==================== block 1
==> block_1/port_trees.png <==
(3 px per um)
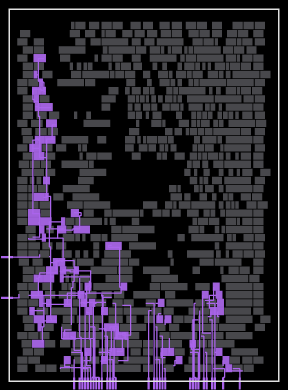

File: src/rtl/mem_access.sv
// mem_access: RV32I memory stage; drives a req/gnt/rvalid data port, formats loads, stalls upstream while an access is outstanding.
module mem_access #(
  parameter int          ADDR_W    = 32,
  parameter logic [31:0] NOP_INSTR = 32'h0000_0013
) (
  input  logic              clk,
  input  logic              rst_n,
  input  logic [31:0]       instr_i,
  input  logic [31:0]       alu_result_i,
  input  logic [31:0]       store_data_i,
  output logic              stall_o,
  output logic              dmem_req_o,
  output logic              dmem_we_o,
  output logic [ADDR_W-1:0] dmem_addr_o,
  output logic [3:0]        dmem_be_o,
  output logic [31:0]       dmem_wdata_o,
  input  logic              dmem_gnt_i,
  input  logic              dmem_rvalid_i,
  input  logic [31:0]       dmem_rdata_i,
  output logic [31:0]       instr_o,
  output logic [31:0]       wb_data_o,
  output logic              misaligned_o
);
  typedef enum logic [1:0] {IDLE, REQ, WAIT} state_t;
  state_t      state, state_nxt;
  logic [6:0]  opcode;
  logic [2:0]  f3, f3_q;
  logic [1:0]  off, off_q;
  logic        is_load, is_store, misal, mem_op, in_wait, done;
  logic [31:0] d, load_data;
  assign opcode   = instr_i[6:0];
  assign f3       = instr_i[14:12];
  assign off      = alu_result_i[1:0];
  assign is_load  = opcode == 7'b0000011 && (f3 == 3'b000 || f3 == 3'b001 || f3 == 3'b010 || f3 == 3'b100 || f3 == 3'b101);
  assign is_store = opcode == 7'b0100011 && (f3 == 3'b000 || f3 == 3'b001 || f3 == 3'b010);
  assign misal    = (is_load || is_store) && ((f3[1:0] == 2'b01 && off[0]) || (f3[1:0] == 2'b10 && off != 2'b00));
  // Gated by rst_n so a held mem op cannot raise req while reset is asserted
  assign mem_op   = rst_n && (is_load || is_store) && !misal;
  always_ff @(posedge clk or negedge rst_n)
    if (!rst_n) state <= IDLE;
    else        state <= state_nxt;
  always_comb
    state_nxt = state == WAIT ? (dmem_rvalid_i ? IDLE : WAIT) :
                !mem_op       ? IDLE :
                !dmem_gnt_i   ? REQ  :
                is_load       ? WAIT : IDLE;
  always_comb begin
    in_wait    = state == WAIT;
    dmem_req_o = mem_op && !in_wait;
    done       = in_wait ? dmem_rvalid_i : mem_op && dmem_gnt_i && is_store;
    stall_o    = in_wait ? !dmem_rvalid_i : mem_op && !done;
  end
  always_comb begin
    dmem_addr_o  = {alu_result_i[ADDR_W-1:2], 2'b00};
    dmem_we_o    = is_store;
    dmem_be_o    = !is_store           ? 4'b1111 :
                   f3[1:0] == 2'b00    ? 4'b0001 << off :
                   f3[1:0] == 2'b01    ? (off[1] ? 4'b1100 : 4'b0011) : 4'b1111;
    dmem_wdata_o = f3[1:0] == 2'b00 ? {4{store_data_i[7:0]}} :
                   f3[1:0] == 2'b01 ? {2{store_data_i[15:0]}} : store_data_i;
  end
  always_ff @(posedge clk or negedge rst_n)
    if (!rst_n) begin
      off_q <= 2'b00;
      f3_q  <= 3'b000;
    end else if (dmem_req_o && dmem_gnt_i && is_load) begin
      off_q <= off;
      f3_q  <= f3;
    end
  always_comb begin
    d         = dmem_rdata_i >> {off_q, 3'b000};
    load_data = f3_q == 3'b000 ? {{24{d[7]}}, d[7:0]} :
                f3_q == 3'b001 ? {{16{d[15]}}, d[15:0]} :
                f3_q == 3'b100 ? {24'b0, d[7:0]} :
                f3_q == 3'b101 ? {16'b0, d[15:0]} : dmem_rdata_i;
  end
  always_ff @(posedge clk or negedge rst_n)
    if (!rst_n) begin
      instr_o      <= 32'b0;
      wb_data_o    <= 32'b0;
      misaligned_o <= 1'b0;
    end else begin
      instr_o      <= stall_o ? NOP_INSTR : instr_i;
      wb_data_o    <= stall_o ? 32'b0 : in_wait ? load_data : done ? 32'b0 : alu_result_i;
      misaligned_o <= !stall_o && misal;
    end
endmodule
File: config.mk
export PLATFORM = sky130hd
export DESIGN_NAME = mem_access
export DESIGN_NICKNAME = d
export VERILOG_FILES = /design/src/rtl/mem_access.sv
export SDC_FILE = /design/constraint.sdc
export NUM_CORES = 1
export LEC_CHECK = 0
export CORE_ASPECT_RATIO = 1.4
export CORE_MARGIN = 2
export CORE_UTILIZATION = 40
export CTS_BUF_LIST = sky130_fd_sc_hd__clkbuf_4 sky130_fd_sc_hd__clkbuf_8
export CTS_CLUSTER_SIZE = 10
export DETAILED_ROUTE_END_ITERATION = 6
export PLACE_DENSITY = 0.88
export SYNTH_ARGS = -nofsm -noshare
export SYNTH_HDL_FRONTEND = slang
export SYNTH_SLANG_ARGS = --single-unit
File: constraint.sdc
create_clock -name clk -period 4.65 [get_ports clk]
set_input_delay 0.6975 -clock clk [delete_from_list [all_inputs] [get_ports clk]]
set_output_delay 0.6975 -clock clk [all_outputs]
set_load 0.005 [all_outputs]
==================== block 2
<file path="config.mk">
export PLATFORM = sky130hd
export DESIGN_NAME = mux4_rr_arbiter
export DESIGN_NICKNAME = d
export VERILOG_FILES = /design/src/rtl/mux4_rr_arbiter.sv
export SDC_FILE = /design/constraint.sdc
export NUM_CORES = 1
export LEC_CHECK = 0
export ABC_AREA = 1
export CORE_MARGIN = 4
export CORE_UTILIZATION = 40
export DETAILED_ROUTE_END_ITERATION = 8
export HOLD_SLACK_MARGIN = 0.02
export PLACE_DENSITY = 0.88
export SETUP_SLACK_MARGIN = 0.4
export SLEW_MARGIN = 10
export SYNTH_ARGS = -nofsm -noshare
export SYNTH_HDL_FRONTEND = slang
export SYNTH_SLANG_ARGS = --single-unit
</file>
<file path="constraint.sdc">
create_clock -name clk -period 4 [get_ports clk]
set_input_delay 1.2 -clock clk [delete_from_list [all_inputs] [get_ports clk]]
set_output_delay 1.2 -clock clk [all_outputs]
set_load 0.02 [all_outputs]
</file>
<file path="src/rtl/mux4_rr_arbiter.sv">
// Four-way round-robin arbiter driving a shared 4:1 data mux onto one valid/ready port.
// Each grant lasts at most MAX_BURST accepted beats and is followed by one idle cycle.
module mux4_rr_arbiter #(
  parameter int WIDTH     = 8,
  parameter int MAX_BURST = 4
) (
  input  logic               clk,
  input  logic               rst_n,
  input  logic [3:0]         req,
  input  logic [4*WIDTH-1:0] in_data,
  output logic [3:0]         gnt,
  output logic [1:0]         sel,
  output logic               out_valid,
  output logic [WIDTH-1:0]   out_data,
  input  logic               out_ready
);

  localparam int CW = (MAX_BURST > 1) ? $clog2(MAX_BURST) : 1;
  localparam logic [CW-1:0] LAST_BEAT = CW'(MAX_BURST - 1);

  typedef enum logic {IDLE, GRANT} state_t;

  state_t          state_q, state_d;
  logic [3:0]      gnt_q, gnt_d;
  logic [1:0]      sel_q, sel_d;
  logic [1:0]      ptr_q, ptr_d;
  logic [CW-1:0]   cnt_q, cnt_d;
  logic [WIDTH-1:0] sel_word;
  logic            xfer;
  logic            found;
  logic [1:0]      idx;
  logic [1:0]      winner;

  always_comb begin
    sel_word = '0;
    for (int unsigned i = 0; i < 4; i++) begin
      if (sel_q == 2'(i)) sel_word = in_data[i*WIDTH +: WIDTH];
    end
  end

  assign out_valid = (|gnt_q) & req[sel_q];
  assign out_data  = out_valid ? sel_word : '0;
  assign xfer      = out_valid & out_ready;
  assign gnt       = gnt_q;
  assign sel       = sel_q;

  // Scan ptr, ptr+1, ... modulo 4; the 2-bit add wraps naturally.
  always_comb begin
    found  = 1'b0;
    winner = '0;
    idx    = '0;
    for (int unsigned i = 0; i < 4; i++) begin
      idx = ptr_q + 2'(i);
      if (!found && req[idx]) begin
        found  = 1'b1;
        winner = idx;
      end
    end
  end

  always_comb begin
    state_d = state_q;
    gnt_d   = gnt_q;
    sel_d   = sel_q;
    ptr_d   = ptr_q;
    cnt_d   = cnt_q;
    unique case (state_q)
      IDLE: begin
        if (found) begin
          gnt_d   = 4'b0001 << winner;
          sel_d   = winner;
          cnt_d   = '0;
          state_d = GRANT;
        end
      end
      GRANT: begin
        if (!req[sel_q] || (xfer && cnt_q == LAST_BEAT)) begin
          gnt_d   = '0;
          ptr_d   = sel_q + 2'd1;
          state_d = IDLE;
        end else if (xfer) begin
          cnt_d = cnt_q + CW'(1);
        end
      end
      default: state_d = IDLE;
    endcase
  end

  always_ff @(posedge clk or negedge rst_n) begin
    if (!rst_n) begin
      state_q <= IDLE;
      gnt_q   <= '0;
      sel_q   <= '0;
      ptr_q   <= '0;
      cnt_q   <= '0;
    end else begin
      state_q <= state_d;
      gnt_q   <= gnt_d;
      sel_q   <= sel_d;
      ptr_q   <= ptr_d;
      cnt_q   <= cnt_d;
    end
  end

endmodule

</file>
==================== block 3
$ cat src/rtl/sel_arbiter_pkg.sv
// sel_arbiter_pkg: shared types and constants for the two-channel selector
// arbiter.
//   state_t      arbiter state (IDLE: nothing presented, PRESENT: word held)
//   SEL_B/SEL_C  encoding of the downstream 2:1 select line
//   WIDTH_DEF    default data width
//   DEPTH_DEF    default per-channel FIFO depth
package sel_arbiter_pkg;

   typedef enum logic {
      IDLE    = 1'b0,
      PRESENT = 1'b1
   } state_t;

   localparam logic SEL_B = 1'b1;
   localparam logic SEL_C = 1'b0;

   localparam int unsigned WIDTH_DEF = 8;
   localparam int unsigned DEPTH_DEF = 2;

endpackage

$ cat src/rtl/sel_fifo.sv
// sel_fifo: DEPTH-entry synchronous FIFO (DEPTH a power of two, >= 2).
//   clk, rst_n  clock, asynchronous active-low reset
//   push, din   write request and data; ignored while full
//   pop         read request; ignored while empty
//   full, empty occupancy flags (combinational from the count)
//   ready       registered "not full", held low during reset and for the
//               first edge after it
//   head        oldest stored word
module sel_fifo #(
   parameter int unsigned WIDTH = 8,
   parameter int unsigned DEPTH = 2
) (
   input  logic             clk,
   input  logic             rst_n,
   input  logic             push,
   input  logic [WIDTH-1:0] din,
   input  logic             pop,
   output logic             full,
   output logic             empty,
   output logic             ready,
   output logic [WIDTH-1:0] head
);

   localparam int unsigned     AW       = (DEPTH > 1) ? $clog2(DEPTH) : 1;
   localparam logic [AW:0]     FULL_CNT = (AW + 1)'(DEPTH);

   logic [WIDTH-1:0] mem [DEPTH];
   logic [AW-1:0]    wr_ptr;
   logic [AW-1:0]    rd_ptr;
   logic [AW:0]      count;
   logic [AW:0]      count_next;
   logic             do_push;
   logic             do_pop;

   assign full    = (count == FULL_CNT);
   assign empty   = (count == '0);
   assign do_push = push && !full;
   assign do_pop  = pop && !empty;
   assign head    = mem[rd_ptr];

   always_comb begin
      count_next = count;
      if (do_push && !do_pop) begin
         count_next = count + 1'b1;
      end else if (do_pop && !do_push) begin
         count_next = count - 1'b1;
      end
   end

   // Pointers wrap naturally because DEPTH is a power of two.
   always_ff @(posedge clk or negedge rst_n) begin
      if (!rst_n) begin
         wr_ptr <= '0;
         rd_ptr <= '0;
         count  <= '0;
         ready  <= 1'b0;
      end else begin
         if (do_push) wr_ptr <= wr_ptr + 1'b1;
         if (do_pop)  rd_ptr <= rd_ptr + 1'b1;
         count <= count_next;
         ready <= (count_next != FULL_CNT);
      end
   end

   // Storage needs no reset: head is only consumed while non-empty.
   always_ff @(posedge clk) begin
      if (do_push) mem[wr_ptr] <= din;
   end

endmodule

$ cat src/rtl/sel_arbiter.sv
// sel_arbiter: two buffered channels (B, C) arbitrated round-robin onto the
// operand/select inputs of a downstream 2:1 selector.
//   clk, rst_n                      clock, asynchronous active-low reset
//   b_valid/b_ready/b_data          channel B push interface
//   c_valid/c_ready/c_data          channel C push interface
//   sel                             1 = B operand, 0 = C operand
//   b_out, c_out                    operands; the non-granted one holds
//   out_valid/out_ready             result handshake to the consumer
module sel_arbiter
   import sel_arbiter_pkg::*;
#(
   parameter int unsigned WIDTH = WIDTH_DEF,
   parameter int unsigned DEPTH = DEPTH_DEF
) (
   input  logic             clk,
   input  logic             rst_n,
   input  logic             b_valid,
   output logic             b_ready,
   input  logic [WIDTH-1:0] b_data,
   input  logic             c_valid,
   output logic             c_ready,
   input  logic [WIDTH-1:0] c_data,
   output logic             sel,
   output logic [WIDTH-1:0] b_out,
   output logic [WIDTH-1:0] c_out,
   output logic             out_valid,
   input  logic             out_ready
);

   state_t           state;
   logic             last;
   logic             b_push, b_pop, b_full, b_empty;
   logic             c_push, c_pop, c_full, c_empty;
   logic [WIDTH-1:0] b_head, c_head;
   logic             load;
   logic             any;
   logic             last_eff;
   logic             grant_b;

   assign b_push = b_valid && b_ready && !b_full;
   assign c_push = c_valid && c_ready && !c_full;

   sel_fifo #(.WIDTH(WIDTH), .DEPTH(DEPTH)) u_fifo_b (
      .clk   (clk),
      .rst_n (rst_n),
      .push  (b_push),
      .din   (b_data),
      .pop   (b_pop),
      .full  (b_full),
      .empty (b_empty),
      .ready (b_ready),
      .head  (b_head)
   );

   sel_fifo #(.WIDTH(WIDTH), .DEPTH(DEPTH)) u_fifo_c (
      .clk   (clk),
      .rst_n (rst_n),
      .push  (c_push),
      .din   (c_data),
      .pop   (c_pop),
      .full  (c_full),
      .empty (c_empty),
      .ready (c_ready),
      .head  (c_head)
   );

   // A new grant may load when idle or when the presented word is being
   // accepted. In the accepting case the word leaving now counts as the
   // last grant, so use sel directly rather than the not-yet-updated last.
   always_comb begin
      load     = (state == IDLE) || out_ready;
      any      = !b_empty || !c_empty;
      last_eff = (state == PRESENT) ? sel : last;
      grant_b  = !b_empty && (c_empty || (last_eff == SEL_C));
      b_pop    = load && any && grant_b;
      c_pop    = load && any && !grant_b;
   end

   always_ff @(posedge clk or negedge rst_n) begin
      if (!rst_n) begin
         state     <= IDLE;
         out_valid <= 1'b0;
         sel       <= SEL_C;
         b_out     <= '0;
         c_out     <= '0;
         last      <= SEL_C;
      end else begin
         if (state == PRESENT && out_ready) begin
            last <= sel;
         end
         if (load) begin
            if (any) begin
               state     <= PRESENT;
               out_valid <= 1'b1;
               if (grant_b) begin
                  sel   <= SEL_B;
                  b_out <= b_head;
               end else begin
                  sel   <= SEL_C;
                  c_out <= c_head;
               end
            end else begin
               state     <= IDLE;
               out_valid <= 1'b0;
            end
         end
      end
   end

endmodule
$ cat config.mk
export PLATFORM = sky130hd
export DESIGN_NAME = sel_arbiter
export DESIGN_NICKNAME = d
export VERILOG_FILES = /design/src/rtl/sel_arbiter_pkg.sv /design/src/rtl/sel_fifo.sv /design/src/rtl/sel_arbiter.sv
export SDC_FILE = /design/constraint.sdc
export NUM_CORES = 1
export LEC_CHECK = 0
export ABC_AREA = 1
export ABC_CLOCK_PERIOD_IN_PS = 1900
export CORE_ASPECT_RATIO = 0.7
export CORE_UTILIZATION = 55
export CTS_BUF_LIST = sky130_fd_sc_hd__clkbuf_2 sky130_fd_sc_hd__clkbuf_4 sky130_fd_sc_hd__clkbuf_8
export CTS_CLUSTER_SIZE = 25
export DETAILED_ROUTE_END_ITERATION = 10
export PLACE_DENSITY = 0.82
export SYNTH_ARGS = -nofsm -noshare
export SYNTH_HDL_FRONTEND = slang
export SYNTH_SLANG_ARGS = --single-unit
$ cat constraint.sdc
create_clock -name clk -period 1.9 [get_ports clk]
set_clock_uncertainty 0.2 [all_clocks]
set_input_delay 0.38 -clock clk [delete_from_list [all_inputs] [get_ports clk]]
set_output_delay 0.38 -clock clk [all_outputs]
set_load 0.01 [all_outputs]
==> block_1/m2.png <==
(4 px per um) Cells faint in the background.
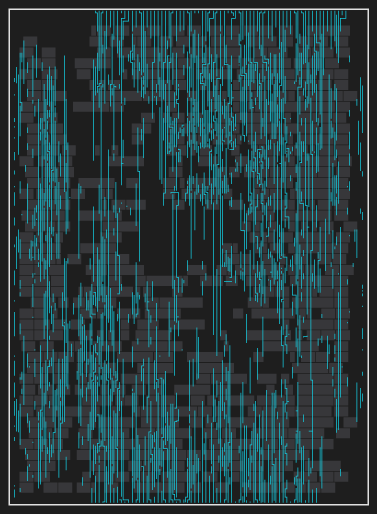
longest straight run: 62.9 um
wire length on this layer: 7470 um
share of all routed wire: 55%

About block_1/port_trees.png:
| port | colour | bits | direction | end cells | buffers | wire |
|---|---|---|---|---|---|---|
| instr_i | purple | 32 | input | 79 | 34 | 1160 um |

==> impl_metrics.yaml, block 1 <==
# physical design summary
route:
  wl_mm: 13.5
  wl_met2_mm: 7.47
  post_drt_wl_per_cell_um: 17.1
  ant_nets: 0
  drc: 0
min_path:
  min_path_cells: 1
  hold_start: "f3_q[1]"
  hold_path.class: "flop to flop"
setup_path:
  rr_worst_depth: 4
  critPathArrivalTime_ps: 3270
  path_depth: 8
  crit_type: "primary input to output pin"
  critPathBufInv: 4
  crit_slowest_cell: "clkdlybuf4s50_1"
  rr_startpoint: "off_q[1]"
clocking:
  hold_buffers: 0
  clockRootBuffer: "clkbuf_8"
  htreeDepth: 3
  clk_latency_ps: 340
placed_design:
  gp_routability_congestion: 0.864
  dp.cells: 777
  place_area_mm2: 0.00654
yosys:
  synth_chip_area_mm2: 0.00408
  postSynthCellCount: 437
  netlist.area_leader.share_pct: 44.2
  ys_cells: 437
  top_cells_by_count: "dfrtp_1, nand2_1, o21ai_0"
  synthSimpleGateAreaFrac_pct: 16.5
  synth-edff-count: 0
  yosysWarningCount: 0
  top_cell: "dfrtp_1"
power:
  p_leak_nw: 2.76
  power_frac_clock_pct: 34.7
  internal_power_w: 0.00122
  power_density_mw_per_mm2: 236
  power_w: 0.00160
  power.switching_w: 0.000378
  ir_worst_vdd_v: 0.000132
timing:
  fmax_mhz: 252
  rsz0062_at_grt: "false"
  period_minus_slack_ps: 3970
  finalMaxSlewViolations: 0
  setup_slack_ps: 684
  worst_pin_slew_ps: 1110
floorplanning:
  coreArea_mm2: 0.00990
  die_area_mm2: 0.0110
  num_io_pins: 268
  die-height_um: 123
  fp-row-count: 43
cells_and_area:
  n_all_inverters: 12
  clkbuf_count: 10
  final-nonclk-buf-share_pct: 39.9
  final_cells: 793
  fillers: 806
  final_cell_area_mm2: 0.00677
  reg_top3: "instr_o: 32 flops, wb_data_o: 32 flops, f3_q: 3 flops"
  comb_cells: 286
  seq_area_share_pct: 26.6
  signal_buffers: 272
  drive_gt1_share_pct: 9.42
  biggestCellCategory: "non-clock buffers"
global_route:
  grt_pass1_wl_mm: 20.1
  overflow: 0
  gr-usage-met3_pct: 5.81
  top_usage_layer: "met2"
run_status:
  status: "completed"
==> block_2/m2.png <==
(8 px per um) Cells faint in the background.
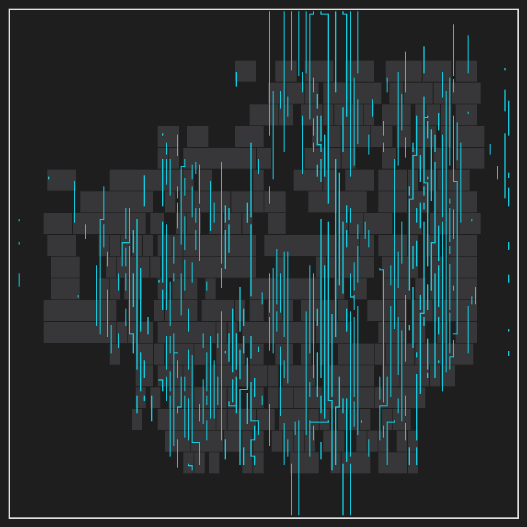
main direction: vertical
nets with wire on the layer: 224
longest straight run: 35.0 um
wire length on this layer: 1640 um
routed via count: 1425
routed wire length: 3.66 mm
met2 track demand over resource: 31.3%

==> impl_metrics.yaml, block 2 <==
# physical design summary
route:
  post_drt_wl_per_cell_um: 13.3
  drt_pass1_iterations: 4
  drc: 0
  drt-vias-per-instance: 5.16
  dr_wl_met3_um: 288
  wl_met2_mm: 1.64
yosys:
  netlist.area_leader.share_pct: 22.4
  syn_area_mm2: 0.00123
  ys_ff: 11
  postSynth.asyncResetShare_pct: 100
  synth-edff-count: 0
  fa_ha_area_share_pct: 5.09
  floorplan.nets: 235
  compound_area_share_pct: 18.9
  postSynthSeqShare_pct: 22.4
power:
  pwr-share-comb_pct: 80.1
  power_frac_clock_pct: 4.9
  power_top_consumer: "combinational cells"
  swShare_pct: 56.7
  internal_power_w: 0.000654
  p_leak_nw: 0.915
  pg_seq_w: 0.000227
  power_density_mw_per_mm2: 824
  power_w: 0.00151
clocking:
  cts_buffer_depth: 2
  path_clk_slew_ps: 70
  cts_resized: 38
  cts_tree: "done"
  hold_buffers: 0
setup_path:
  start_kind: "primary input"
  rr_worst_depth: 10
  crit_top_cell: "nand3_4"
  crit_slowest_cell: "clkdlybuf4s50_1"
  crit_type: "primary input to output pin"
  cp_max_fo: 5
  worstPathCellList: "clkdlybuf4s50_1 > nand2_1 > nand3_4 > nand3_4 > nor2_1 > buf_2"
placed_design:
  place_area_mm2: 0.00178
floorplanning:
  coreArea_mm2: 0.00285
  die-height_um: 63.4
global_route:
  top_usage_layer: "met2"
  grt_pass1_vias: 1360
  gr-usage-met1_pct: 25.0
run_status:
  status: "completed"
cells_and_area:
  n_all_inverters: 20
  final_cell_mix: "nand2_1, clkdlybuf4s50_1, nor2_1"
  diodes: 0
  final_util_pct: 64.4
  fillers: 240
  areaGrowthSynthToFinish_pct: 49.5
  final-nonclk-buf-share_pct: 28.3
timing:
  period_minus_slack_ps: 3560
  setup_slack_ps: 441
  fin_hold_ws_ps: 495
  slew_headroom_pct: 64.0
run:
  tool_warnings: 30
min_path:
  min_path_cells: 1
  hold_start: "cnt_q[0]"
==> block_3/port_trees.png <==
(4 px per um)
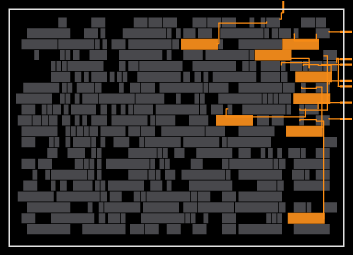
| port | colour | bits | direction | end cells | buffers | wire |
|---|---|---|---|---|---|---|
| c_out | orange | 8 | output | 8 | 8 | 182 um |

==> block_3/m2.png <==
(6 px per um) Cells faint in the background.
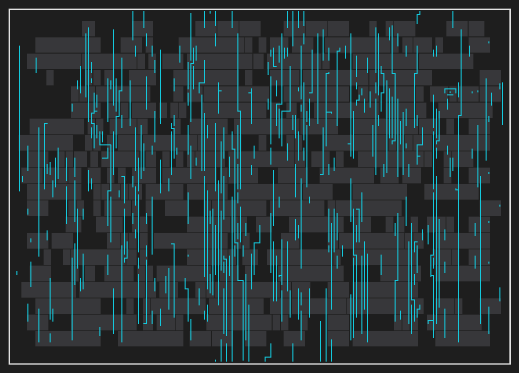
nets with wire on the layer: 231
share of all routed wire: 48%
main direction: vertical
wire length on this layer: 1980 um
longest straight run: 37.7 um
routed via count: 1612
routed wire length: 4.14 mm
met2 track demand over resource: 31.0%

==> impl_metrics.yaml, block 3 <==
# physical design summary
global_route:
  gr-usage-met1_pct: 25.1
  gr-usage-met3_pct: 8.84
  grt_max_degree: 30
  overflow: 0
  grt_pass1_wl_mm: 6.97
  top_usage_layer: "met2"
cells_and_area:
  regArea_mm2: 0.00169
  fillers: 318
  clkbuf_count: 12
  comb_area_share_pct: 20.7
  reg_top3: "u_fifo_b.mem: 16 flops, u_fifo_c.mem: 16 flops"
  biggestCellCategory: "flip-flops and latches"
  diodes: 0
setup_path:
  crit_family: "buffers and inverters"
  crit-reg2reg-capture: "u_fifo_c.ready"
  critPathArrivalTime_ps: 1250
  startpoint: "sel"
  endpoint_kind: "output pin"
  worstPathCellList: "clkdlybuf4s50_1"
  max_stage_delay_ps: 570
power:
  pg_comb_w: 0.00208
  swShare_pct: 34.4
  power_frac_clock_pct: 21.7
  power_density_mw_per_mm2: 1650
  power.switching_w: 0.00186
  power_top_consumer: "sequential cells"
route:
  drt-vias-per-instance: 4.80
  drt-initial-drc-count: 94
  drt_pass1_iterations: 5
  wl_met2_mm: 1.98
clocking:
  cts.sinks: 61
  hold_buffers: 0
  cts_buffer_depth: 2
  htreeDepth: 3
  cts_tree: "done"
yosys:
  ys_sh_mux_pct: 0
  netlist.area_leader.share_pct: 37.8
  ff_type: "edfxtp_1"
  synth.logic.top_family: "simple AND/OR/NAND/NOR gates"
  synth_chip_area_mm2: 0.00254
floorplanning:
  coreArea_mm2: 0.00438
  die-height_um: 58.9
  fp-row-count: 20
timing:
  setup_tns_ps: 0
  fmax_mhz: 547
  final-setup-viol-count: 0
  hold_violations: 0
  worst_pin_slew_ps: 513
run:
  maxCapViolations: 0
placed_design:
  pre_cts_ws_ps: -1.75
  io_buffers: 40
run_status:
  status: "completed"
min_path:
  hold_path.class: "primary input to async pin"

==> notes/layouts.md <==
Pictures saved along the way, in no particular order.

Clock wires, drivers and flops.
shot_01.png
(4 px per um)
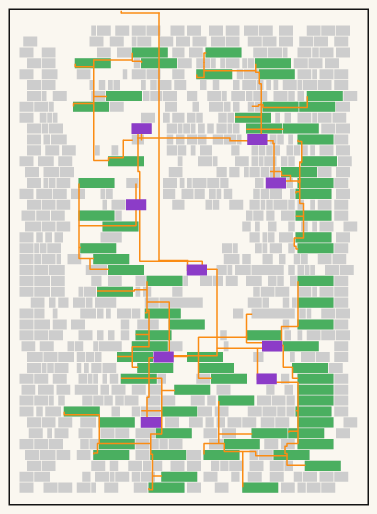
shot_02.png
(8 px per um)
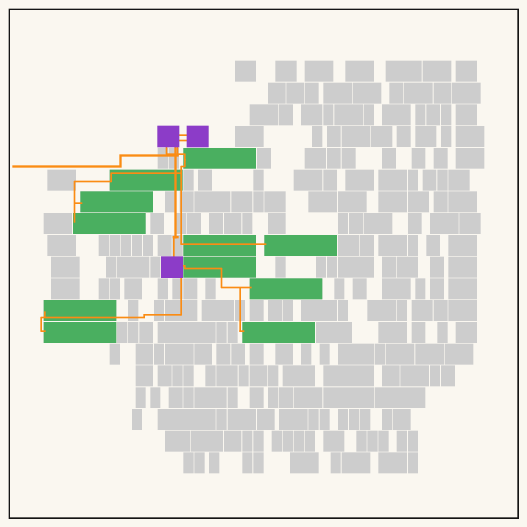
shot_03.png
(6 px per um)
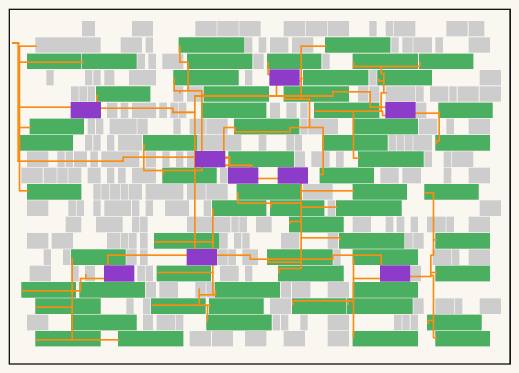
shot_02.png: block 2
shot_01.png: block 1
shot_03.png: block 3


==================== block 4
==> block_4/clock_wires.png <==
(1 px per um)
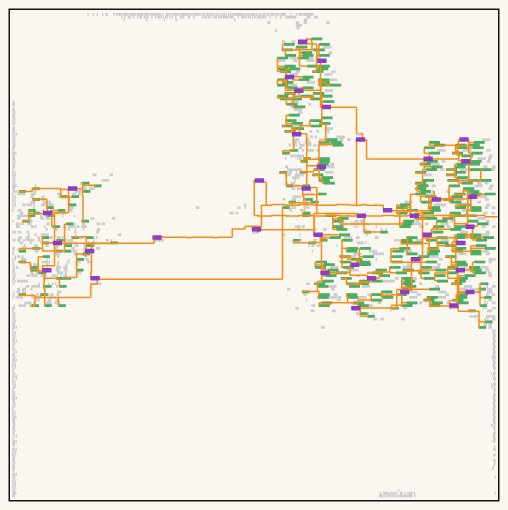

**config.mk**
```make
export PLATFORM = sky130hd
export DESIGN_NAME = gradient_tx_packetizer
export DESIGN_NICKNAME = d
export VERILOG_FILES = /design/src/rtl/gradient_tx_packetizer.sv
export SDC_FILE = /design/constraint.sdc
export NUM_CORES = 1
export LEC_CHECK = 0
export CORE_AREA = 2 2 486 488
export DETAILED_ROUTE_END_ITERATION = 10
export DIE_AREA = 0 0 488 490
export PLACE_DENSITY = 0.37
export SLEW_MARGIN = 10
export SYNTH_ARGS = -nofsm -noshare
export SYNTH_HDL_FRONTEND = slang
export SYNTH_SLANG_ARGS = --single-unit
```
**constraint.sdc**
```tcl
create_clock -name clk -period 4.85 [get_ports clk]
set_input_delay 0.97 -clock clk [delete_from_list [all_inputs] [get_ports clk]]
set_output_delay 0.97 -clock clk [all_outputs]
set_load 0.05 [all_outputs]
```
**src/rtl/gradient_tx_packetizer.sv**
```systemverilog
// gradient_tx_packetizer - buffers gradient floats and sends each as one meta/status/data TCP transaction.
// Optional GRAD_TX_RETRY_EN: on error status, retransmit the same head entry instead of dropping it.
module gradient_tx_packetizer #(
  parameter int FLOAT_SIZE = 32,
  parameter int FIFO_DEPTH = 8
) (
  input  logic         clk,
  input  logic         rst,
  input  logic [15:0]  session_id,
  input  logic [511:0] batch_gradient_TDATA,
  input  logic         batch_gradient_TVALID,
  input  logic         batch_gradient_TLAST,
  output logic         batch_gradient_TREADY,
  output logic [31:0]  m_axis_tx_meta_TDATA,
  output logic         m_axis_tx_meta_TVALID,
  input  logic         m_axis_tx_meta_TREADY,
  input  logic [63:0]  s_axis_tx_status_TDATA,
  input  logic         s_axis_tx_status_TVALID,
  output logic         s_axis_tx_status_TREADY,
  output logic [511:0] m_axis_tx_data_TDATA,
  output logic [63:0]  m_axis_tx_data_TKEEP,
  output logic         m_axis_tx_data_TLAST,
  output logic         m_axis_tx_data_TVALID,
  input  logic         m_axis_tx_data_TREADY,
  output logic [31:0]  sent_count,
  output logic [15:0]  error_count
);
  localparam int AW = $clog2(FIFO_DEPTH);

  typedef enum logic [1:0] {IDLE, META, STATUS, DATA} state_t;

  state_t                state;
  logic [FLOAT_SIZE-1:0] mem [FIFO_DEPTH];
  logic [AW-1:0]         wr_ptr;
  logic [AW-1:0]         rd_ptr;
  logic [AW:0]           count;
  logic [15:0]           session_q;
  logic                  push;
  logic                  pop;
  logic                  status_fire;
  logic                  status_err;
  logic                  data_fire;
  logic                  unused_ok;

  assign unused_ok = ^{batch_gradient_TLAST, batch_gradient_TDATA[511:FLOAT_SIZE],
                       s_axis_tx_status_TDATA[61:0]};

  // A full FIFO refuses pushes even while the head is being popped.
  assign batch_gradient_TREADY = (count < (AW+1)'(FIFO_DEPTH));
  assign push        = batch_gradient_TVALID && batch_gradient_TREADY;
  assign status_fire = (state == STATUS) && s_axis_tx_status_TVALID;
  assign status_err  = status_fire && (s_axis_tx_status_TDATA[63:62] != 2'b00);
  assign data_fire   = (state == DATA) && m_axis_tx_data_TREADY;

`ifdef GRAD_TX_RETRY_EN
  assign pop = data_fire;
`else
  assign pop = data_fire || status_err;
`endif

  assign m_axis_tx_meta_TVALID   = (state == META);
  assign m_axis_tx_meta_TDATA    = {16'd64, session_q};
  assign s_axis_tx_status_TREADY = (state == STATUS);
  assign m_axis_tx_data_TVALID   = (state == DATA);
  assign m_axis_tx_data_TLAST    = (state == DATA);
  assign m_axis_tx_data_TKEEP    = 64'hFFFF_FFFF_FFFF_FFFF;
  assign m_axis_tx_data_TDATA    = {{(512-FLOAT_SIZE){1'b0}}, mem[rd_ptr]};

  // Writes never target rd_ptr while entries are held, so the head stays stable.
  always_ff @(posedge clk) begin
    if (push) mem[wr_ptr] <= batch_gradient_TDATA[FLOAT_SIZE-1:0];
  end

  always_ff @(posedge clk) begin
    if (rst) begin
      state       <= IDLE;
      wr_ptr      <= '0;
      rd_ptr      <= '0;
      count       <= '0;
      session_q   <= '0;
      sent_count  <= '0;
      error_count <= '0;
    end else begin
      if (push) wr_ptr <= wr_ptr + AW'(1);
      if (pop)  rd_ptr <= rd_ptr + AW'(1);
      count <= count + (AW+1)'(push) - (AW+1)'(pop);
      if (data_fire) sent_count <= sent_count + 32'd1;
      if (status_err && error_count != 16'hFFFF) error_count <= error_count + 16'd1;

      case (state)
        IDLE: begin
          if (count != '0) begin
            state     <= META;
            session_q <= session_id;
          end
        end
        META: begin
          if (m_axis_tx_meta_TREADY) state <= STATUS;
        end
        STATUS: begin
          if (status_fire) begin
            if (!status_err) begin
              state <= DATA;
            end else begin
`ifdef GRAD_TX_RETRY_EN
              state     <= META;
              session_q <= session_id;
`else
              state <= IDLE;
`endif
            end
          end
        end
        DATA: begin
          if (m_axis_tx_data_TREADY) state <= IDLE;
        end
        default: state <= IDLE;
      endcase
    end
  end
endmodule

```
==================== block 5
==> src/rtl/memory_content_tester.sv <==
// Word-addressed scratch RAM for CPU test benches. Reads are registered and
// drive zero when the address is outside this block's window, so the output
// can be OR-combined with other bus slaves. content_ok flags when every stored
// word equals the reference image fixed at elaboration.
module memory_content_tester #(
    parameter int unsigned base_addr  = 1024,
    parameter int unsigned addr_size  = 30,
    parameter int unsigned array_size = 4,
    parameter int unsigned word_size  = 32,
    parameter logic [array_size*word_size-1:0] array_content =
        128'h0D0C0B0A_0304EF00_01020304_ABCDEF00
) (
    input  logic                 clk,
    input  logic                 reset,
    input  logic [addr_size-1:0] addr,
    input  logic [word_size-1:0] data_in,
    input  logic                 write_en,
    output logic [word_size-1:0] data_out,
    output logic                 content_ok
);

    localparam int unsigned IDX_W = (array_size > 1) ? $clog2(array_size) : 1;
    localparam logic [addr_size-1:0] ADDR_LO = addr_size'(base_addr);
    localparam logic [addr_size-1:0] ADDR_HI = addr_size'(base_addr + array_size);

    logic [word_size-1:0] r_mem [array_size];
    logic                 w_sel;
    logic [IDX_W-1:0]     w_idx;
    logic                 w_match;

    // Address decode: unsigned window [base_addr, base_addr + array_size)
    always_comb begin
        w_sel = (addr >= ADDR_LO) && (addr < ADDR_HI);
        w_idx = IDX_W'(addr - ADDR_LO);
    end

    // Storage: full-word writes to the selected index, cleared on reset
    always_ff @(posedge clk or posedge reset) begin
        if (reset) begin
            for (int i = 0; i < int'(array_size); i++) begin
                r_mem[i] <= '0;
            end
        end else if (write_en && w_sel) begin
            r_mem[w_idx] <= data_in;
        end
    end

    // Registered read; old word is returned on a same-cycle write (read-before-write)
    always_ff @(posedge clk or posedge reset) begin
        if (reset) begin
            data_out <= '0;
        end else if (w_sel) begin
            data_out <= r_mem[w_idx];
        end else begin
            data_out <= '0;
        end
    end

    // Compare every stored word against its slice of the reference image
    always_comb begin
        w_match = 1'b1;
        for (int i = 0; i < int'(array_size); i++) begin
            if (r_mem[i] != array_content[i*word_size +: word_size]) begin
                w_match = 1'b0;
            end
        end
    end

    assign content_ok = w_match;

endmodule

==> config.mk <==
export PLATFORM = sky130hd
export DESIGN_NAME = memory_content_tester
export DESIGN_NICKNAME = d
export VERILOG_FILES = /design/src/rtl/memory_content_tester.sv
export SDC_FILE = /design/constraint.sdc
export NUM_CORES = 1
export LEC_CHECK = 0
export CELL_PAD_IN_SITES_DETAIL_PLACEMENT = 1
export CELL_PAD_IN_SITES_GLOBAL_PLACEMENT = 1
export CORE_AREA = 2 2 113 137
export CTS_CLUSTER_DIAMETER = 60
export DETAILED_ROUTE_END_ITERATION = 8
export DIE_AREA = 0 0 115 139
export HOLD_SLACK_MARGIN = 0.12
export PLACE_DENSITY_LB_ADDON = 0.1
export SETUP_SLACK_MARGIN = 0.3
export SLEW_MARGIN = 20
export SYNTH_ARGS = -nofsm -noshare
export SYNTH_HDL_FRONTEND = slang
export SYNTH_SLANG_ARGS = --single-unit
==> constraint.sdc <==
create_clock -name clk -period 12.8 [get_ports clk]
set_input_delay 1.28 -clock clk [delete_from_list [all_inputs] [get_ports clk]]
set_output_delay 1.28 -clock clk [all_outputs]
set_load 0.02 [all_outputs]
==================== block 6
**src/rtl/mdu_iter.sv**
```systemverilog
// Iterative MIPS multiply/divide unit with architectural HI/LO registers.
// One radix-2 step per clock: shift-add for MULT/MULTU and restoring
// division for DIV/DIVU. Operands are reduced to magnitudes on entry, and
// the signs are reapplied in a single FIX cycle before HI/LO are written.
//
// Handshake: start is sampled only while busy=0. An accepted start launches
// an op, and done pulses for exactly one cycle when HI/LO hold the result.
// The done cycle is already idle, so a start in that cycle is accepted.
// MTHI/MTLO writes take effect only in an idle cycle with no start.
module mdu_iter #(
  parameter int WIDTH = 32
) (
  input  logic             clk,
  input  logic             reset,
  input  logic             start,
  input  logic [1:0]       op,
  input  logic [WIDTH-1:0] a,
  input  logic [WIDTH-1:0] b,
  input  logic             hi_we,
  input  logic             lo_we,
  input  logic [WIDTH-1:0] wdata,
  output logic             busy,
  output logic             done,
  output logic             div_by_zero,
  output logic [WIDTH-1:0] hi,
  output logic [WIDTH-1:0] lo
);

  localparam int CW = $clog2(WIDTH + 1);

  typedef enum logic [1:0] {
    S_IDLE = 2'd0,
    S_CALC = 2'd1,
    S_FIX  = 2'd2
  } state_t;

  state_t             state_q, state_d;
  logic [CW-1:0]      count_q, count_d;
  // acc holds {upper, lower}: product halves for MUL, {remainder, quotient} for DIV
  logic [2*WIDTH-1:0] acc_q, acc_d;
  // multiplicand for MUL, divisor for DIV (magnitude)
  logic [WIDTH-1:0]   opnd_q, opnd_d;
  logic               is_div_q, is_div_d;
  logic               neg_lo_q, neg_lo_d;
  logic               neg_hi_q, neg_hi_d;
  logic               dbz_pend_q, dbz_pend_d;
  logic [WIDTH-1:0]   hi_q, hi_d;
  logic [WIDTH-1:0]   lo_q, lo_d;
  logic               done_q, done_d;
  logic               dbz_q, dbz_d;

  logic               a_neg, b_neg;
  logic [WIDTH-1:0]   a_mag, b_mag;
  logic [WIDTH:0]     mul_sum;
  logic [2*WIDTH-1:0] mul_next;
  logic [WIDTH:0]     rem_sh, diff;
  logic               no_borrow;
  logic [2*WIDTH-1:0] div_next;
  logic [2*WIDTH-1:0] prod_fix;
  logic [WIDTH-1:0]   quo_fix, rem_fix;

  // Next-state, datapath step and result sign fix-up
  always_comb begin
    state_d    = state_q;
    count_d    = count_q;
    acc_d      = acc_q;
    opnd_d     = opnd_q;
    is_div_d   = is_div_q;
    neg_lo_d   = neg_lo_q;
    neg_hi_d   = neg_hi_q;
    dbz_pend_d = dbz_pend_q;
    hi_d       = hi_q;
    lo_d       = lo_q;
    done_d     = 1'b0;
    dbz_d      = dbz_q;

    // op[0] selects the signed variants; magnitudes are taken only for those
    a_neg = op[0] & a[WIDTH-1];
    b_neg = op[0] & b[WIDTH-1];
    a_mag = a_neg ? -a : a;
    b_mag = b_neg ? -b : b;

    // Shift-add: add the multiplicand into the upper half when the multiplier LSB is set
    mul_sum  = {1'b0, acc_q[2*WIDTH-1:WIDTH]} + (acc_q[0] ? {1'b0, opnd_q} : '0);
    mul_next = {mul_sum, acc_q[WIDTH-1:1]};

    // Restoring divide: the remainder never reaches the divisor, so W+1 bits hold the shifted value
    rem_sh    = {acc_q[2*WIDTH-1:WIDTH], acc_q[WIDTH-1]};
    diff      = rem_sh - {1'b0, opnd_q};
    no_borrow = ~diff[WIDTH];
    div_next  = {(no_borrow ? diff[WIDTH-1:0] : rem_sh[WIDTH-1:0]),
                 acc_q[WIDTH-2:0], no_borrow};

    // With a zero divisor the remainder path ends as |a|, so the remainder sign fix restores a
    prod_fix = neg_lo_q ? -acc_q : acc_q;
    quo_fix  = dbz_pend_q ? '1 : (neg_lo_q ? -acc_q[WIDTH-1:0] : acc_q[WIDTH-1:0]);
    rem_fix  = neg_hi_q ? -acc_q[2*WIDTH-1:WIDTH] : acc_q[2*WIDTH-1:WIDTH];

    case (state_q)
      S_IDLE: begin
        if (start) begin
          state_d    = S_CALC;
          count_d    = '0;
          is_div_d   = op[1];
          neg_lo_d   = a_neg ^ b_neg;
          neg_hi_d   = a_neg;
          dbz_pend_d = op[1] & (b == '0);
          opnd_d     = op[1] ? b_mag : a_mag;
          acc_d      = {{WIDTH{1'b0}}, (op[1] ? a_mag : b_mag)};
        end else begin
          if (hi_we) hi_d = wdata;
          if (lo_we) lo_d = wdata;
        end
      end
      S_CALC: begin
        acc_d   = is_div_q ? div_next : mul_next;
        count_d = count_q + 1'b1;
        if (count_q == CW'(WIDTH - 1)) state_d = S_FIX;
      end
      S_FIX: begin
        if (is_div_q) begin
          hi_d = rem_fix;
          lo_d = quo_fix;
        end else begin
          hi_d = prod_fix[2*WIDTH-1:WIDTH];
          lo_d = prod_fix[WIDTH-1:0];
        end
        done_d  = 1'b1;
        dbz_d   = dbz_pend_q;
        state_d = S_IDLE;
      end
      default: state_d = S_IDLE;
    endcase
  end

  // State and result registers; reset aborts any op in flight
  always_ff @(posedge clk or posedge reset) begin
    if (reset) begin
      state_q    <= S_IDLE;
      count_q    <= '0;
      acc_q      <= '0;
      opnd_q     <= '0;
      is_div_q   <= 1'b0;
      neg_lo_q   <= 1'b0;
      neg_hi_q   <= 1'b0;
      dbz_pend_q <= 1'b0;
      hi_q       <= '0;
      lo_q       <= '0;
      done_q     <= 1'b0;
      dbz_q      <= 1'b0;
    end else begin
      state_q    <= state_d;
      count_q    <= count_d;
      acc_q      <= acc_d;
      opnd_q     <= opnd_d;
      is_div_q   <= is_div_d;
      neg_lo_q   <= neg_lo_d;
      neg_hi_q   <= neg_hi_d;
      dbz_pend_q <= dbz_pend_d;
      hi_q       <= hi_d;
      lo_q       <= lo_d;
      done_q     <= done_d;
      dbz_q      <= dbz_d;
    end
  end

  assign busy        = (state_q != S_IDLE);
  assign done        = done_q;
  assign div_by_zero = dbz_q;
  assign hi          = hi_q;
  assign lo          = lo_q;

endmodule

```
**config.mk**
```make
export PLATFORM = sky130hd
export DESIGN_NAME = mdu_iter
export DESIGN_NICKNAME = d
export VERILOG_FILES = /design/src/rtl/mdu_iter.sv
export SDC_FILE = /design/constraint.sdc
export NUM_CORES = 1
export LEC_CHECK = 0
export CAP_MARGIN = 5
export CORE_UTILIZATION = 54
export CTS_BUF_LIST = sky130_fd_sc_hd__clkbuf_4
export DETAILED_ROUTE_END_ITERATION = 10
export PLACE_DENSITY = 0.81
export SLEW_MARGIN = 20
export SYNTH_ARGS = -nofsm -noshare
export SYNTH_HDL_FRONTEND = slang
export SYNTH_SLANG_ARGS = --single-unit
```
**constraint.sdc**
```tcl
create_clock -name clk -period 5.96 [get_ports clk]
set_clock_uncertainty 0.2 [all_clocks]
set_input_delay 1.192 -clock clk [delete_from_list [all_inputs] [get_ports clk]]
set_output_delay 1.192 -clock clk [all_outputs]
set_load 0.005 [all_outputs]
```

==> notes/layouts.md <==
Pictures saved along the way, in no particular order.

Cells coloured by class.
image #1
(2 px per um) Fill, decap, tap and diode cells in grey.
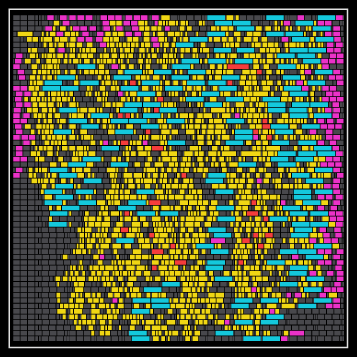
image #2
(1 px per um) Fill, decap, tap and diode cells in grey.
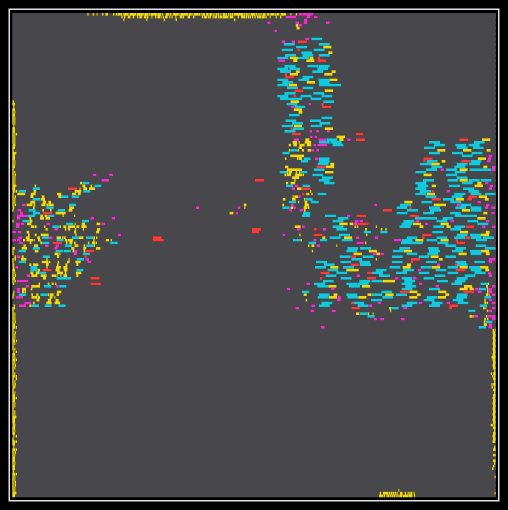
image #3
(3 px per um) Fill, decap, tap and diode cells in grey.
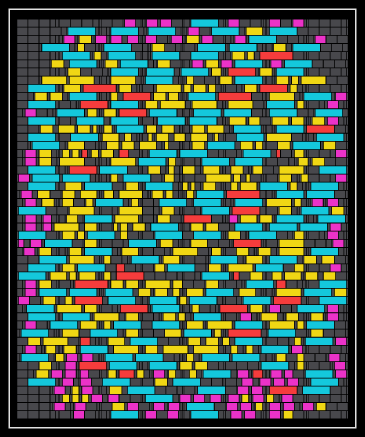
image #3: block 5
image #2: block 4
image #1: block 6

==> block_6/port_trees.png <==
(2 px per um)
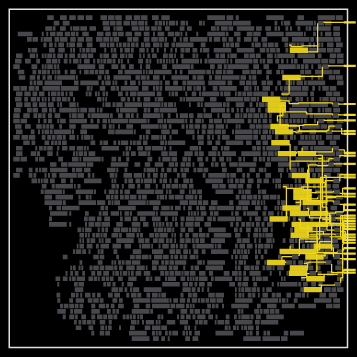
| port | colour | bits | direction | end cells | buffers | wire |
|---|---|---|---|---|---|---|
| hi | yellow | 32 | output | 32 | 32 | 1030 um |

==> block_6/clock_wires.png <==
(3 px per um)
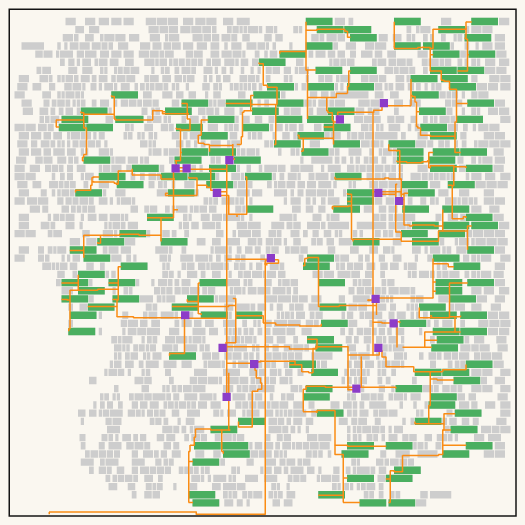
[clock wires] orange | length: 2250 um
[clock-net drivers] purple | count: 17
[flip-flops] green | count: 174
flops lie: widely spread
routed clock nets: 18
Clock Power Share: 8.9%
clock latency on the worst-skew pair: 620 ps
clk pwr: 0.000778 W

==> impl_metrics.yaml, block 6 <==
# physical design summary
yosys:
  ys_ff: 174
  postSynth.asyncResetShare_pct: 100
  ys_top_cells_by_area: "dfrtp_1, o21ai_0, ha_1, mux2i_1, xnor2_1"
  postSynthCellCount: 1869
  ys_cells: 1869
  synth.logic.top_family: "AND-OR/OR-AND gates"
  synth-edff-count: 0
  ff_type: "dfrtp_1"
  netlist.area_leader.share_pct: 29.1
  top_cell: "nand2_1"
global_route:
  top_usage_layer: "met2"
  use_met2_pct: 52.0
  gr-usage-met3_pct: 5.31
  overflow: 0
  antenna_found_initial: 1
setup_path:
  critPathArrivalTime_ps: 4800
  crit_family: "AND-OR/OR-AND gates"
  rr_startpoint: "acc_q[31]"
  crit_slowest_cell: "dfrtp_1"
  worstPathCellList: "inv_1 > ha_1 > fa_1 > nor2b_1 > o211ai_1 > a31oi_1 > a31oi_1 > a21oi_1 > buf_4 > a31o_2 > and3_1 > buf_4 > mux2i_1 > o21ai_0"
  r2r_slack_ps: 1420
  cp_max_fo: 30
  start_kind: "flop"
clocking:
  cts_buffers: 17
  cts_resized: 0
  hold_buffers: 0
  cts_buffer_depth: 2
  clockRootBuffer: "clkbuf_4"
route:
  post_drt_wl_per_cell_um: 21.0
  drt_pass1_iterations: 8
  drc: 1
  drt-initial-drc-count: 2045
  wl_met2_mm: 21.1
  ant_nets: 0
  m1WireLength_mm: 20.7
cells_and_area:
  fillers: 2320
  diodes: 1
  drive_gt1_share_pct: 4.53
  final_cells: 2308
  final_util_pct: 63.4
  logic_area_mm2: 0.00990
  regArea_mm2: 0.00436
  comb_area_share_pct: 57.8
  clkbuf_count: 17
  final_cell_area_mm2: 0.0171
  nNetsFinal: 2127
  signal_buffers: 186
  comb_cells: 1503
floorplanning:
  coreArea_mm2: 0.0270
  fp-row-count: 60
  taps: 341
  die_x_um: 168
timing:
  period_minus_slack_ps: 4540
  setup_tns_ps: 0
power:
  pwr-share-comb_pct: 64.4
  pwr-share-seq_pct: 26.7
  pg_seq_w: 0.00233
  power_top_consumer: "combinational cells"
  p_leak_nw: 7.05
  ir_worst_vdd_v: 0.000277
placed_design:
  gp_routability_congestion: 1.00
  pre_cts_ws_ps: 1290
run_status:
  status: "finished with violations"
  violations: "design-rule violations"
min_path:
  min_path_cells: 2
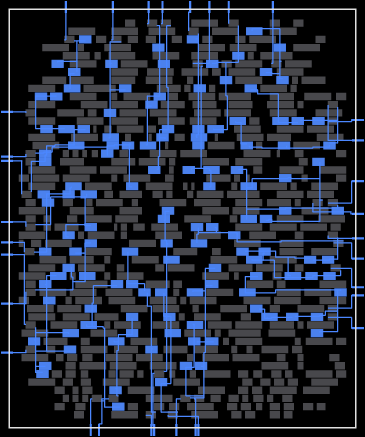
(block_5/port_trees.png)
(3 px per um)
| port | colour | bits | direction | end cells | buffers | wire |
|---|---|---|---|---|---|---|
| data_in | blue | 32 | input | 128 | 32 | 1840 um |
number of port buffers: 97
# IOs: 98

==> block_5/clock_wires.png <==
(3 px per um)
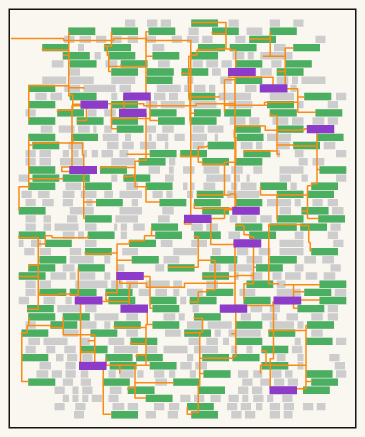
[flip-flops] green | count: 160
[clock wires] orange | length: 1940 um
[clock-net drivers] purple | count: 17
routed clock nets: 18
flops lie: widely spread

==> impl_metrics.yaml, block 5 <==
# physical design summary
run_status:
  status: "completed"
setup_path:
  crit_type: "flop to output pin"
  rr_worst_depth: 2
  crit_required_ps: 11520
  max_stage_delay_ps: 620
  rr_startpoint: "r_mem[26]"
  worstPathCellList: "nor4b_1 > nand4_1 > nor4_1 > and4_1 > clkdlybuf4s50_1"
  crit-reg2reg-capture: "data_out[26]"
  startpoint: "r_mem[95]"
  path_depth: 5
  start_kind: "flop"
min_path:
  min_to: "r_mem[41]"
  min_path_cells: 1
  hold_start: "r_mem[41]"
timing:
  rsz0062_at_grt: "false"
  setup_slack_ps: 8830
  worst_pin_slew_ps: 959
  setup_tns_ps: 0
  skew_ps: 6.45
floorplanning:
  taps: 178
  die_area_mm2: 0.0160
  fp-row-count: 49
  die-height_um: 139
route:
  dr_total_vias: 4344
  drt-vias-per-instance: 5.96
  drt_pass1_iterations: 4
  dr_wl_met3_um: 444
clocking:
  clk_latency_ps: 430
  cts_resized: 0
  htreeDepth: 4
  path_clk_slew_ps: 60
  cts_tree: "done"
  cts.sinks: 160
cells_and_area:
  ff_count: 160
  n_all_inverters: 1
  clk_share_pct: 7.60
  comb_cells: 256
  biggestCellCategory: "flip-flops and latches"
  clkbuf_count: 19
  final_cell_area_mm2: 0.00889
  final-nonclk-buf-share_pct: 11.3
  comb_area_share_pct: 33.5
  nNetsFinal: 603
  regArea_mm2: 0.00400
  final_cells: 729
  final_util_pct: 60.4
yosys:
  synthSimpleGateAreaFrac_pct: 9.63
  top_cell: "dfrtp_1"
  xor_area_share_pct: 0
  yosysWarningCount: 0
  synth_chip_area_mm2: 0.00723
  synth.avg_cell_area_um2: 16.2
  ys_ff: 160
  postSynth.asyncResetShare_pct: 100
  synth.logic.top_family: "multiplexers"
global_route:
  grt_pass1_vias: 5030
  use_met2_pct: 41.9
  grt_usage_pct: 24.1
  top_usage_layer: "met2"
power:
  ir_worst_vdd_v: 0.000104
  pwr-share-seq_pct: 44.7
run:
  tool_warnings: 26
placed_design:
  gp_routability_congestion: 0.799
==> block_4/clock_nets.png <==
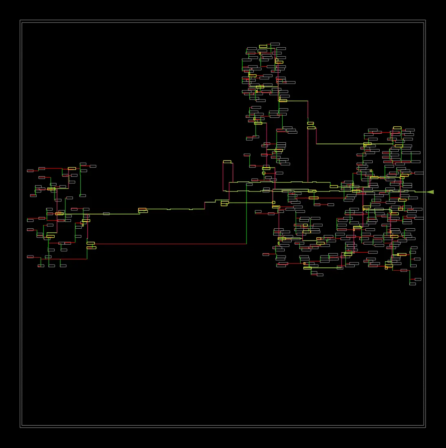
clk pwr: 0.00297 W
Worst Clk Skew: 35.4 ps
number of clock buffers in the layout: 52
CTS Buf Count: 39

==> block_4/port_trees.png <==
(1 px per um)
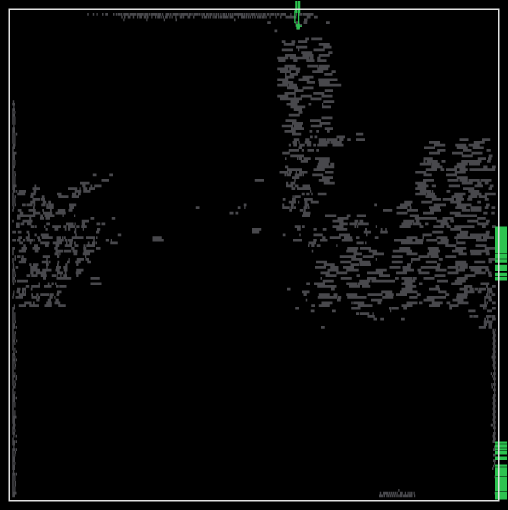
| port | colour | bits | direction | end cells | buffers | wire |
|---|---|---|---|---|---|---|
| s_axis_tx_status_TDATA | green | 64 | input | 2 | 2 | 42.7 um |

## Picture notes: block_4/clock_wires.png
[clock wires] orange | length: 5840 um
[flip-flops] green | count: 335
[clock-net drivers] purple | count: 39
routed clock nets: 40

==> impl_metrics.yaml, block 4 <==
# physical design summary
setup_path:
  endpoint_kind: "output pin"
  crit_path_end: "m_axis_tx_data_TDATA[25]"
  critPathArrivalTime_ps: 3140
  crit_slowest_cell: "clkdlybuf4s50_1"
placed_design:
  pre_cts_ws_ps: 1040
  gp_routability_congestion: 0.659
yosys:
  synth.logic.top_family: "buffers and inverters"
  postSynthCellCount: 1387
  syn_area_mm2: 0.0175
floorplanning:
  die_area_mm2: 0.239
  floorplan.core_util_pct: 7.50
  die_x_um: 488
cells_and_area:
  clk_share_pct: 5.63
  drive_gt1_share_pct: 13.5
  n_all_inverters: 19
  final_util_pct: 9.54
  seq_area_share_pct: 41.5
global_route:
  grt_pass1_vias: 8437
  antenna_found_initial: 23
power:
  ir_worst_vdd_v: 0.000188
  pg_comb_w: 0.00247
timing:
  setup_tns_ps: 0
  rsz0062_at_grt: "false"
clocking:
  cts.sinks: 335
  clk_latency_ps: 590
route:
  wl_met2_mm: 22.8
  drt_pass1_iterations: 4
run_status:
  status: "completed"
min_path:
  min_to: "session_q[14]"

==================== block 7
==> block_7/m2.png <==
(4 px per um) Cells faint in the background.
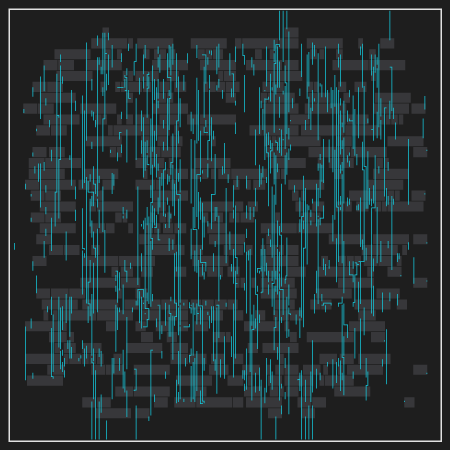

File: src/rtl/uart_rx_ctrl.sv
// UART receive-side controller: enables/resyncs the receiver, validates captured
// frames (start/parity/stop/break) and queues them with error status for the host.
module uart_rx_ctrl #(
  parameter  int DATA_BITS  = 8,
  parameter  int PARITY_EN  = 1,
  parameter  int PARITY_ODD = 0,
  parameter  int STOP_BITS  = 1,
  parameter  int FIFO_DEPTH = 4,
  parameter  int TIMEOUT    = 15,
  localparam int FRAME_W    = 1 + DATA_BITS + PARITY_EN + STOP_BITS,
  localparam int CW         = $clog2(FIFO_DEPTH) + 1
) (
  input  logic                 baud_clk,
  input  logic                 reset_n,
  input  logic                 rx_enable,
  input  logic [FRAME_W-1:0]   frame_in,
  input  logic                 frame_valid,
  input  logic                 rx_active,
  output logic                 sipo_rst_n,
  output logic [DATA_BITS-1:0] host_data,
  output logic [2:0]           host_err,
  output logic                 host_valid,
  input  logic                 host_ready,
  output logic [CW-1:0]        fifo_count,
  output logic                 overrun,
  input  logic                 clr_overrun,
  output logic                 timeout_pulse
);

  localparam int PW      = $clog2(FIFO_DEPTH);
  localparam int TW      = $clog2(TIMEOUT + 1);
  localparam int PAR_IDX = DATA_BITS + 1;

  typedef enum logic [1:0] {S_OFF, S_ARMED, S_CHECK, S_RESYNC} state_e;

  typedef struct packed {
    logic                 brk;
    logic                 framing;
    logic                 parity;
    logic [DATA_BITS-1:0] data;
  } entry_t;

  state_e               state_q, state_d;
  logic [TW-1:0]        cnt_q, cnt_d;
  logic [TW-1:0]        cnt_inc;
  logic [FRAME_W-1:0]   frame_q, frame_d;
  logic                 sipo_rst_n_q, sipo_rst_n_d;
  logic                 timeout_pulse_q, timeout_pulse_d;
  logic                 push;
  entry_t               chk_entry;

  entry_t               mem_q [FIFO_DEPTH];
  entry_t               mem_d [FIFO_DEPTH];
  logic [PW-1:0]        rd_ptr_q, rd_ptr_d;
  logic [PW-1:0]        wr_ptr_q, wr_ptr_d;
  logic [CW-1:0]        count_q, count_d;
  logic                 overrun_q, overrun_d;
  entry_t               head_q, head_d;
  logic                 host_valid_q, host_valid_d;
  logic                 pop, full, push_ok, drop;

  // ---------------------------------------------------------------- control FSM
  always_ff @(posedge baud_clk or negedge reset_n) begin
    if (!reset_n) begin
      state_q         <= S_OFF;
      cnt_q           <= '0;
      frame_q         <= '0;
      sipo_rst_n_q    <= 1'b0;
      timeout_pulse_q <= 1'b0;
    end else begin
      state_q         <= state_d;
      cnt_q           <= cnt_d;
      frame_q         <= frame_d;
      sipo_rst_n_q    <= sipo_rst_n_d;
      timeout_pulse_q <= timeout_pulse_d;
    end
  end

  assign cnt_inc = cnt_q + 1'b1;

  always_comb begin
    state_d = state_q;
    cnt_d   = '0;
    frame_d = frame_q;
    push    = 1'b0;
    case (state_q)
      S_OFF: begin
        if (rx_enable) state_d = S_ARMED;
      end
      S_ARMED: begin
        // Disable wins over everything, including a frame arriving this cycle.
        if (!rx_enable) begin
          state_d = S_OFF;
        end else if (frame_valid) begin
          frame_d = frame_in;
          state_d = S_CHECK;
        end else if (rx_active) begin
          cnt_d = cnt_inc;
          if (cnt_inc == TW'(TIMEOUT)) begin
            cnt_d   = '0;
            state_d = S_RESYNC;
          end
        end
      end
      S_CHECK: begin
        push    = 1'b1;
        state_d = rx_enable ? S_ARMED : S_OFF;
      end
      S_RESYNC: begin
        state_d = S_ARMED;
      end
      default: state_d = S_OFF;
    endcase
    // Receiver reset and resync pulse are registered off the next state so they
    // stay glitch-free while tracking the FSM cycle-for-cycle.
    sipo_rst_n_d    = (state_d == S_ARMED) || (state_d == S_CHECK);
    timeout_pulse_d = (state_d == S_RESYNC);
  end

  // ---------------------------------------------------------------- frame check
  always_comb begin
    chk_entry         = '0;
    chk_entry.data    = frame_q[DATA_BITS:1];
    chk_entry.brk     = ~|frame_q;
    chk_entry.parity  = (PARITY_EN != 0) &&
                        ((^frame_q[DATA_BITS:1] ^ frame_q[PAR_IDX]) != (PARITY_ODD != 0));
    chk_entry.framing = frame_q[0] | ~&frame_q[FRAME_W-1 -: STOP_BITS] | chk_entry.brk;
  end

  // ---------------------------------------------------------------- RX FIFO
  always_ff @(posedge baud_clk or negedge reset_n) begin
    if (!reset_n) begin
      mem_q        <= '{default: '0};
      rd_ptr_q     <= '0;
      wr_ptr_q     <= '0;
      count_q      <= '0;
      overrun_q    <= 1'b0;
      head_q       <= '0;
      host_valid_q <= 1'b0;
    end else begin
      mem_q        <= mem_d;
      rd_ptr_q     <= rd_ptr_d;
      wr_ptr_q     <= wr_ptr_d;
      count_q      <= count_d;
      overrun_q    <= overrun_d;
      head_q       <= head_d;
      host_valid_q <= host_valid_d;
    end
  end

  always_comb begin
    pop     = host_valid_q & host_ready;
    full    = (count_q == CW'(FIFO_DEPTH));
    // A pop in the same cycle frees the slot, so a full FIFO can still accept.
    push_ok = push & (~full | pop);
    drop    = push & full & ~pop;

    mem_d = mem_q;
    if (push_ok) mem_d[wr_ptr_q] = chk_entry;

    wr_ptr_d  = wr_ptr_q + PW'(push_ok);
    rd_ptr_d  = rd_ptr_q + PW'(pop);
    count_d   = count_q + CW'(push_ok) - CW'(pop);
    overrun_d = drop | (overrun_q & ~clr_overrun);

    // Head is registered from the post-edge view so it is valid with host_valid.
    host_valid_d = (count_d != '0);
    head_d       = host_valid_d ? mem_d[rd_ptr_d] : '0;
  end

  assign sipo_rst_n    = sipo_rst_n_q;
  assign timeout_pulse = timeout_pulse_q;
  assign host_data     = head_q.data;
  assign host_err      = {head_q.brk, head_q.framing, head_q.parity};
  assign host_valid    = host_valid_q;
  assign fifo_count    = count_q;
  assign overrun       = overrun_q;

endmodule

File: config.mk
export PLATFORM = sky130hd
export DESIGN_NAME = uart_rx_ctrl
export DESIGN_NICKNAME = d
export VERILOG_FILES = /design/src/rtl/uart_rx_ctrl.sv
export SDC_FILE = /design/constraint.sdc
export NUM_CORES = 1
export LEC_CHECK = 0
export CELL_PAD_IN_SITES_DETAIL_PLACEMENT = 0
export CELL_PAD_IN_SITES_GLOBAL_PLACEMENT = 1
export CORE_MARGIN = 3
export CORE_UTILIZATION = 40
export CTS_CLUSTER_DIAMETER = 60
export DETAILED_ROUTE_END_ITERATION = 6
export PLACE_DENSITY_LB_ADDON = 0.1
export SYNTH_ARGS = -nofsm -noshare
export SYNTH_HDL_FRONTEND = slang
export SYNTH_SLANG_ARGS = --single-unit
File: constraint.sdc
create_clock -name baud_clk -period 4.6 [get_ports baud_clk]
set_input_delay 0.46 -clock baud_clk [delete_from_list [all_inputs] [get_ports baud_clk]]
set_output_delay 0.46 -clock baud_clk [all_outputs]
set_load 0.005 [all_outputs]
==================== block 8
===== config.mk =====
export PLATFORM = sky130hd
export DESIGN_NAME = or16
export DESIGN_NICKNAME = d
export VERILOG_FILES = /design/src/rtl/or16.sv
export SDC_FILE = /design/constraint.sdc
export NUM_CORES = 1
export LEC_CHECK = 0
export ABC_AREA = 1
export CORE_MARGIN = 2
export CORE_UTILIZATION = 26
export DETAILED_ROUTE_END_ITERATION = 7
export PLACE_DENSITY = 0.77
export SLEW_MARGIN = 20
export SYNTH_ARGS = -nofsm -noshare
export SYNTH_HDL_FRONTEND = slang
export SYNTH_SLANG_ARGS = --single-unit

===== constraint.sdc =====
create_clock -name clk -period 0.8 [get_ports clk]
set_clock_uncertainty 0.1 [all_clocks]
set_input_delay 0.08 -clock clk [delete_from_list [all_inputs] [get_ports clk]]
set_output_delay 0.08 -clock clk [all_outputs]
set_load 0.01 [all_outputs]

===== src/rtl/or16.sv =====
// or16: 16-bit word OR built from nand2tetris-style Or cells (two inverters + NAND per bit), plus a registered copy.
// Latency: out is combinational (0 cycles); out_q lags a/b by one rising clk edge.
// Backpressure: none; new operands are accepted every cycle and nothing can stall the block.
module or16 #(
    parameter int WIDTH = 16
) (
    output logic [WIDTH-1:0] out,
    input  logic [WIDTH-1:0] a,
    input  logic [WIDTH-1:0] b,
    input  logic             clk,
    input  logic             reset,
    output logic [WIDTH-1:0] out_q
);

    logic [WIDTH-1:0] w_not_a;
    logic [WIDTH-1:0] w_not_b;
    logic [WIDTH-1:0] w_or;
    logic [WIDTH-1:0] r_out_q;

    // One independent cell per bit: or(x,y) = nand(not x, not y); no cross-bit logic.
    for (genvar i = 0; i < WIDTH; i++) begin : g_or_cell
        assign w_not_a[i] = ~a[i];
        assign w_not_b[i] = ~b[i];
        assign w_or[i]    = ~(w_not_a[i] & w_not_b[i]);
    end

    // The combinational result never touches clk or reset.
    assign out = w_or;

    // Registered copy; reset clears it immediately, without waiting for a clock.
    always_ff @(posedge clk or posedge reset) begin
        if (reset) begin
            r_out_q <= '0;
        end else begin
            r_out_q <= w_or;
        end
    end

    assign out_q = r_out_q;

endmodule


==================== block 9
`src/rtl/keypad_entry.sv`:
```
// keypad_entry: 4x4 active-low matrix keypad front end for the calculator.
// Scans columns, debounces presses and releases, decodes keys into digits,
// operators and equals, and builds operand A, operand B and the operator
// code, with an equals level that falls only after the operands are stable.
//
// Handshake: key_valid is a one-cycle strobe with key_code valid in the same
// cycle; there is no ready, every strobe is consumed by the entry FSM.
//
// Optional feature: define KEYPAD_ENTRY_ERR_EN to add the entry_err output,
// a one-cycle pulse (the cycle after key_valid) for each rejected key.
module keypad_entry #(
  parameter int SCAN_DIV     = 1000,
  parameter int DEBOUNCE_CNT = 20000
) (
  input  logic       clk,
  input  logic       ac,
  input  logic [3:0] row_in,
  output logic [3:0] col_out,
  output logic [3:0] opt_a,
  output logic [3:0] opt_b,
  output logic [2:0] do_opt,
  output logic       equal_to,
  output logic       key_valid,
  output logic [3:0] key_code
`ifdef KEYPAD_ENTRY_ERR_EN
  ,
  output logic       entry_err
`endif
);

  localparam int DIV_W = $clog2(SCAN_DIV);
  localparam int DEB_W = $clog2(DEBOUNCE_CNT);

  typedef enum logic [1:0] {S_SCAN, S_DEBOUNCE, S_PRESSED, S_RELEASE} scan_t;
  typedef enum logic [1:0] {E_A, E_B, E_DONE} entry_t;

  scan_t            scan_state, scan_next;
  entry_t           entry_state, entry_next;
  logic [3:0]       row_s1, row_s2;
  logic [1:0]       col_idx;
  logic [DIV_W-1:0] div_cnt;
  logic [DEB_W-1:0] deb_cnt;
  logic [3:0]       row_pat;
  logic             wait_clear;
  logic [1:0]       clear_streak;
  logic             div_done, deb_done, rows_idle, one_low;
  logic             is_digit, is_op, is_eq;
  logic [2:0]       op_code;
  logic [7:0]       acc_a, acc_b;
  logic [3:0]       a_nxt, b_nxt;
  logic [2:0]       op_nxt;
  logic             eq_accept;

  function automatic logic single_low(input logic [3:0] pat);
    case (pat)
      4'b1110, 4'b1101, 4'b1011, 4'b0111: single_low = 1'b1;
      default:                            single_low = 1'b0;
    endcase
  endfunction

  function automatic logic [1:0] row_index(input logic [3:0] pat);
    case (pat)
      4'b1110: row_index = 2'd0;
      4'b1101: row_index = 2'd1;
      4'b1011: row_index = 2'd2;
      default: row_index = 2'd3;
    endcase
  endfunction

  assign div_done  = (div_cnt == DIV_W'(SCAN_DIV - 1));
  assign deb_done  = (deb_cnt == DEB_W'(DEBOUNCE_CNT - 1));
  assign rows_idle = (row_s2 == 4'hF);
  assign one_low   = single_low(row_s2);

  // Two-flop synchronizer for the asynchronous keypad rows.
  always_ff @(posedge clk or negedge ac) begin
    if (!ac) begin
      row_s1 <= 4'hF;
      row_s2 <= 4'hF;
    end else begin
      row_s1 <= row_in;
      row_s2 <= row_s1;
    end
  end

  // Scanner state register.
  always_ff @(posedge clk or negedge ac) begin
    if (!ac) scan_state <= S_SCAN;
    else     scan_state <= scan_next;
  end

  // Scanner next state: a key held through reset is ignored until released.
  always_comb begin
    scan_next = scan_state;
    case (scan_state)
      S_SCAN:     if (div_done && one_low && !wait_clear) scan_next = S_DEBOUNCE;
      S_DEBOUNCE: if (row_s2 != row_pat) scan_next = S_SCAN;
                  else if (deb_done)     scan_next = S_PRESSED;
      S_PRESSED:  scan_next = S_RELEASE;
      S_RELEASE:  if (rows_idle && deb_done) scan_next = S_SCAN;
      default:    scan_next = S_SCAN;
    endcase
  end

  // Scanner outputs: one-hot active-low column drive and the key strobe.
  always_comb begin
    col_out   = ~(4'b0001 << col_idx);
    key_valid = (scan_state == S_PRESSED);
  end

  // Scanner datapath: dwell/debounce counters, column, latched key.
  // wait_clear needs four consecutive all-high samples (one full column
  // rotation) after reset before any press is accepted.
  always_ff @(posedge clk or negedge ac) begin
    if (!ac) begin
      col_idx      <= 2'd0;
      div_cnt      <= '0;
      deb_cnt      <= '0;
      row_pat      <= 4'hF;
      key_code     <= 4'd0;
      wait_clear   <= 1'b1;
      clear_streak <= 2'd0;
    end else begin
      case (scan_state)
        S_SCAN: begin
          if (div_done) begin
            div_cnt <= '0;
            if (wait_clear) begin
              if (!rows_idle)              clear_streak <= 2'd0;
              else if (clear_streak == 2'd3) wait_clear <= 1'b0;
              else                         clear_streak <= clear_streak + 2'd1;
            end
            if (one_low && !wait_clear) begin
              row_pat <= row_s2;
              deb_cnt <= '0;
            end else begin
              col_idx <= col_idx + 2'd1;
            end
          end else begin
            div_cnt <= div_cnt + DIV_W'(1);
          end
        end
        S_DEBOUNCE: begin
          if (row_s2 != row_pat) begin
            deb_cnt <= '0;
            div_cnt <= '0;
          end else if (deb_done) begin
            deb_cnt  <= '0;
            key_code <= {row_index(row_pat), col_idx};
          end else begin
            deb_cnt <= deb_cnt + DEB_W'(1);
          end
        end
        S_PRESSED: deb_cnt <= '0;
        S_RELEASE: begin
          if (!rows_idle) begin
            deb_cnt <= '0;
          end else if (deb_done) begin
            deb_cnt <= '0;
            div_cnt <= '0;
            col_idx <= col_idx + 2'd1;
          end else begin
            deb_cnt <= deb_cnt + DEB_W'(1);
          end
        end
        default: deb_cnt <= '0;
      endcase
    end
  end

  // Key decode and 8-bit decimal accumulation.
  always_comb begin
    is_digit = (key_code <= 4'd9);
    is_eq    = (key_code == 4'd15);
    is_op    = !is_digit && !is_eq;
    op_code  = 3'(key_code - 4'd9);
    acc_a    = {4'd0, opt_a} * 8'd10 + {4'd0, key_code};
    acc_b    = {4'd0, opt_b} * 8'd10 + {4'd0, key_code};
  end

  // Entry state register.
  always_ff @(posedge clk or negedge ac) begin
    if (!ac) entry_state <= E_A;
    else     entry_state <= entry_next;
  end

  // Entry next state, advanced only on accepted keys.
  always_comb begin
    entry_next = entry_state;
    if (key_valid) begin
      case (entry_state)
        E_A:     if (is_op) entry_next = E_B;
        E_B:     if (is_eq) entry_next = E_DONE;
        E_DONE:  if (is_digit) entry_next = E_A;
                 else if (is_op) entry_next = E_B;
        default: entry_next = E_A;
      endcase
    end
  end

  // Entry outputs: next operand/operator values; overflowing digits are dropped.
  always_comb begin
    a_nxt     = opt_a;
    b_nxt     = opt_b;
    op_nxt    = do_opt;
    eq_accept = 1'b0;
    if (key_valid) begin
      case (entry_state)
        E_A: begin
          if (is_digit && acc_a <= 8'd15) a_nxt = acc_a[3:0];
          if (is_op) begin
            op_nxt = op_code;
            b_nxt  = 4'd0;
          end
        end
        E_B: begin
          if (is_digit && acc_b <= 8'd15) b_nxt = acc_b[3:0];
          if (is_op) op_nxt = op_code;
          if (is_eq) eq_accept = 1'b1;
        end
        E_DONE: begin
          if (is_digit) begin
            a_nxt  = key_code;
            b_nxt  = 4'd0;
            op_nxt = 3'd0;
          end else if (is_op) begin
            op_nxt = op_code;
            b_nxt  = 4'd0;
          end
        end
        default: ;
      endcase
    end
  end

  // Operand registers and equals level; equals drops as the scanner leaves RELEASE.
  always_ff @(posedge clk or negedge ac) begin
    if (!ac) begin
      opt_a    <= 4'd0;
      opt_b    <= 4'd0;
      do_opt   <= 3'd0;
      equal_to <= 1'b0;
    end else begin
      opt_a  <= a_nxt;
      opt_b  <= b_nxt;
      do_opt <= op_nxt;
      if (eq_accept)
        equal_to <= 1'b1;
      else if (scan_state == S_RELEASE && scan_next == S_SCAN)
        equal_to <= 1'b0;
    end
  end

`ifdef KEYPAD_ENTRY_ERR_EN
  logic entry_reject;

  // Rejected key: operand overflow, or equals outside B entry.
  always_comb begin
    entry_reject = key_valid &&
                   ((is_digit && entry_state == E_A && acc_a > 8'd15) ||
                    (is_digit && entry_state == E_B && acc_b > 8'd15) ||
                    (is_eq && entry_state != E_B));
  end

  // Error pulse one cycle after the rejected key strobe.
  always_ff @(posedge clk or negedge ac) begin
    if (!ac) entry_err <= 1'b0;
    else     entry_err <= entry_reject;
  end
`endif

endmodule

```
`config.mk`:
```
export PLATFORM = sky130hd
export DESIGN_NAME = keypad_entry
export DESIGN_NICKNAME = d
export VERILOG_FILES = /design/src/rtl/keypad_entry.sv
export SDC_FILE = /design/constraint.sdc
export NUM_CORES = 1
export LEC_CHECK = 0
export ABC_AREA = 0
export ABC_CLOCK_PERIOD_IN_PS = 2900
export CAP_MARGIN = 10
export CORE_MARGIN = 3
export CORE_UTILIZATION = 59
export CTS_CLUSTER_DIAMETER = 200
export DETAILED_ROUTE_END_ITERATION = 10
export HOLD_SLACK_MARGIN = 0.03
export PLACE_DENSITY_LB_ADDON = 0.25
export SLEW_MARGIN = 20
export SYNTH_ARGS = -nofsm -noshare
export SYNTH_HDL_FRONTEND = slang
export SYNTH_SLANG_ARGS = --single-unit
```
`constraint.sdc`:
```
create_clock -name clk -period 2.9 [get_ports clk]
set_input_delay 0.435 -clock clk [delete_from_list [all_inputs] [get_ports clk]]
set_output_delay 0.435 -clock clk [all_outputs]
set_load 0.02 [all_outputs]
```
==> block_9/m2.png <==
(6 px per um) Cells faint in the background.
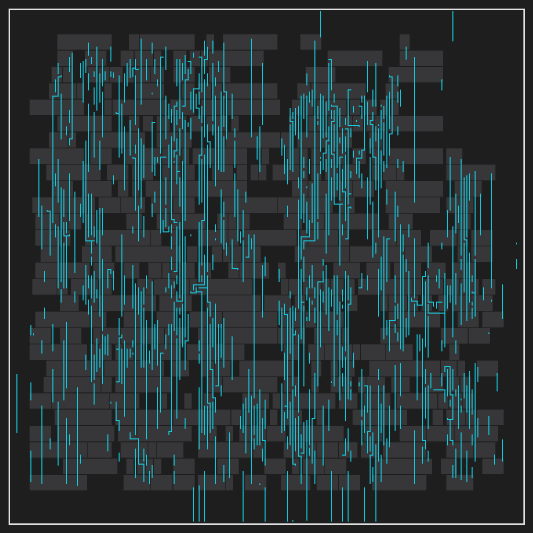
nets with wire on the layer: 376
main direction: vertical
longest straight run: 33.3 um
share of all routed wire: 49%

==> block_9/port_trees.png <==
(4 px per um)
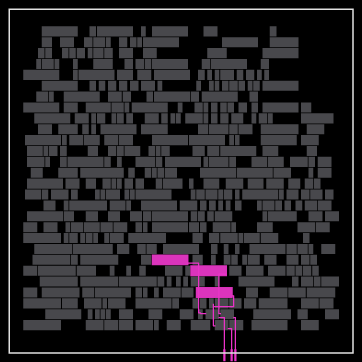
| port | colour | bits | direction | end cells | buffers | wire |
|---|---|---|---|---|---|---|
| do_opt | magenta | 3 | output | 3 | 3 | 68.5 um |

==> impl_metrics.yaml, block 9 <==
# physical design summary
placed_design:
  place_hpwl_mm: 5.21
global_route:
  top_usage_layer: "met2"
  antenna_found_initial: 0
  grt_usage_pct: 22.3
  gr-usage-met3_pct: 5.48
power:
  p_clk_w: 0.000746
  pg_seq_w: 0.000880
  swShare_pct: 21.5
  power_frac_clock_pct: 44.8
yosys:
  postSynthSeqShare_pct: 42.0
  yosysTopAreaCell: "dfrtp_1"
  floorplan.nets: 409
  ys_cells: 371
  postSynth.asyncResetShare_pct: 100
  synthSimpleGateAreaFrac_pct: 18.4
  ys_sh_mux_pct: 5.73
  compound_area_share_pct: 17.1
  synth.avg_cell_area_um2: 10.1
  xor_area_share_pct: 1.88
  ys_ff: 62
timing:
  skew_ps: 9.12
  hold_violations: 0
  setup_slack_ps: 163
  finalMaxSlewViolations: 0
  period_used_pct: 94.4
  worst_pin_slew_ps: 659
  fin_hold_ws_ps: 88.1
  rsz0062_at_grt: "false"
cells_and_area:
  comb_cells: 282
  signal_buffers: 31
  seq_area_share_pct: 36.7
  nNetsFinal: 444
  final_common_cell: "dfrtp_1"
  final_cells: 486
  drive_gt1_share_pct: 14.8
  n_all_inverters: 20
  final_cell_mix: "dfrtp_1, nand2_1, ha_1"
  final_util_pct: 71.1
floorplanning:
  floorplan.core_util_pct: 62.0
  die_x_um: 85.6
  die_area_mm2: 0.00732
run:
  tool_warnings: 34
setup_path:
  endpoint_kind: "flop"
  crit_family: "adder cells"
  crit_type: "flop to flop"
  max_stage_delay_ps: 530
  crit_slowest_cell: "fa_1"
route:
  dr_wl_met3_um: 301
  ant_nets: 0
  m1WireLength_mm: 3.35
  wl_mm: 7.32
clocking:
  clockRootBuffer: "clkbuf_8"
  htreeDepth: 3
  cts_tree: "done"
  cts_buffer_depth: 2
min_path:
  hold_path.class: "primary input to async pin"
run_status:
  status: "completed"
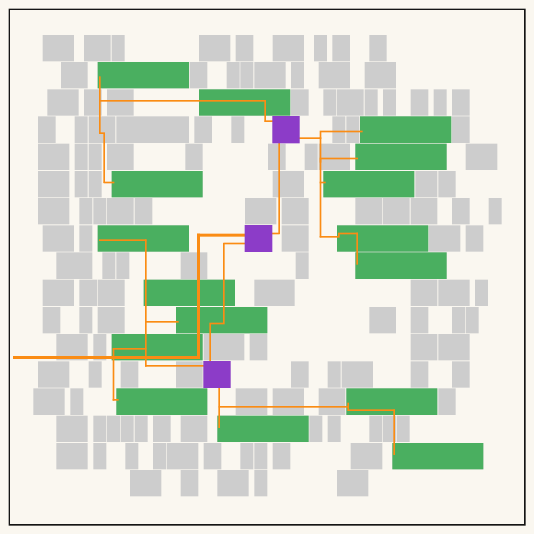
(block_8/clock_wires.png)
(10 px per um)
[flip-flops] green | count: 16
[clock-net drivers] purple | count: 3
[clock wires] orange | length: 191 um
routed clock nets: 4
clk pwr: 0.000397 W
Clock Power Share: 23.9%

==> impl_metrics.yaml, block 8 <==
# physical design summary
timing:
  hold_violations: 0
  final-setup-viol-count: 16
  worst_pin_slew_ps: 99.1
  rsz0062_at_grt: "true"
  setup_slack_ps: -163
  setup_tns_ps: -2380
route:
  wl_met2_mm: 1.02
  post_drt_wl_per_cell_um: 9.33
  drt-vias-per-instance: 3.72
  wl_mm: 1.71
clocking:
  clockRootBuffer: "clkbuf_4"
  path_clk_slew_ps: 80
  cts_tree: "done"
  cts_buffers: 3
global_route:
  gr-usage-met1_pct: 13.0
  grt_max_degree: 17
  grt_usage_pct: 15.2
  grt_pass1_wl_mm: 2.90
  gr-usage-met3_pct: 4.09
run_status:
  violations: "negative setup slack"
  status: "finished with violations"
placed_design:
  place_area_mm2: 0.00136
  io_buffers: 65
power:
  pwr-share-comb_pct: 24.4
  ir_worst_vdd_v: 0.000757
  internal_power_w: 0.00126
  power_w: 0.00166
  pg_comb_w: 0.000404
floorplanning:
  floorplan.core_util_pct: 26.9
  taps: 28
min_path:
  hold_path.class: "primary input to async pin"
cells_and_area:
  nNetsFinal: 191
  final_cell_area_mm2: 0.00128
  areaGrowthSynthToFinish_pct: 120
setup_path:
  endpoint_kind: "output pin"
  crit_family: "flip-flops"
  crit_required_ps: 620
  worstPathCellList: "buf_2"
  start_kind: "flop"
  startpoint: "out_q[3]"
yosys:
  synth.avg_cell_area_um2: 8.99
  ys_sh_mux_pct: 0
  yosysWarningCount: 0
  ys_ff: 16
  xor_area_share_pct: 0
  yosysTopAreaCell: "dfrtp_1"
==> block_7/clock_wires.png <==
(4 px per um)
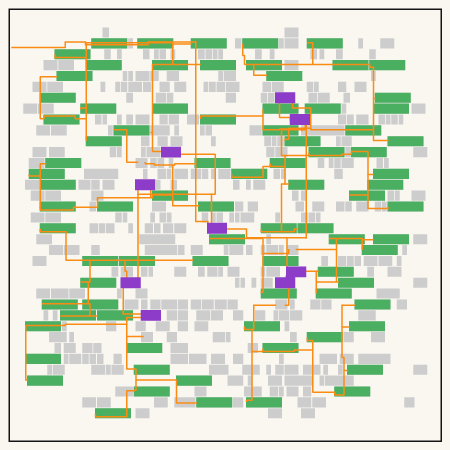
[clock wires] orange | length: 1160 um
[clock-net drivers] purple | count: 9
[flip-flops] green | count: 83
flops lie: widely spread
Worst Clk Skew: 11.5 ps
Clock Power Share: 17.5%
clk pwr: 0.000557 W
clock latency on the worst-skew pair: 350 ps

Notes on block_7/m2.png above:
share of all routed wire: 44%
longest straight run: 34.7 um
main direction: vertical
wire length on this layer: 4310 um
nets with wire on the layer: 346
routed via count: 3019
routed wire length: 9.76 mm

==> impl_metrics.yaml, block 7 <==
# physical design summary
run_status:
  status: "completed"
cells_and_area:
  largest_register_ffs: 44
  final_cells: 561
  comb_area_share_pct: 38.8
  clk_share_pct: 4.40
  diodes: 0
  top_register: "mem_q"
  comb_cells: 264
  seq_area_share_pct: 43.2
  final_common_cell: "dfrtp_1"
  final_util_pct: 48.5
  final-nonclk-buf-share_pct: 8.33
  logic_area_mm2: 0.00186
  n_all_inverters: 23
global_route:
  grt_pass1_vias: 2929
  grt_usage_pct: 18.1
  grt_max_degree: 84
  top_usage_layer: "met1"
  gr-usage-met1_pct: 27.7
  antenna_found_initial: 0
  use_met2_pct: 26.2
timing:
  fin_hold_ws_ps: 288
  slew_headroom_pct: 28.6
  period_used_pct: 61.4
  finalMaxSlewViolations: 0
  final-setup-viol-count: 0
  worst_pin_slew_ps: 1070
  hold_violations: 0
setup_path:
  start_kind: "primary input"
  r2r_slack_ps: 1880
  crit_top_cell: "ha_1"
  critPathArrivalTime_ps: 3070
  crit_slowest_cell: "clkdlybuf4s50_1"
route:
  dr_wl_met3_um: 351
  drt-vias-per-instance: 5.38
  wl_met2_mm: 4.31
clocking:
  hold_buffers: 0
  cts_buffers: 9
  cts_setup_buffers: 0
  path_clk_slew_ps: 90
run:
  tool_warnings: 27
  maxCapViolations: 0
power:
  ir_worst_vdd_v: 0.000256
  internal_power_w: 0.00190
  pwr-share-comb_pct: 46.1
  swShare_pct: 40.5
  power_w: 0.00319
  pwr-share-seq_pct: 36.4
  pg_comb_w: 0.00147
yosys:
  top_cells_by_count: "dfrtp_1, nand2_1, o21ai_0"
  floorplan.nets: 417
  postSynthSeqShare_pct: 50.3
  ff_type: "dfrtp_1"
  postSynth.asyncResetShare_pct: 100
  synth_chip_area_mm2: 0.00413
  top_cell: "dfrtp_1"
  xor_area_share_pct: 4.15
  fa_ha_area_share_pct: 2.61
  ys_top_cells_by_area: "dfrtp_1, o21ai_0, nand2_1, mux2i_1, mux2_2"
  synth.avg_cell_area_um2: 10.6
  synth.distinct_cells: 57
floorplanning:
  coreArea_mm2: 0.00991
  taps: 133
placed_design:
  pre_cts_ws_ps: 1380
  gp_routability_congestion: 0.710

==> screenshots <==
Clock wiring as the flow saved it.
picture 1
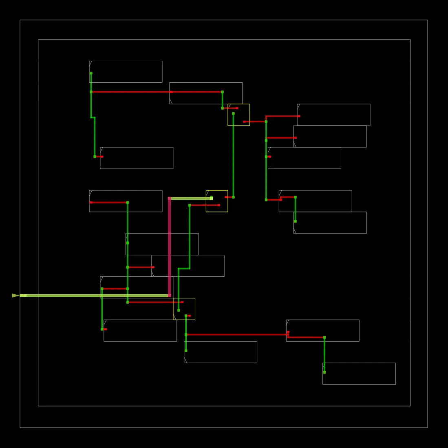
picture 2
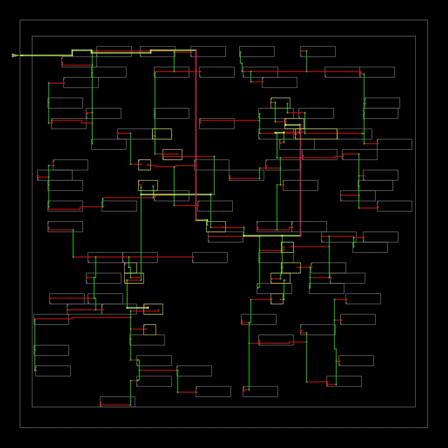
picture 3
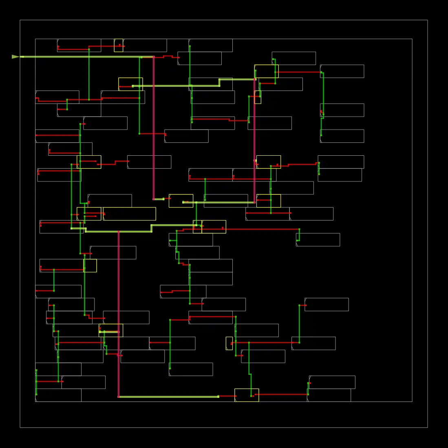
Picture 2 comes from block 7.
Picture 1 comes from block 8.
Picture 3 comes from block 9.
- most sequential cells: picture 2
- fewest clock buffers: picture 1


==================== block 10
==> block_10/m2.png <==
(4 px per um) Cells faint in the background.
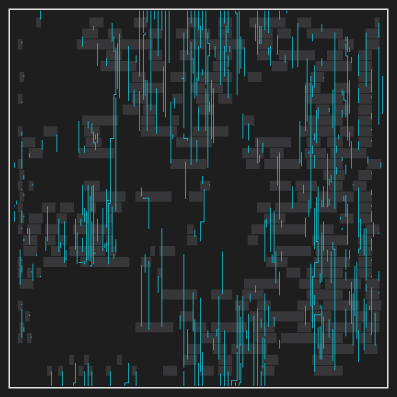

==> config.mk <==
export PLATFORM = sky130hd
export DESIGN_NAME = pc_sequencer
export DESIGN_NICKNAME = d
export VERILOG_FILES = /design/src/rtl/pc_sequencer.sv
export SDC_FILE = /design/constraint.sdc
export NUM_CORES = 1
export LEC_CHECK = 0
export CAP_MARGIN = 20
export CELL_PAD_IN_SITES_DETAIL_PLACEMENT = 1
export CELL_PAD_IN_SITES_GLOBAL_PLACEMENT = 2
export CORE_UTILIZATION = 25
export CTS_BUF_LIST = sky130_fd_sc_hd__clkbuf_4
export DETAILED_ROUTE_END_ITERATION = 6
export HOLD_SLACK_MARGIN = 0.03
export PLACE_DENSITY = 0.93
export SYNTH_ARGS = -nofsm -noshare
export SYNTH_HDL_FRONTEND = slang
export SYNTH_SLANG_ARGS = --single-unit
==> constraint.sdc <==
create_clock -name CLK -period 4.65 [get_ports CLK]
set_clock_uncertainty 0.15 [all_clocks]
set_input_delay 0.465 -clock CLK [delete_from_list [all_inputs] [get_ports CLK]]
set_output_delay 0.465 -clock CLK [all_outputs]
set_load 0.005 [all_outputs]
==> src/rtl/pc_sequencer.sv <==
// ---------------------------------------------------------------------------
// pc_sequencer
//
// Fetch/execute sequencing FSM for the 19-bit CPU. It steps through
// CLEAR -> FETCH -> EXEC -> UPDATE, handshakes with instruction memory,
// latches the fetched word into ir, starts the execution unit and, once the
// instruction retires, issues exactly one PC command (CLEAR / INCR / LOAD) or
// halts.
//
// Every output is registered. The combinational block works out the next
// state and the command for that state, and the output registers capture
// them at the same edge that moves the state register. Each output therefore
// describes the state the FSM is currently in (Moore).
//
// Optional feature (compile-time macro):
//   PC_SEQ_INSTR_CNT_EN - when defined, instr_count counts retired
//                         instructions. It advances at the end of each UPDATE
//                         cycle and clears on reset and on entry to CLEAR.
//                         When undefined, the counter is omitted and
//                         instr_count is tied to 0.
//
// Ports:
//   CLK            in   system clock, rising edge
//   RESET_N        in   asynchronous active-low reset
//   start          in   begin/restart execution (honoured in IDLE/HALT only)
//   halt_req       in   external halt, sampled when an instruction retires
//   imem_req       out  instruction fetch request, held until imem_ack
//   imem_ack       in   fetch data valid
//   imem_rdata     in   fetched instruction word
//   ir             out  latched instruction register
//   exec_start     out  one-cycle pulse on the first EXEC cycle
//   exec_done      in   execution unit finished the current instruction
//   jump_req       in   with exec_done: redirect the PC
//   dec_halt       in   with exec_done: instruction is HALT
//   jump_target    in   with exec_done: redirect address
//   LOAD_REG       out  PC control: load enable
//   INC_PC         out  PC control: increment/clear select
//   LOAD_SELECT    out  PC control: register select
//   pc_in_address  out  address presented to the PC load input
//   state_dbg      out  current state encoding
//   instr_count    out  retired-instruction count
// ---------------------------------------------------------------------------
module pc_sequencer #(
    parameter int                ADDR_W   = 19,
    parameter int                INSTR_W  = 19,
    parameter int                SEL_W    = 3,
    parameter logic [SEL_W-1:0]  SEL_PC   = 3'd0,
    parameter logic [SEL_W-1:0]  SEL_NONE = 3'd7
) (
    input  logic               CLK,
    input  logic               RESET_N,
    input  logic               start,
    input  logic               halt_req,
    output logic               imem_req,
    input  logic               imem_ack,
    input  logic [INSTR_W-1:0] imem_rdata,
    output logic [INSTR_W-1:0] ir,
    output logic               exec_start,
    input  logic               exec_done,
    input  logic               jump_req,
    input  logic               dec_halt,
    input  logic [ADDR_W-1:0]  jump_target,
    output logic               LOAD_REG,
    output logic               INC_PC,
    output logic [SEL_W-1:0]   LOAD_SELECT,
    output logic [ADDR_W-1:0]  pc_in_address,
    output logic [2:0]         state_dbg,
    output logic [31:0]        instr_count
);

    // State codes are visible on state_dbg, so the values are fixed.
    typedef enum logic [2:0] {
        ST_IDLE   = 3'd0,
        ST_CLEAR  = 3'd1,
        ST_FETCH  = 3'd2,
        ST_EXEC   = 3'd3,
        ST_UPDATE = 3'd4,
        ST_HALT   = 3'd5
    } state_t;

    // PC command to be shown during the next cycle.
    typedef enum logic [1:0] {
        CMD_NONE,
        CMD_CLEAR,
        CMD_INCR,
        CMD_LOAD
    } cmd_t;

    state_t state;
    state_t next_state;
    cmd_t   next_cmd;
    logic   ir_load;     // fetch handshake completes this cycle
    logic   jump_load;   // retiring instruction redirects the PC

    // ------------------------------------------------------------------
    // Next-state / next-command logic
    // ------------------------------------------------------------------
    always_comb begin
        // NOTE: every signal gets a default before the case so that no path
        // leaves one unassigned; otherwise synthesis infers a latch.
        next_state = state;
        next_cmd   = CMD_NONE;
        ir_load    = 1'b0;
        jump_load  = 1'b0;

        case (state)
            ST_IDLE, ST_HALT: begin
                // Both resting states restart from address 0.
                if (start) begin
                    next_state = ST_CLEAR;
                    next_cmd   = CMD_CLEAR;
                end
            end

            ST_CLEAR: begin
                next_state = ST_FETCH;
            end

            ST_FETCH: begin
                // No timeout: memory may stall for as long as it needs.
                if (imem_ack) begin
                    next_state = ST_EXEC;
                    ir_load    = 1'b1;
                end
            end

            ST_EXEC: begin
                // jump_req / jump_target / halts only mean something with
                // exec_done. Halt wins over jump, and a halted instruction
                // leaves the PC alone.
                if (exec_done) begin
                    if (halt_req || dec_halt) begin
                        next_state = ST_HALT;
                    end else if (jump_req) begin
                        next_state = ST_UPDATE;
                        next_cmd   = CMD_LOAD;
                        jump_load  = 1'b1;
                    end else begin
                        next_state = ST_UPDATE;
                        next_cmd   = CMD_INCR;
                    end
                end
            end

            ST_UPDATE: begin
                next_state = ST_FETCH;
            end

            default: begin
                next_state = ST_IDLE;
            end
        endcase
    end

    // ------------------------------------------------------------------
    // State register
    // ------------------------------------------------------------------
    always_ff @(posedge CLK or negedge RESET_N) begin
        // NOTE: sequential state uses non-blocking assignments so all
        // registers sample their inputs from the same edge, whatever order
        // the blocks run in.
        if (!RESET_N) begin
            state <= ST_IDLE;
        end else begin
            state <= next_state;
        end
    end

    assign state_dbg = state;

    // ------------------------------------------------------------------
    // Registered control outputs
    //
    // Loaded from next_state/next_cmd, so the command is on the PC pins
    // for exactly the one CLEAR or UPDATE cycle that it belongs to.
    // ------------------------------------------------------------------
    always_ff @(posedge CLK or negedge RESET_N) begin
        if (!RESET_N) begin
            imem_req    <= 1'b0;
            exec_start  <= 1'b0;
            LOAD_REG    <= 1'b0;
            INC_PC      <= 1'b0;
            LOAD_SELECT <= SEL_NONE;
        end else begin
            imem_req    <= (next_state == ST_FETCH);
            exec_start  <= ir_load;
            LOAD_REG    <= (next_cmd == CMD_LOAD);
            INC_PC      <= (next_cmd == CMD_INCR);
            LOAD_SELECT <= (next_cmd == CMD_NONE) ? SEL_NONE : SEL_PC;
        end
    end

    // ------------------------------------------------------------------
    // Instruction register and jump address
    // ------------------------------------------------------------------
    always_ff @(posedge CLK or negedge RESET_N) begin
        // NOTE: these datapath registers are reset because their values are
        // visible on ports and must be 0 after reset. A plain storage array
        // with no such visibility would be left without a reset.
        if (!RESET_N) begin
            ir            <= '0;
            pc_in_address <= '0;
        end else begin
            if (ir_load) begin
                ir <= imem_rdata;
            end
            // Only a taken jump changes the address. Between jumps it keeps
            // the last target, which the PC ignores unless LOAD_REG is high.
            if (jump_load) begin
                pc_in_address <= jump_target;
            end
        end
    end

    // ------------------------------------------------------------------
    // Retired-instruction counter (optional)
    // ------------------------------------------------------------------
`ifdef PC_SEQ_INSTR_CNT_EN
    logic [31:0] instr_count_q;

    always_ff @(posedge CLK or negedge RESET_N) begin
        if (!RESET_N) begin
            instr_count_q <= '0;
        end else if (next_state == ST_CLEAR) begin
            instr_count_q <= '0;
        end else if (state == ST_UPDATE) begin
            // Wraps naturally from 32'hFFFF_FFFF to 0.
            instr_count_q <= instr_count_q + 32'd1;
        end
    end

    assign instr_count = instr_count_q;
`else
    assign instr_count = '0;
`endif

endmodule

==================== block 11
`src/rtl/bq_coef_loader.sv`:
```
// bq_coef_loader: Wishbone master that writes five biquad coefficients to BASE_ADDR+0..4.
// Define BQLOAD_READBACK_EN to add a read-back pass that verifies every written coefficient.
module bq_coef_loader #(
    parameter int unsigned COEFWIDTH = 16,
    parameter logic [31:0] BASE_ADDR = 32'h0,
    parameter int unsigned TIMEOUT   = 255
) (
    input  logic                     wb_clk_i,
    input  logic                     nreset,
    input  logic                     start_i,
    input  logic [5*COEFWIDTH-1:0]   coefs_i,
    output logic                     busy_o,
    output logic                     done_o,
    output logic [1:0]               err_o,
    output logic [2:0]               err_idx_o,
    output logic                     wb_cyc_o,
    output logic                     wb_stb_o,
    output logic                     wb_we_o,
    output logic [31:0]              wb_adr_o,
    output logic [31:0]              wb_dat_o,
    input  logic [31:0]              wb_dat_i,
    input  logic                     wb_ack_i
);

    localparam int unsigned NCOEF = 5;
    localparam int unsigned IDXW  = 3;
    localparam int unsigned CNTW  = 16;
    localparam logic [IDXW-1:0] END_IDX  = IDXW'(NCOEF);
    localparam logic [1:0]      ERR_OK   = 2'd0;
    localparam logic [1:0]      ERR_TOUT = 2'd1;
`ifdef BQLOAD_READBACK_EN
    localparam logic [1:0]      ERR_MISM = 2'd2;
`endif

    typedef enum logic [2:0] {
        S_IDLE,
        S_REQ,
        S_GAP,
`ifdef BQLOAD_READBACK_EN
        S_RDREQ,
        S_RDGAP,
`endif
        S_FIN
    } state_t;

    state_t                      r_state;
    logic [5*COEFWIDTH-1:0]      r_coefs;
    logic [IDXW-1:0]             r_idx;
    logic [CNTW-1:0]             r_cnt;
    logic                        r_busy;
    logic                        r_done;
    logic [1:0]                  r_err;
    logic [2:0]                  r_err_idx;
    logic                        r_cyc;
    logic                        r_stb;
    logic                        r_we;
    logic [31:0]                 r_adr;
    logic [31:0]                 r_dat;

    logic [COEFWIDTH-1:0]        w_coef;
    logic                        w_tout;
    logic                        w_to_fin;
    logic                        w_unused_dat;
`ifdef BQLOAD_READBACK_EN
    logic                        w_mis;
`endif

    function automatic logic [31:0] sext32(input logic [COEFWIDTH-1:0] c);
        return 32'($signed(c));
    endfunction

    // Latched coefficient addressed by the current beat index.
    always_comb begin
        w_coef = r_coefs[0 +: COEFWIDTH];
        case (r_idx)
            3'd1:    w_coef = r_coefs[1*COEFWIDTH +: COEFWIDTH];
            3'd2:    w_coef = r_coefs[2*COEFWIDTH +: COEFWIDTH];
            3'd3:    w_coef = r_coefs[3*COEFWIDTH +: COEFWIDTH];
            3'd4:    w_coef = r_coefs[4*COEFWIDTH +: COEFWIDTH];
            default: w_coef = r_coefs[0 +: COEFWIDTH];
        endcase
    end

    assign w_tout       = (r_cnt == CNTW'(TIMEOUT - 1));
    assign w_unused_dat = ^wb_dat_i;
`ifdef BQLOAD_READBACK_EN
    assign w_mis        = (wb_dat_i[COEFWIDTH-1:0] != w_coef);
`endif

    // Sequence termination: timeout, final gap, or read-back mismatch.
    always_comb begin
        w_to_fin = 1'b0;
        case (r_state)
            S_REQ:   w_to_fin = !wb_ack_i && w_tout;
`ifdef BQLOAD_READBACK_EN
            S_GAP:   w_to_fin = 1'b0;
            S_RDREQ: w_to_fin = wb_ack_i ? w_mis : w_tout;
            S_RDGAP: w_to_fin = (r_idx == END_IDX);
`else
            S_GAP:   w_to_fin = (r_idx == END_IDX);
`endif
            default: w_to_fin = 1'b0;
        endcase
    end

    always_ff @(posedge wb_clk_i or negedge nreset) begin
        if (!nreset) begin
            r_state   <= S_IDLE;
            r_coefs   <= '0;
            r_idx     <= '0;
            r_cnt     <= '0;
            r_busy    <= 1'b0;
            r_done    <= 1'b0;
            r_err     <= ERR_OK;
            r_err_idx <= '0;
            r_cyc     <= 1'b0;
            r_stb     <= 1'b0;
            r_we      <= 1'b0;
            r_adr     <= '0;
            r_dat     <= '0;
        end else begin
            r_done <= 1'b0;
            case (r_state)
                S_IDLE: begin
                    if (start_i) begin
                        r_coefs   <= coefs_i;
                        r_err     <= ERR_OK;
                        r_err_idx <= '0;
                        r_idx     <= '0;
                        r_cnt     <= '0;
                        r_busy    <= 1'b1;
                        r_cyc     <= 1'b1;
                        r_stb     <= 1'b1;
                        r_we      <= 1'b1;
                        r_adr     <= BASE_ADDR;
                        r_dat     <= sext32(coefs_i[0 +: COEFWIDTH]);
                        r_state   <= S_REQ;
                    end
                end
                S_REQ: begin
                    if (wb_ack_i) begin
                        r_stb   <= 1'b0;
                        r_cnt   <= '0;
                        r_idx   <= r_idx + IDXW'(1);
                        r_state <= S_GAP;
                    end else if (w_tout) begin
                        r_err     <= ERR_TOUT;
                        r_err_idx <= r_idx;
                    end else begin
                        r_cnt <= r_cnt + CNTW'(1);
                    end
                end
                S_GAP: begin
                    // Index already points at the next beat; acks here are ignored.
                    if (r_idx != END_IDX) begin
                        r_stb   <= 1'b1;
                        r_adr   <= BASE_ADDR + 32'(r_idx);
                        r_dat   <= sext32(w_coef);
                        r_state <= S_REQ;
                    end
`ifdef BQLOAD_READBACK_EN
                    else begin
                        r_stb   <= 1'b1;
                        r_we    <= 1'b0;
                        r_idx   <= '0;
                        r_adr   <= BASE_ADDR;
                        r_dat   <= '0;
                        r_state <= S_RDREQ;
                    end
`endif
                end
`ifdef BQLOAD_READBACK_EN
                S_RDREQ: begin
                    if (wb_ack_i) begin
                        if (w_mis) begin
                            r_err     <= ERR_MISM;
                            r_err_idx <= r_idx;
                        end else begin
                            r_stb   <= 1'b0;
                            r_cnt   <= '0;
                            r_idx   <= r_idx + IDXW'(1);
                            r_state <= S_RDGAP;
                        end
                    end else if (w_tout) begin
                        r_err     <= ERR_TOUT;
                        r_err_idx <= r_idx;
                    end else begin
                        r_cnt <= r_cnt + CNTW'(1);
                    end
                end
                S_RDGAP: begin
                    if (r_idx != END_IDX) begin
                        r_stb   <= 1'b1;
                        r_adr   <= BASE_ADDR + 32'(r_idx);
                        r_state <= S_RDREQ;
                    end
                end
`endif
                S_FIN:   r_state <= S_IDLE;
                default: r_state <= S_IDLE;
            endcase

            // Common exit path overrides the per-state bus outputs.
            if (w_to_fin) begin
                r_state <= S_FIN;
                r_busy  <= 1'b0;
                r_done  <= 1'b1;
                r_cyc   <= 1'b0;
                r_stb   <= 1'b0;
                r_we    <= 1'b0;
                r_adr   <= '0;
                r_dat   <= '0;
                r_cnt   <= '0;
            end
        end
    end

    assign busy_o    = r_busy;
    assign done_o    = r_done;
    assign err_o     = r_err;
    assign err_idx_o = r_err_idx;
    assign wb_cyc_o  = r_cyc;
    assign wb_stb_o  = r_stb;
    assign wb_we_o   = r_we;
    assign wb_adr_o  = r_adr;
    assign wb_dat_o  = r_dat;

endmodule

```
`config.mk`:
```
export PLATFORM = sky130hd
export DESIGN_NAME = bq_coef_loader
export DESIGN_NICKNAME = d
export VERILOG_FILES = /design/src/rtl/bq_coef_loader.sv
export SDC_FILE = /design/constraint.sdc
export NUM_CORES = 1
export LEC_CHECK = 0
export CAP_MARGIN = 40
export CORE_MARGIN = 10
export CORE_UTILIZATION = 40
export CTS_BUF_LIST = sky130_fd_sc_hd__clkbuf_16
export DETAILED_ROUTE_END_ITERATION = 10
export GPL_TIMING_DRIVEN = 0
export PLACE_DENSITY = 0.7
export SLEW_MARGIN = 20
export SYNTH_ARGS = -nofsm -noshare
export SYNTH_HDL_FRONTEND = slang
export SYNTH_SLANG_ARGS = --single-unit
```
`constraint.sdc`:
```
create_clock -name wb_clk_i -period 2.21 [get_ports wb_clk_i]
set_input_delay 0.442 -clock wb_clk_i [delete_from_list [all_inputs] [get_ports wb_clk_i]]
set_output_delay 0.442 -clock wb_clk_i [all_outputs]
set_load 0.01 [all_outputs]
```
==> block_10/clock_wires.png <==
(4 px per um)
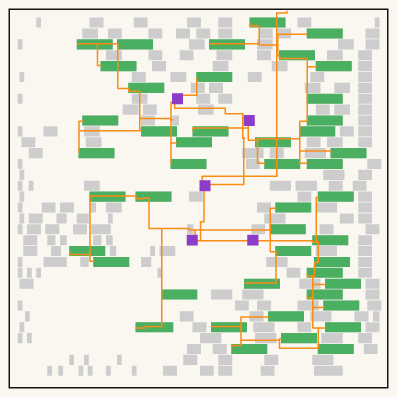
[clock wires] orange | length: 626 um
[flip-flops] green | count: 46
[clock-net drivers] purple | count: 5
routed clock nets: 6

About block_10/m2.png:
main direction: vertical
wire length on this layer: 2330 um
routed wire length: 4.87 mm
routed via count: 1363

==> impl_metrics.yaml, block 10 <==
# physical design summary
placed_design:
  gp_routability_congestion: 0.726
  dp.cells: 334
  pre_cts_ws_ps: 2320
  place_area_mm2: 0.00298
floorplanning:
  die_x_um: 94.3
  die_area_mm2: 0.00889
cells_and_area:
  final_util_pct: 37.3
  n_all_inverters: 0
  clk_share_pct: 1.55
  final_common_cell: "clkdlybuf4s50_1"
  ff_count: 46
  final-nonclk-buf-share_pct: 31.2
  clkbuf_count: 5
yosys:
  yosysWarningCount: 0
  synthSimpleGateAreaFrac_pct: 3.94
  xor_area_share_pct: 0
  syn_area_mm2: 0.00213
  top_cells_by_count: "dfrtp_1, buf_4, mux2_2, mux2_4"
  synth_chip_area_mm2: 0.00213
  postSynthSeqShare_pct: 54.1
  netlist.area_leader.share_pct: 52.9
route:
  post_drt_wl_per_cell_um: 14.2
  dr_wl_met3_um: 436
setup_path:
  crit_slowest_cell: "clkdlybuf4s50_1"
  crit_family: "buffers and inverters"
  rr_startpoint: "state_dbg[0]"
  max_stage_delay_ps: 570
clocking:
  cts_buffers: 5
  cts_resized: 0
  cts_setup_buffers: 0
  cts.sinks: 46
run:
  maxCapViolations: 0
  tool_warnings: 26
global_route:
  overflow: 0
timing:
  fin_hold_ws_ps: 371
  setup_slack_ps: 2580
  worst_pin_slew_ps: 522
  hold_violations: 0
  period_minus_slack_ps: 2070
power:
  pg_comb_w: 0.000756
  swShare_pct: 27.8
  p_clk_w: 0.000182
  power_frac_clock_pct: 11.1
run_status:
  status: "completed"
==> block_11/clock_nets.png <==
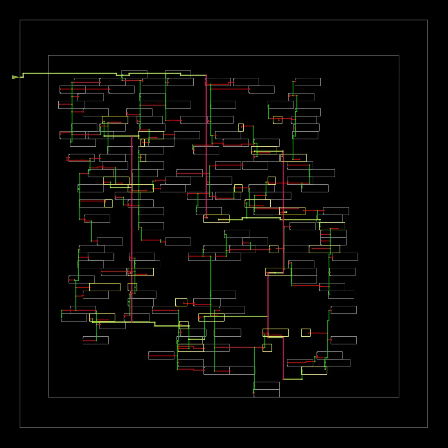
clock latency on the worst-skew pair: 430 ps
number of clock buffers in the layout: 17

==> block_11/class_map.png <==
(2 px per um) Fill, decap, tap and diode cells in grey.
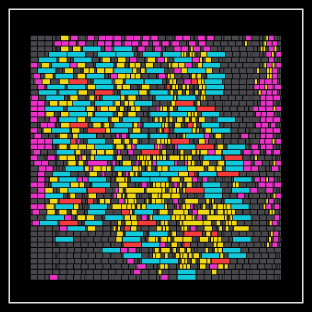
| class | colour | cells | share of their area |
|---|---|---|---|
| clock drivers and dummy loads | red | 32 | 6.8% |
| remaining buffers and delay cells | magenta | 216 | 22% |
| remaining logic cells | yellow | 396 | 34% |
| registers | cyan | 127 | 37% |

==> impl_metrics.yaml, block 11 <==
# physical design summary
timing:
  fmax_mhz: 463
  period_used_pct: 97.8
  rsz0062_at_grt: "true"
cells_and_area:
  top_register: "r_coefs"
  fillers: 1291
  final_common_cell: "clkdlybuf4s50_1"
  nNetsFinal: 885
  areaGrowthSynthToFinish_pct: 39.0
  logic_area_mm2: 0.00280
setup_path:
  crit_type: "flop to flop"
  crit_path_end: "r_cnt[2]"
run_status:
  status: "completed"
run:
  maxCapViolations: 0
route:
  drc: 0
  dr_wl_met3_mm: 1.54
  wl_met2_mm: 8.13
yosys:
  top_cells_by_count: "dfrtp_1, mux2_2, buf_4"
  synth.logic.top_family: "AND-OR/OR-AND gates"
  postSynthCellCount: 576
  yosysWarningCount: 0
  synth-edff-count: 0
  netlist.area_leader.share_pct: 50.1
clocking:
  cts_setup_buffers: 3
  clockRootBuffer: "clkbuf_16"
placed_design:
  pre_cts_ws_ps: -496
floorplanning:
  die-height_um: 146
power:
  swShare_pct: 35.4

==================== block 12
==> block_12/clock_wires.png <==
(4 px per um)
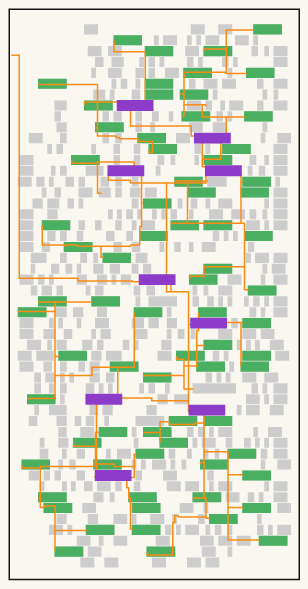

File: config.mk
export PLATFORM = sky130hd
export DESIGN_NAME = spm_burst_loader
export DESIGN_NICKNAME = d
export VERILOG_FILES = /design/src/rtl/spm_burst_loader.sv
export SDC_FILE = /design/constraint.sdc
export NUM_CORES = 1
export LEC_CHECK = 0
export CELL_PAD_IN_SITES_DETAIL_PLACEMENT = 1
export CELL_PAD_IN_SITES_GLOBAL_PLACEMENT = 1
export CORE_ASPECT_RATIO = 2
export CORE_MARGIN = 1
export CORE_UTILIZATION = 31
export CTS_CLUSTER_DIAMETER = 120
export DETAILED_ROUTE_END_ITERATION = 7
export PLACE_DENSITY_LB_ADDON = 0.15
export SLEW_MARGIN = 20
export SYNTH_ARGS = -nofsm -noshare
export SYNTH_HDL_FRONTEND = slang
export SYNTH_SLANG_ARGS = --single-unit
File: constraint.sdc
create_clock -name clk -period 2.13 [get_ports clk]
set_clock_uncertainty 0.15 [all_clocks]
set_input_delay 0.426 -clock clk [delete_from_list [all_inputs] [get_ports clk]]
set_output_delay 0.426 -clock clk [all_outputs]
set_load 0.02 [all_outputs]
File: src/rtl/spm_burst_loader.sv
// rtl/spm_burst_loader.sv - burst loader writing a source stream into SPM bank groups
// Optional macro SPM_LOADER_STRIDE_EN: advance addresses by the latched cmd_stride instead of 1.
module spm_burst_loader #(
    parameter int DATA_W = 32,
    parameter int ADDR_W = 10,
    parameter int BG_W   = 2,
    parameter int LEN_W  = 8,
    localparam int NUM_BG = 2 ** BG_W
) (
    input  logic              clk,
    input  logic              rst,
    input  logic              cmd_valid,
    output logic              cmd_ready,
    input  logic [BG_W-1:0]   cmd_bg,
    input  logic [ADDR_W-1:0] cmd_base,
    input  logic [LEN_W-1:0]  cmd_len,
    input  logic [ADDR_W-1:0] cmd_stride,
    input  logic              src_valid,
    output logic              src_ready,
    input  logic [DATA_W-1:0] src_data,
    output logic              ex_wen,
    output logic [ADDR_W-1:0] ex_addr,
    output logic [DATA_W-1:0] ex_data,
    output logic [NUM_BG-1:0] bg_en,
    output logic              busy,
    output logic              done
);

    typedef enum logic [1:0] {
        IDLE  = 2'd0,
        BURST = 2'd1,
        DONE  = 2'd2
    } state_t;

    localparam logic [NUM_BG-1:0] BG_ONE = NUM_BG'(1);

    state_t            state;
    logic [BG_W-1:0]   bg_q;
    logic [ADDR_W-1:0] cur_addr;
    logic [LEN_W-1:0]  remaining;
    logic [ADDR_W-1:0] stride_q;
    logic [ADDR_W-1:0] step;

`ifdef SPM_LOADER_STRIDE_EN
    assign step = stride_q;
`else
    // Unit-stride build: the stride input and its latch carry no function.
    logic unused_stride;
    assign unused_stride = ^{cmd_stride, stride_q};
    assign step = ADDR_W'(1);
`endif

    always_ff @(posedge clk) begin
        if (!rst) begin
            state     <= IDLE;
            cmd_ready <= 1'b1;
            src_ready <= 1'b0;
            ex_wen    <= 1'b0;
            bg_en     <= '0;
            ex_addr   <= '0;
            ex_data   <= '0;
            busy      <= 1'b0;
            done      <= 1'b0;
            bg_q      <= '0;
            cur_addr  <= '0;
            remaining <= '0;
            stride_q  <= '0;
        end else begin
            ex_wen <= 1'b0;
            bg_en  <= '0;
            done   <= 1'b0;
            case (state)
                IDLE: begin
                    if (cmd_valid) begin
                        bg_q      <= cmd_bg;
                        cur_addr  <= cmd_base;
                        remaining <= cmd_len;
                        stride_q  <= cmd_stride;
                        cmd_ready <= 1'b0;
                        busy      <= 1'b1;
                        if (cmd_len == '0) begin
                            state <= DONE;
                            done  <= 1'b1;
                        end else begin
                            state     <= BURST;
                            src_ready <= 1'b1;
                        end
                    end
                end
                BURST: begin
                    if (src_valid) begin
                        ex_wen    <= 1'b1;
                        ex_addr   <= cur_addr;
                        ex_data   <= src_data;
                        bg_en     <= BG_ONE << bg_q;
                        cur_addr  <= cur_addr + step;
                        remaining <= remaining - LEN_W'(1);
                        // Last beat: the final write and the done pulse share a cycle.
                        if (remaining == LEN_W'(1)) begin
                            state     <= DONE;
                            done      <= 1'b1;
                            src_ready <= 1'b0;
                        end
                    end
                end
                DONE: begin
                    state     <= IDLE;
                    cmd_ready <= 1'b1;
                    busy      <= 1'b0;
                end
                default: begin
                    state     <= IDLE;
                    cmd_ready <= 1'b1;
                    src_ready <= 1'b0;
                    busy      <= 1'b0;
                end
            endcase
        end
    end

endmodule
==================== block 13
==> config.mk <==
export PLATFORM = sky130hd
export DESIGN_NAME = merge_rr
export DESIGN_NICKNAME = d
export VERILOG_FILES = /design/src/rtl/merge_rr_pkg.sv /design/src/rtl/merge_rr_rr_arbiter.sv /design/src/rtl/merge_rr.sv
export SDC_FILE = /design/constraint.sdc
export NUM_CORES = 1
export LEC_CHECK = 0
export CAP_MARGIN = 20
export CORE_AREA = 2 2 118 120
export CTS_BUF_LIST = sky130_fd_sc_hd__clkbuf_4 sky130_fd_sc_hd__clkbuf_8
export DETAILED_ROUTE_END_ITERATION = 6
export DIE_AREA = 0 0 120 122
export PLACE_DENSITY = 0.55
export SYNTH_ARGS = -nofsm -noshare
export SYNTH_HDL_FRONTEND = slang
export SYNTH_HIERARCHICAL = 1
export SYNTH_SLANG_ARGS = --single-unit
==> constraint.sdc <==
create_clock -name clk -period 1.4 [get_ports clk]
set_input_delay 0.28 -clock clk [delete_from_list [all_inputs] [get_ports clk]]
set_output_delay 0.28 -clock clk [all_outputs]
set_load 0.05 [all_outputs]
==> src/rtl/merge_rr_pkg.sv <==
// Shared interconnect definitions for the round-robin merge: bus record
// widths, slice-width helpers and the two FSM state codes.
package merge_rr_pkg;

   // Request record, MSB first: {valid, addr, wdata, wstrb}.
   function automatic int req_w(input int addr_w, input int data_w);
      return 1 + addr_w + data_w + data_w / 8;
   endfunction

   // Response record, MSB first: {rdata, ready}; ready is bit 0.
   function automatic int resp_w(input int data_w);
      return data_w + 1;
   endfunction

   // Master index width; a single master still gets a 1-bit index.
   function automatic int sel_w(input int n_masters);
      return (n_masters > 1) ? $clog2(n_masters) : 1;
   endfunction

   localparam logic [0:0] ST_IDLE = 1'b0;
   localparam logic [0:0] ST_BUSY = 1'b1;

endpackage

==> src/rtl/merge_rr_rr_arbiter.sv <==
// Combinational round-robin pick: first valid master strictly above 'last',
// otherwise the lowest valid master at or below it (the wrap-around).
module rr_arbiter
   import merge_rr_pkg::*;
#(
   parameter int N_MASTERS = 2
) (
   input  logic [N_MASTERS-1:0]        valid,
   input  logic [sel_w(N_MASTERS)-1:0] last,
   output logic [sel_w(N_MASTERS)-1:0] winner
);

   localparam int SEL_W = sel_w(N_MASTERS);

   logic [SEL_W-1:0] hi_win;
   logic [SEL_W-1:0] lo_win;
   logic             hi_found;

   // Scan downward so the lowest candidate in each half overwrites the others.
   always_comb begin
      // NOTE: every output of a combinational block gets a default first, so no path leaves a value held and no latch is inferred.
      hi_win   = '0;
      lo_win   = '0;
      hi_found = 1'b0;
      for (int i = N_MASTERS - 1; i >= 0; i--) begin
         if (valid[i]) begin
            if (SEL_W'(i) > last) begin
               hi_win   = SEL_W'(i);
               hi_found = 1'b1;
            end else begin
               lo_win = SEL_W'(i);
            end
         end
      end
      winner = hi_found ? hi_win : lo_win;
   end

endmodule

==> src/rtl/merge_rr.sv <==
// N-to-1 native-bus merge: round-robin grant in IDLE, then the granted
// master is connected straight through to the slave until it answers ready.
module merge_rr
   import merge_rr_pkg::*;
#(
   parameter int DATA_W    = 32,
   parameter int ADDR_W    = 32,
   parameter int N_MASTERS = 2
) (
   input  logic                                         clk,
   input  logic                                         rst,
   input  logic [N_MASTERS*req_w(ADDR_W, DATA_W)-1:0]   m_req,
   output logic [N_MASTERS*resp_w(DATA_W)-1:0]          m_resp,
   output logic [req_w(ADDR_W, DATA_W)-1:0]             s_req,
   input  logic [resp_w(DATA_W)-1:0]                    s_resp
);

   localparam int               REQ_W    = req_w(ADDR_W, DATA_W);
   localparam int               RESP_W   = resp_w(DATA_W);
   localparam int               SEL_W    = sel_w(N_MASTERS);
   localparam logic [SEL_W-1:0] LAST_RST = SEL_W'(N_MASTERS - 1);

   logic [0:0]           state;
   logic [SEL_W-1:0]     sel;
   logic [SEL_W-1:0]     last;
   logic [SEL_W-1:0]     winner;
   logic [N_MASTERS-1:0] valid;
   logic                 any_valid;

   // Gather the valid bit (MSB of each request slice) from every master.
   always_comb begin
      valid = '0;
      for (int i = 0; i < N_MASTERS; i++) begin
         valid[i] = m_req[i*REQ_W + REQ_W - 1];
      end
   end

   assign any_valid = |valid;

   rr_arbiter #(
      .N_MASTERS (N_MASTERS)
   ) u_arb (
      .valid  (valid),
      .last   (last),
      .winner (winner)
   );

   // Grant on the edge after a valid is seen; release on the slave's ready.
   always_ff @(posedge clk or posedge rst) begin
      if (rst) begin
         state <= ST_IDLE;
         sel   <= '0;
         last  <= LAST_RST;
      end else begin
         // NOTE: state registers use non-blocking assignment so every flop samples pre-edge values regardless of statement order.
         case (state)
            ST_IDLE: begin
               if (any_valid) begin
                  sel   <= winner;
                  state <= ST_BUSY;
               end
            end
            default: begin
               if (s_resp[0]) begin
                  last  <= sel;
                  state <= ST_IDLE;
               end
            end
         endcase
      end
   end

   // Route the granted master to the slave; s_req never depends on s_resp.
   always_comb begin
      s_req  = '0;
      m_resp = '0;
      if (state == ST_BUSY) begin
         for (int i = 0; i < N_MASTERS; i++) begin
            if (sel == SEL_W'(i)) begin
               s_req                      = m_req[i*REQ_W +: REQ_W];
               m_resp[i*RESP_W +: RESP_W] = s_resp;
            end
         end
      end
   end

endmodule


==> screenshots <==
Clock wiring as the flow saved it.
(a)
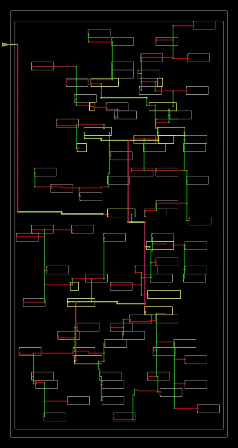
(b)
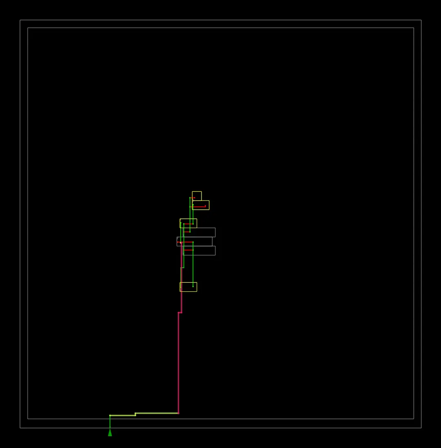
- most clock buffers: (a)
(b) comes from block 13.
(a) comes from block 12.

==> block_12/m2.png <==
(4 px per um) Cells faint in the background.
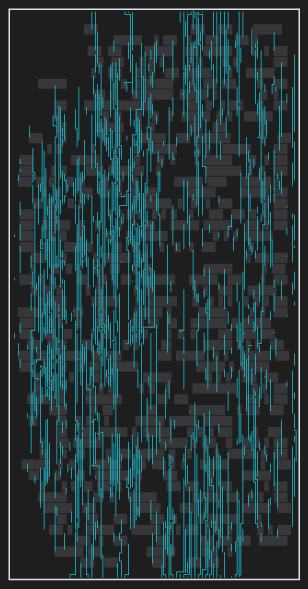
wire length on this layer: 5560 um
main direction: vertical
longest straight run: 44.9 um
met2 track demand over resource: 37.5%
routed via count: 3194
routed wire length: 9.82 mm

## Picture notes: block_12/clock_wires.png
[clock wires] orange | length: 994 um
[flip-flops] green | count: 73
[clock-net drivers] purple | count: 9
routed clock nets: 10
flops lie: widely spread

==> impl_metrics.yaml, block 12 <==
# physical design summary
global_route:
  gr-usage-met3_pct: 4.04
  antenna_found_initial: 0
  gr-usage-met1_pct: 20.1
run_status:
  status: "completed"
cells_and_area:
  ff_count: 73
  final_common_cell: "nand2_1"
  biggestCellCategory: "flip-flops and latches"
  reg_top3: "ex_data: 32 flops, cur_addr: 10 flops, ex_addr: 10 flops"
  final_cells: 631
  n_all_inverters: 6
  comb_cells: 283
  fillers: 1133
  final_cell_mix: "nand2_1, clkdlybuf4s50_1, dfxtp_1"
yosys:
  xor_area_share_pct: 0
  synth_chip_area_mm2: 0.00305
  synth.avg_cell_area_um2: 7.81
  postSynthSeqShare_pct: 48.0
  ys_ff: 73
  fa_ha_area_share_pct: 1.23
power:
  pg_seq_w: 0.00151
  power_density_mw_per_mm2: 787
  power_frac_clock_pct: 41.4
  p_leak_nw: 1.65
  power_w: 0.00361
clocking:
  clockRootBuffer: "clkbuf_16"
  cts_buffers: 9
  cts_tree: "done"
  htreeDepth: 3
  clk_latency_ps: 330
  cts_setup_buffers: 0
timing:
  worst_pin_slew_ps: 467
  hold_violations: 0
min_path:
  hold_start: "ex_data[9]"
setup_path:
  startpoint: "ex_data[31]"
  crit_slowest_cell: "clkdlybuf4s50_1"
  endpoint_kind: "output pin"
  path_depth: 1
  crit_required_ps: 1550
  cp_max_fo: 2
route:
  drc: 0
  wl_met2_mm: 5.56
floorplanning:
  taps: 130
  die-height_um: 142
placed_design:
  pre_cts_ws_ps: -71.5
  place_area_mm2: 0.00430
  gp_routability_congestion: 0.767
==> block_13/port_trees.png <==
(3 px per um)
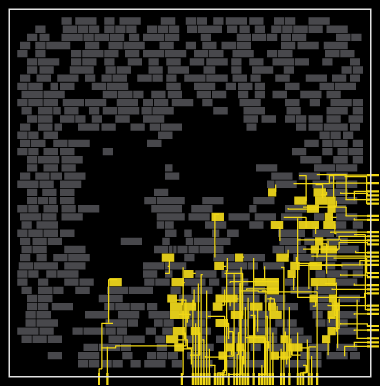
| port | colour | bits | direction | end cells | buffers | wire |
|---|---|---|---|---|---|---|
| m_resp | yellow | 66 | output | 66 | 66 | 1710 um |
# IOs: 308
number of port buffers: 307

==> impl_metrics.yaml, block 13 <==
# physical design summary
run_status:
  status: "finished with violations"
  violations: "negative setup slack"
cells_and_area:
  fillers: 1106
  final-nonclk-buf-share_pct: 61.6
  final_cells: 733
  clk_share_pct: 0.625
  clkbuf_count: 4
  biggestCellCategory: "non-clock buffers"
  reg_top3: "last: 1 flops, sel: 1 flops, state: 1 flops"
  signal_buffers: 334
  diodes: 0
  ff_count: 3
setup_path:
  crit_top_cell: "buf_12"
  rr_startpoint: "sel"
  crit_family: "flip-flops"
  crit_required_ps: 1120
  max_stage_delay_ps: 490
  crit-reg2reg-capture: "last"
  crit_slowest_cell: "dfrtp_4"
yosys:
  synth.logic.top_family: "simple AND/OR/NAND/NOR gates"
  fa_ha_area_share_pct: 0
  xor_area_share_pct: 0
  synth_chip_area_mm2: 0.00189
timing:
  setup_slack_ps: -396
  finalMaxSlewViolations: 0
  setup_tns_ps: -46140
  final-setup-viol-count: 135
  period_minus_slack_ps: 1800
clocking:
  cts_buffers: 3
  hold_buffers: 0
power:
  pwr-share-comb_pct: 95.5
  pg_comb_w: 0.00880
  p_leak_nw: 3.29
  p_clk_w: 0.000270
route:
  post_drt_wl_per_cell_um: 16.4
  drt-vias-per-instance: 4.08
global_route:
  top_usage_layer: "met2"
  gr-usage-met1_pct: 16.2
min_path:
  hold_path.class: "primary input to async pin"
floorplanning:
  die-height_um: 122
placed_design:
  gp_routability_congestion: 0.808
  place_area_mm2: 0.00721


## Gallery

Met2 routing.
Plate I
(3 px per um) Cells faint in the background.
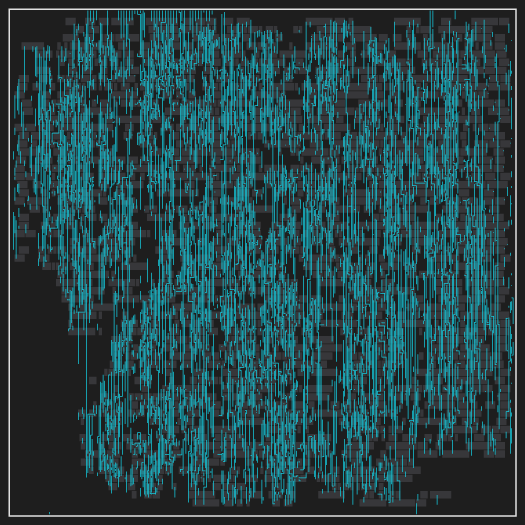
Plate II
(3 px per um) Cells faint in the background.
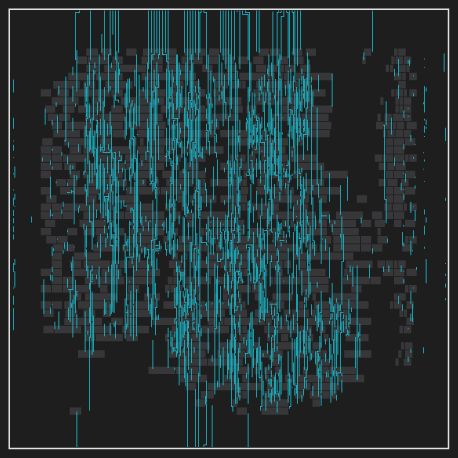
Plate III
(10 px per um) Cells faint in the background.
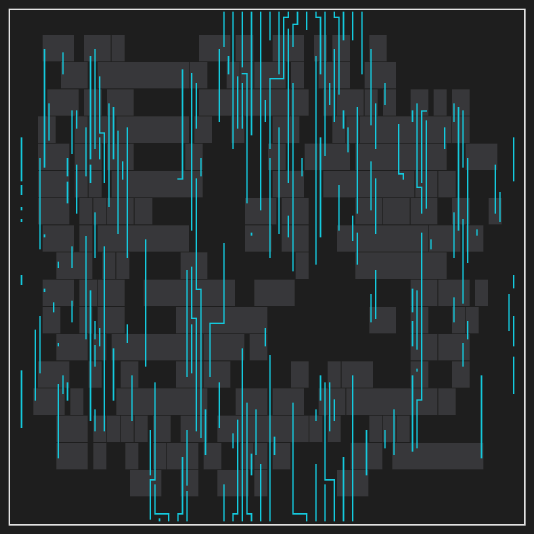
Plate IV
(3 px per um) Cells faint in the background.
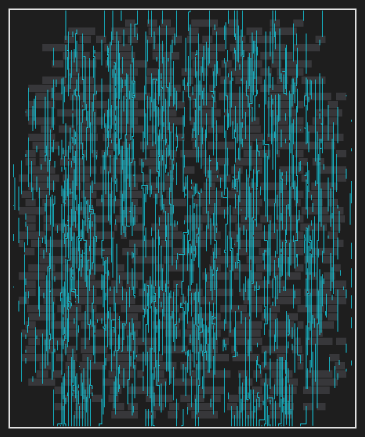
Plate V
(4 px per um) Cells faint in the background.
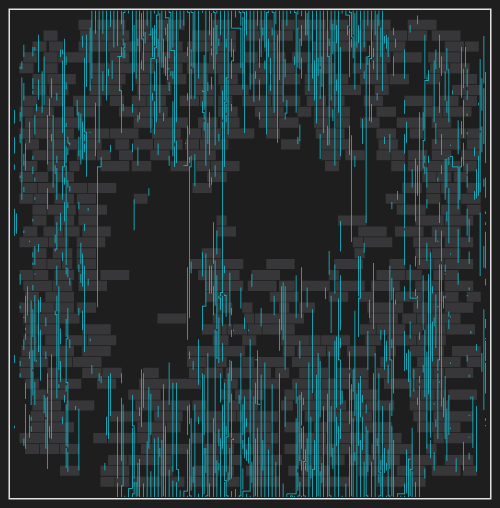
Plate VI
(1 px per um) Cells faint in the background.
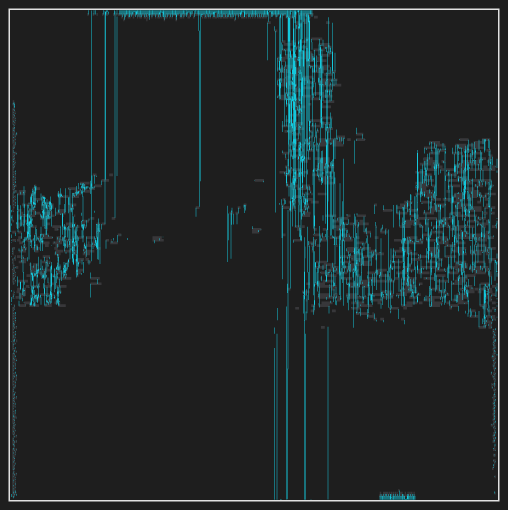
For block 13, see Plate V.
For block 5, see Plate IV.
For block 11, see Plate II.
For block 6, see Plate I.
For block 8, see Plate III.
For block 4, see Plate VI.

Key to Plate III:
longest straight run: 20.7 um
main direction: vertical
wire length on this layer: 1020 um
share of all routed wire: 60%


==> layout pictures side by side <==
Clock wires, drivers and flops.
panel A
(4 px per um)
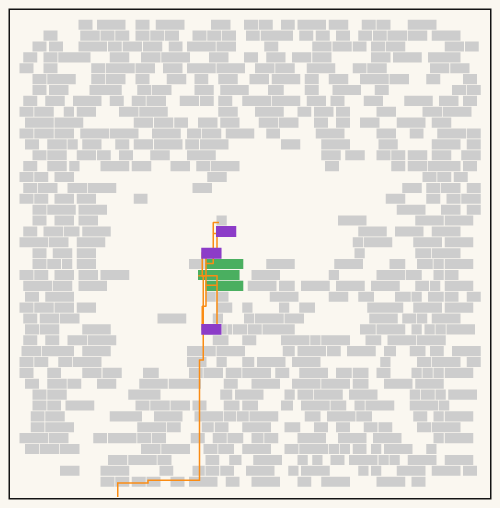
panel B
(6 px per um)
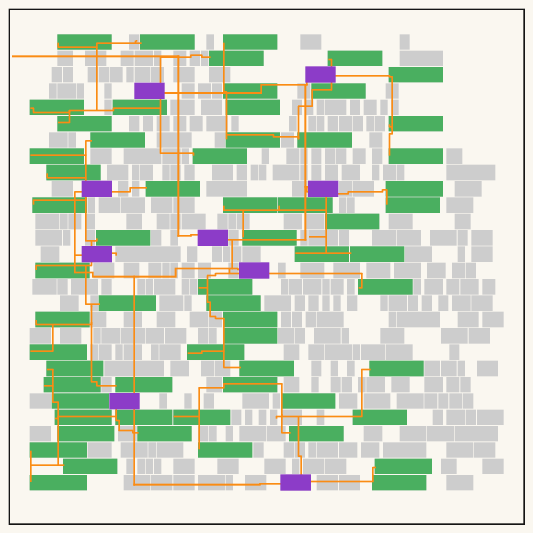
panel C
(3 px per um)
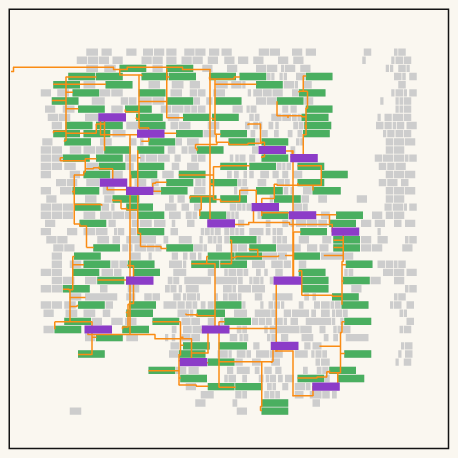
- panel A = block 13
- panel C = block 11
- panel B = block 9

Key to panel B:
[clock-net drivers] purple | count: 9
[flip-flops] green | count: 62
[clock wires] orange | length: 786 um
flops lie: widely spread
routed clock nets: 10

Power figures rest on the tool's default switching activity, not on a simulated workload.
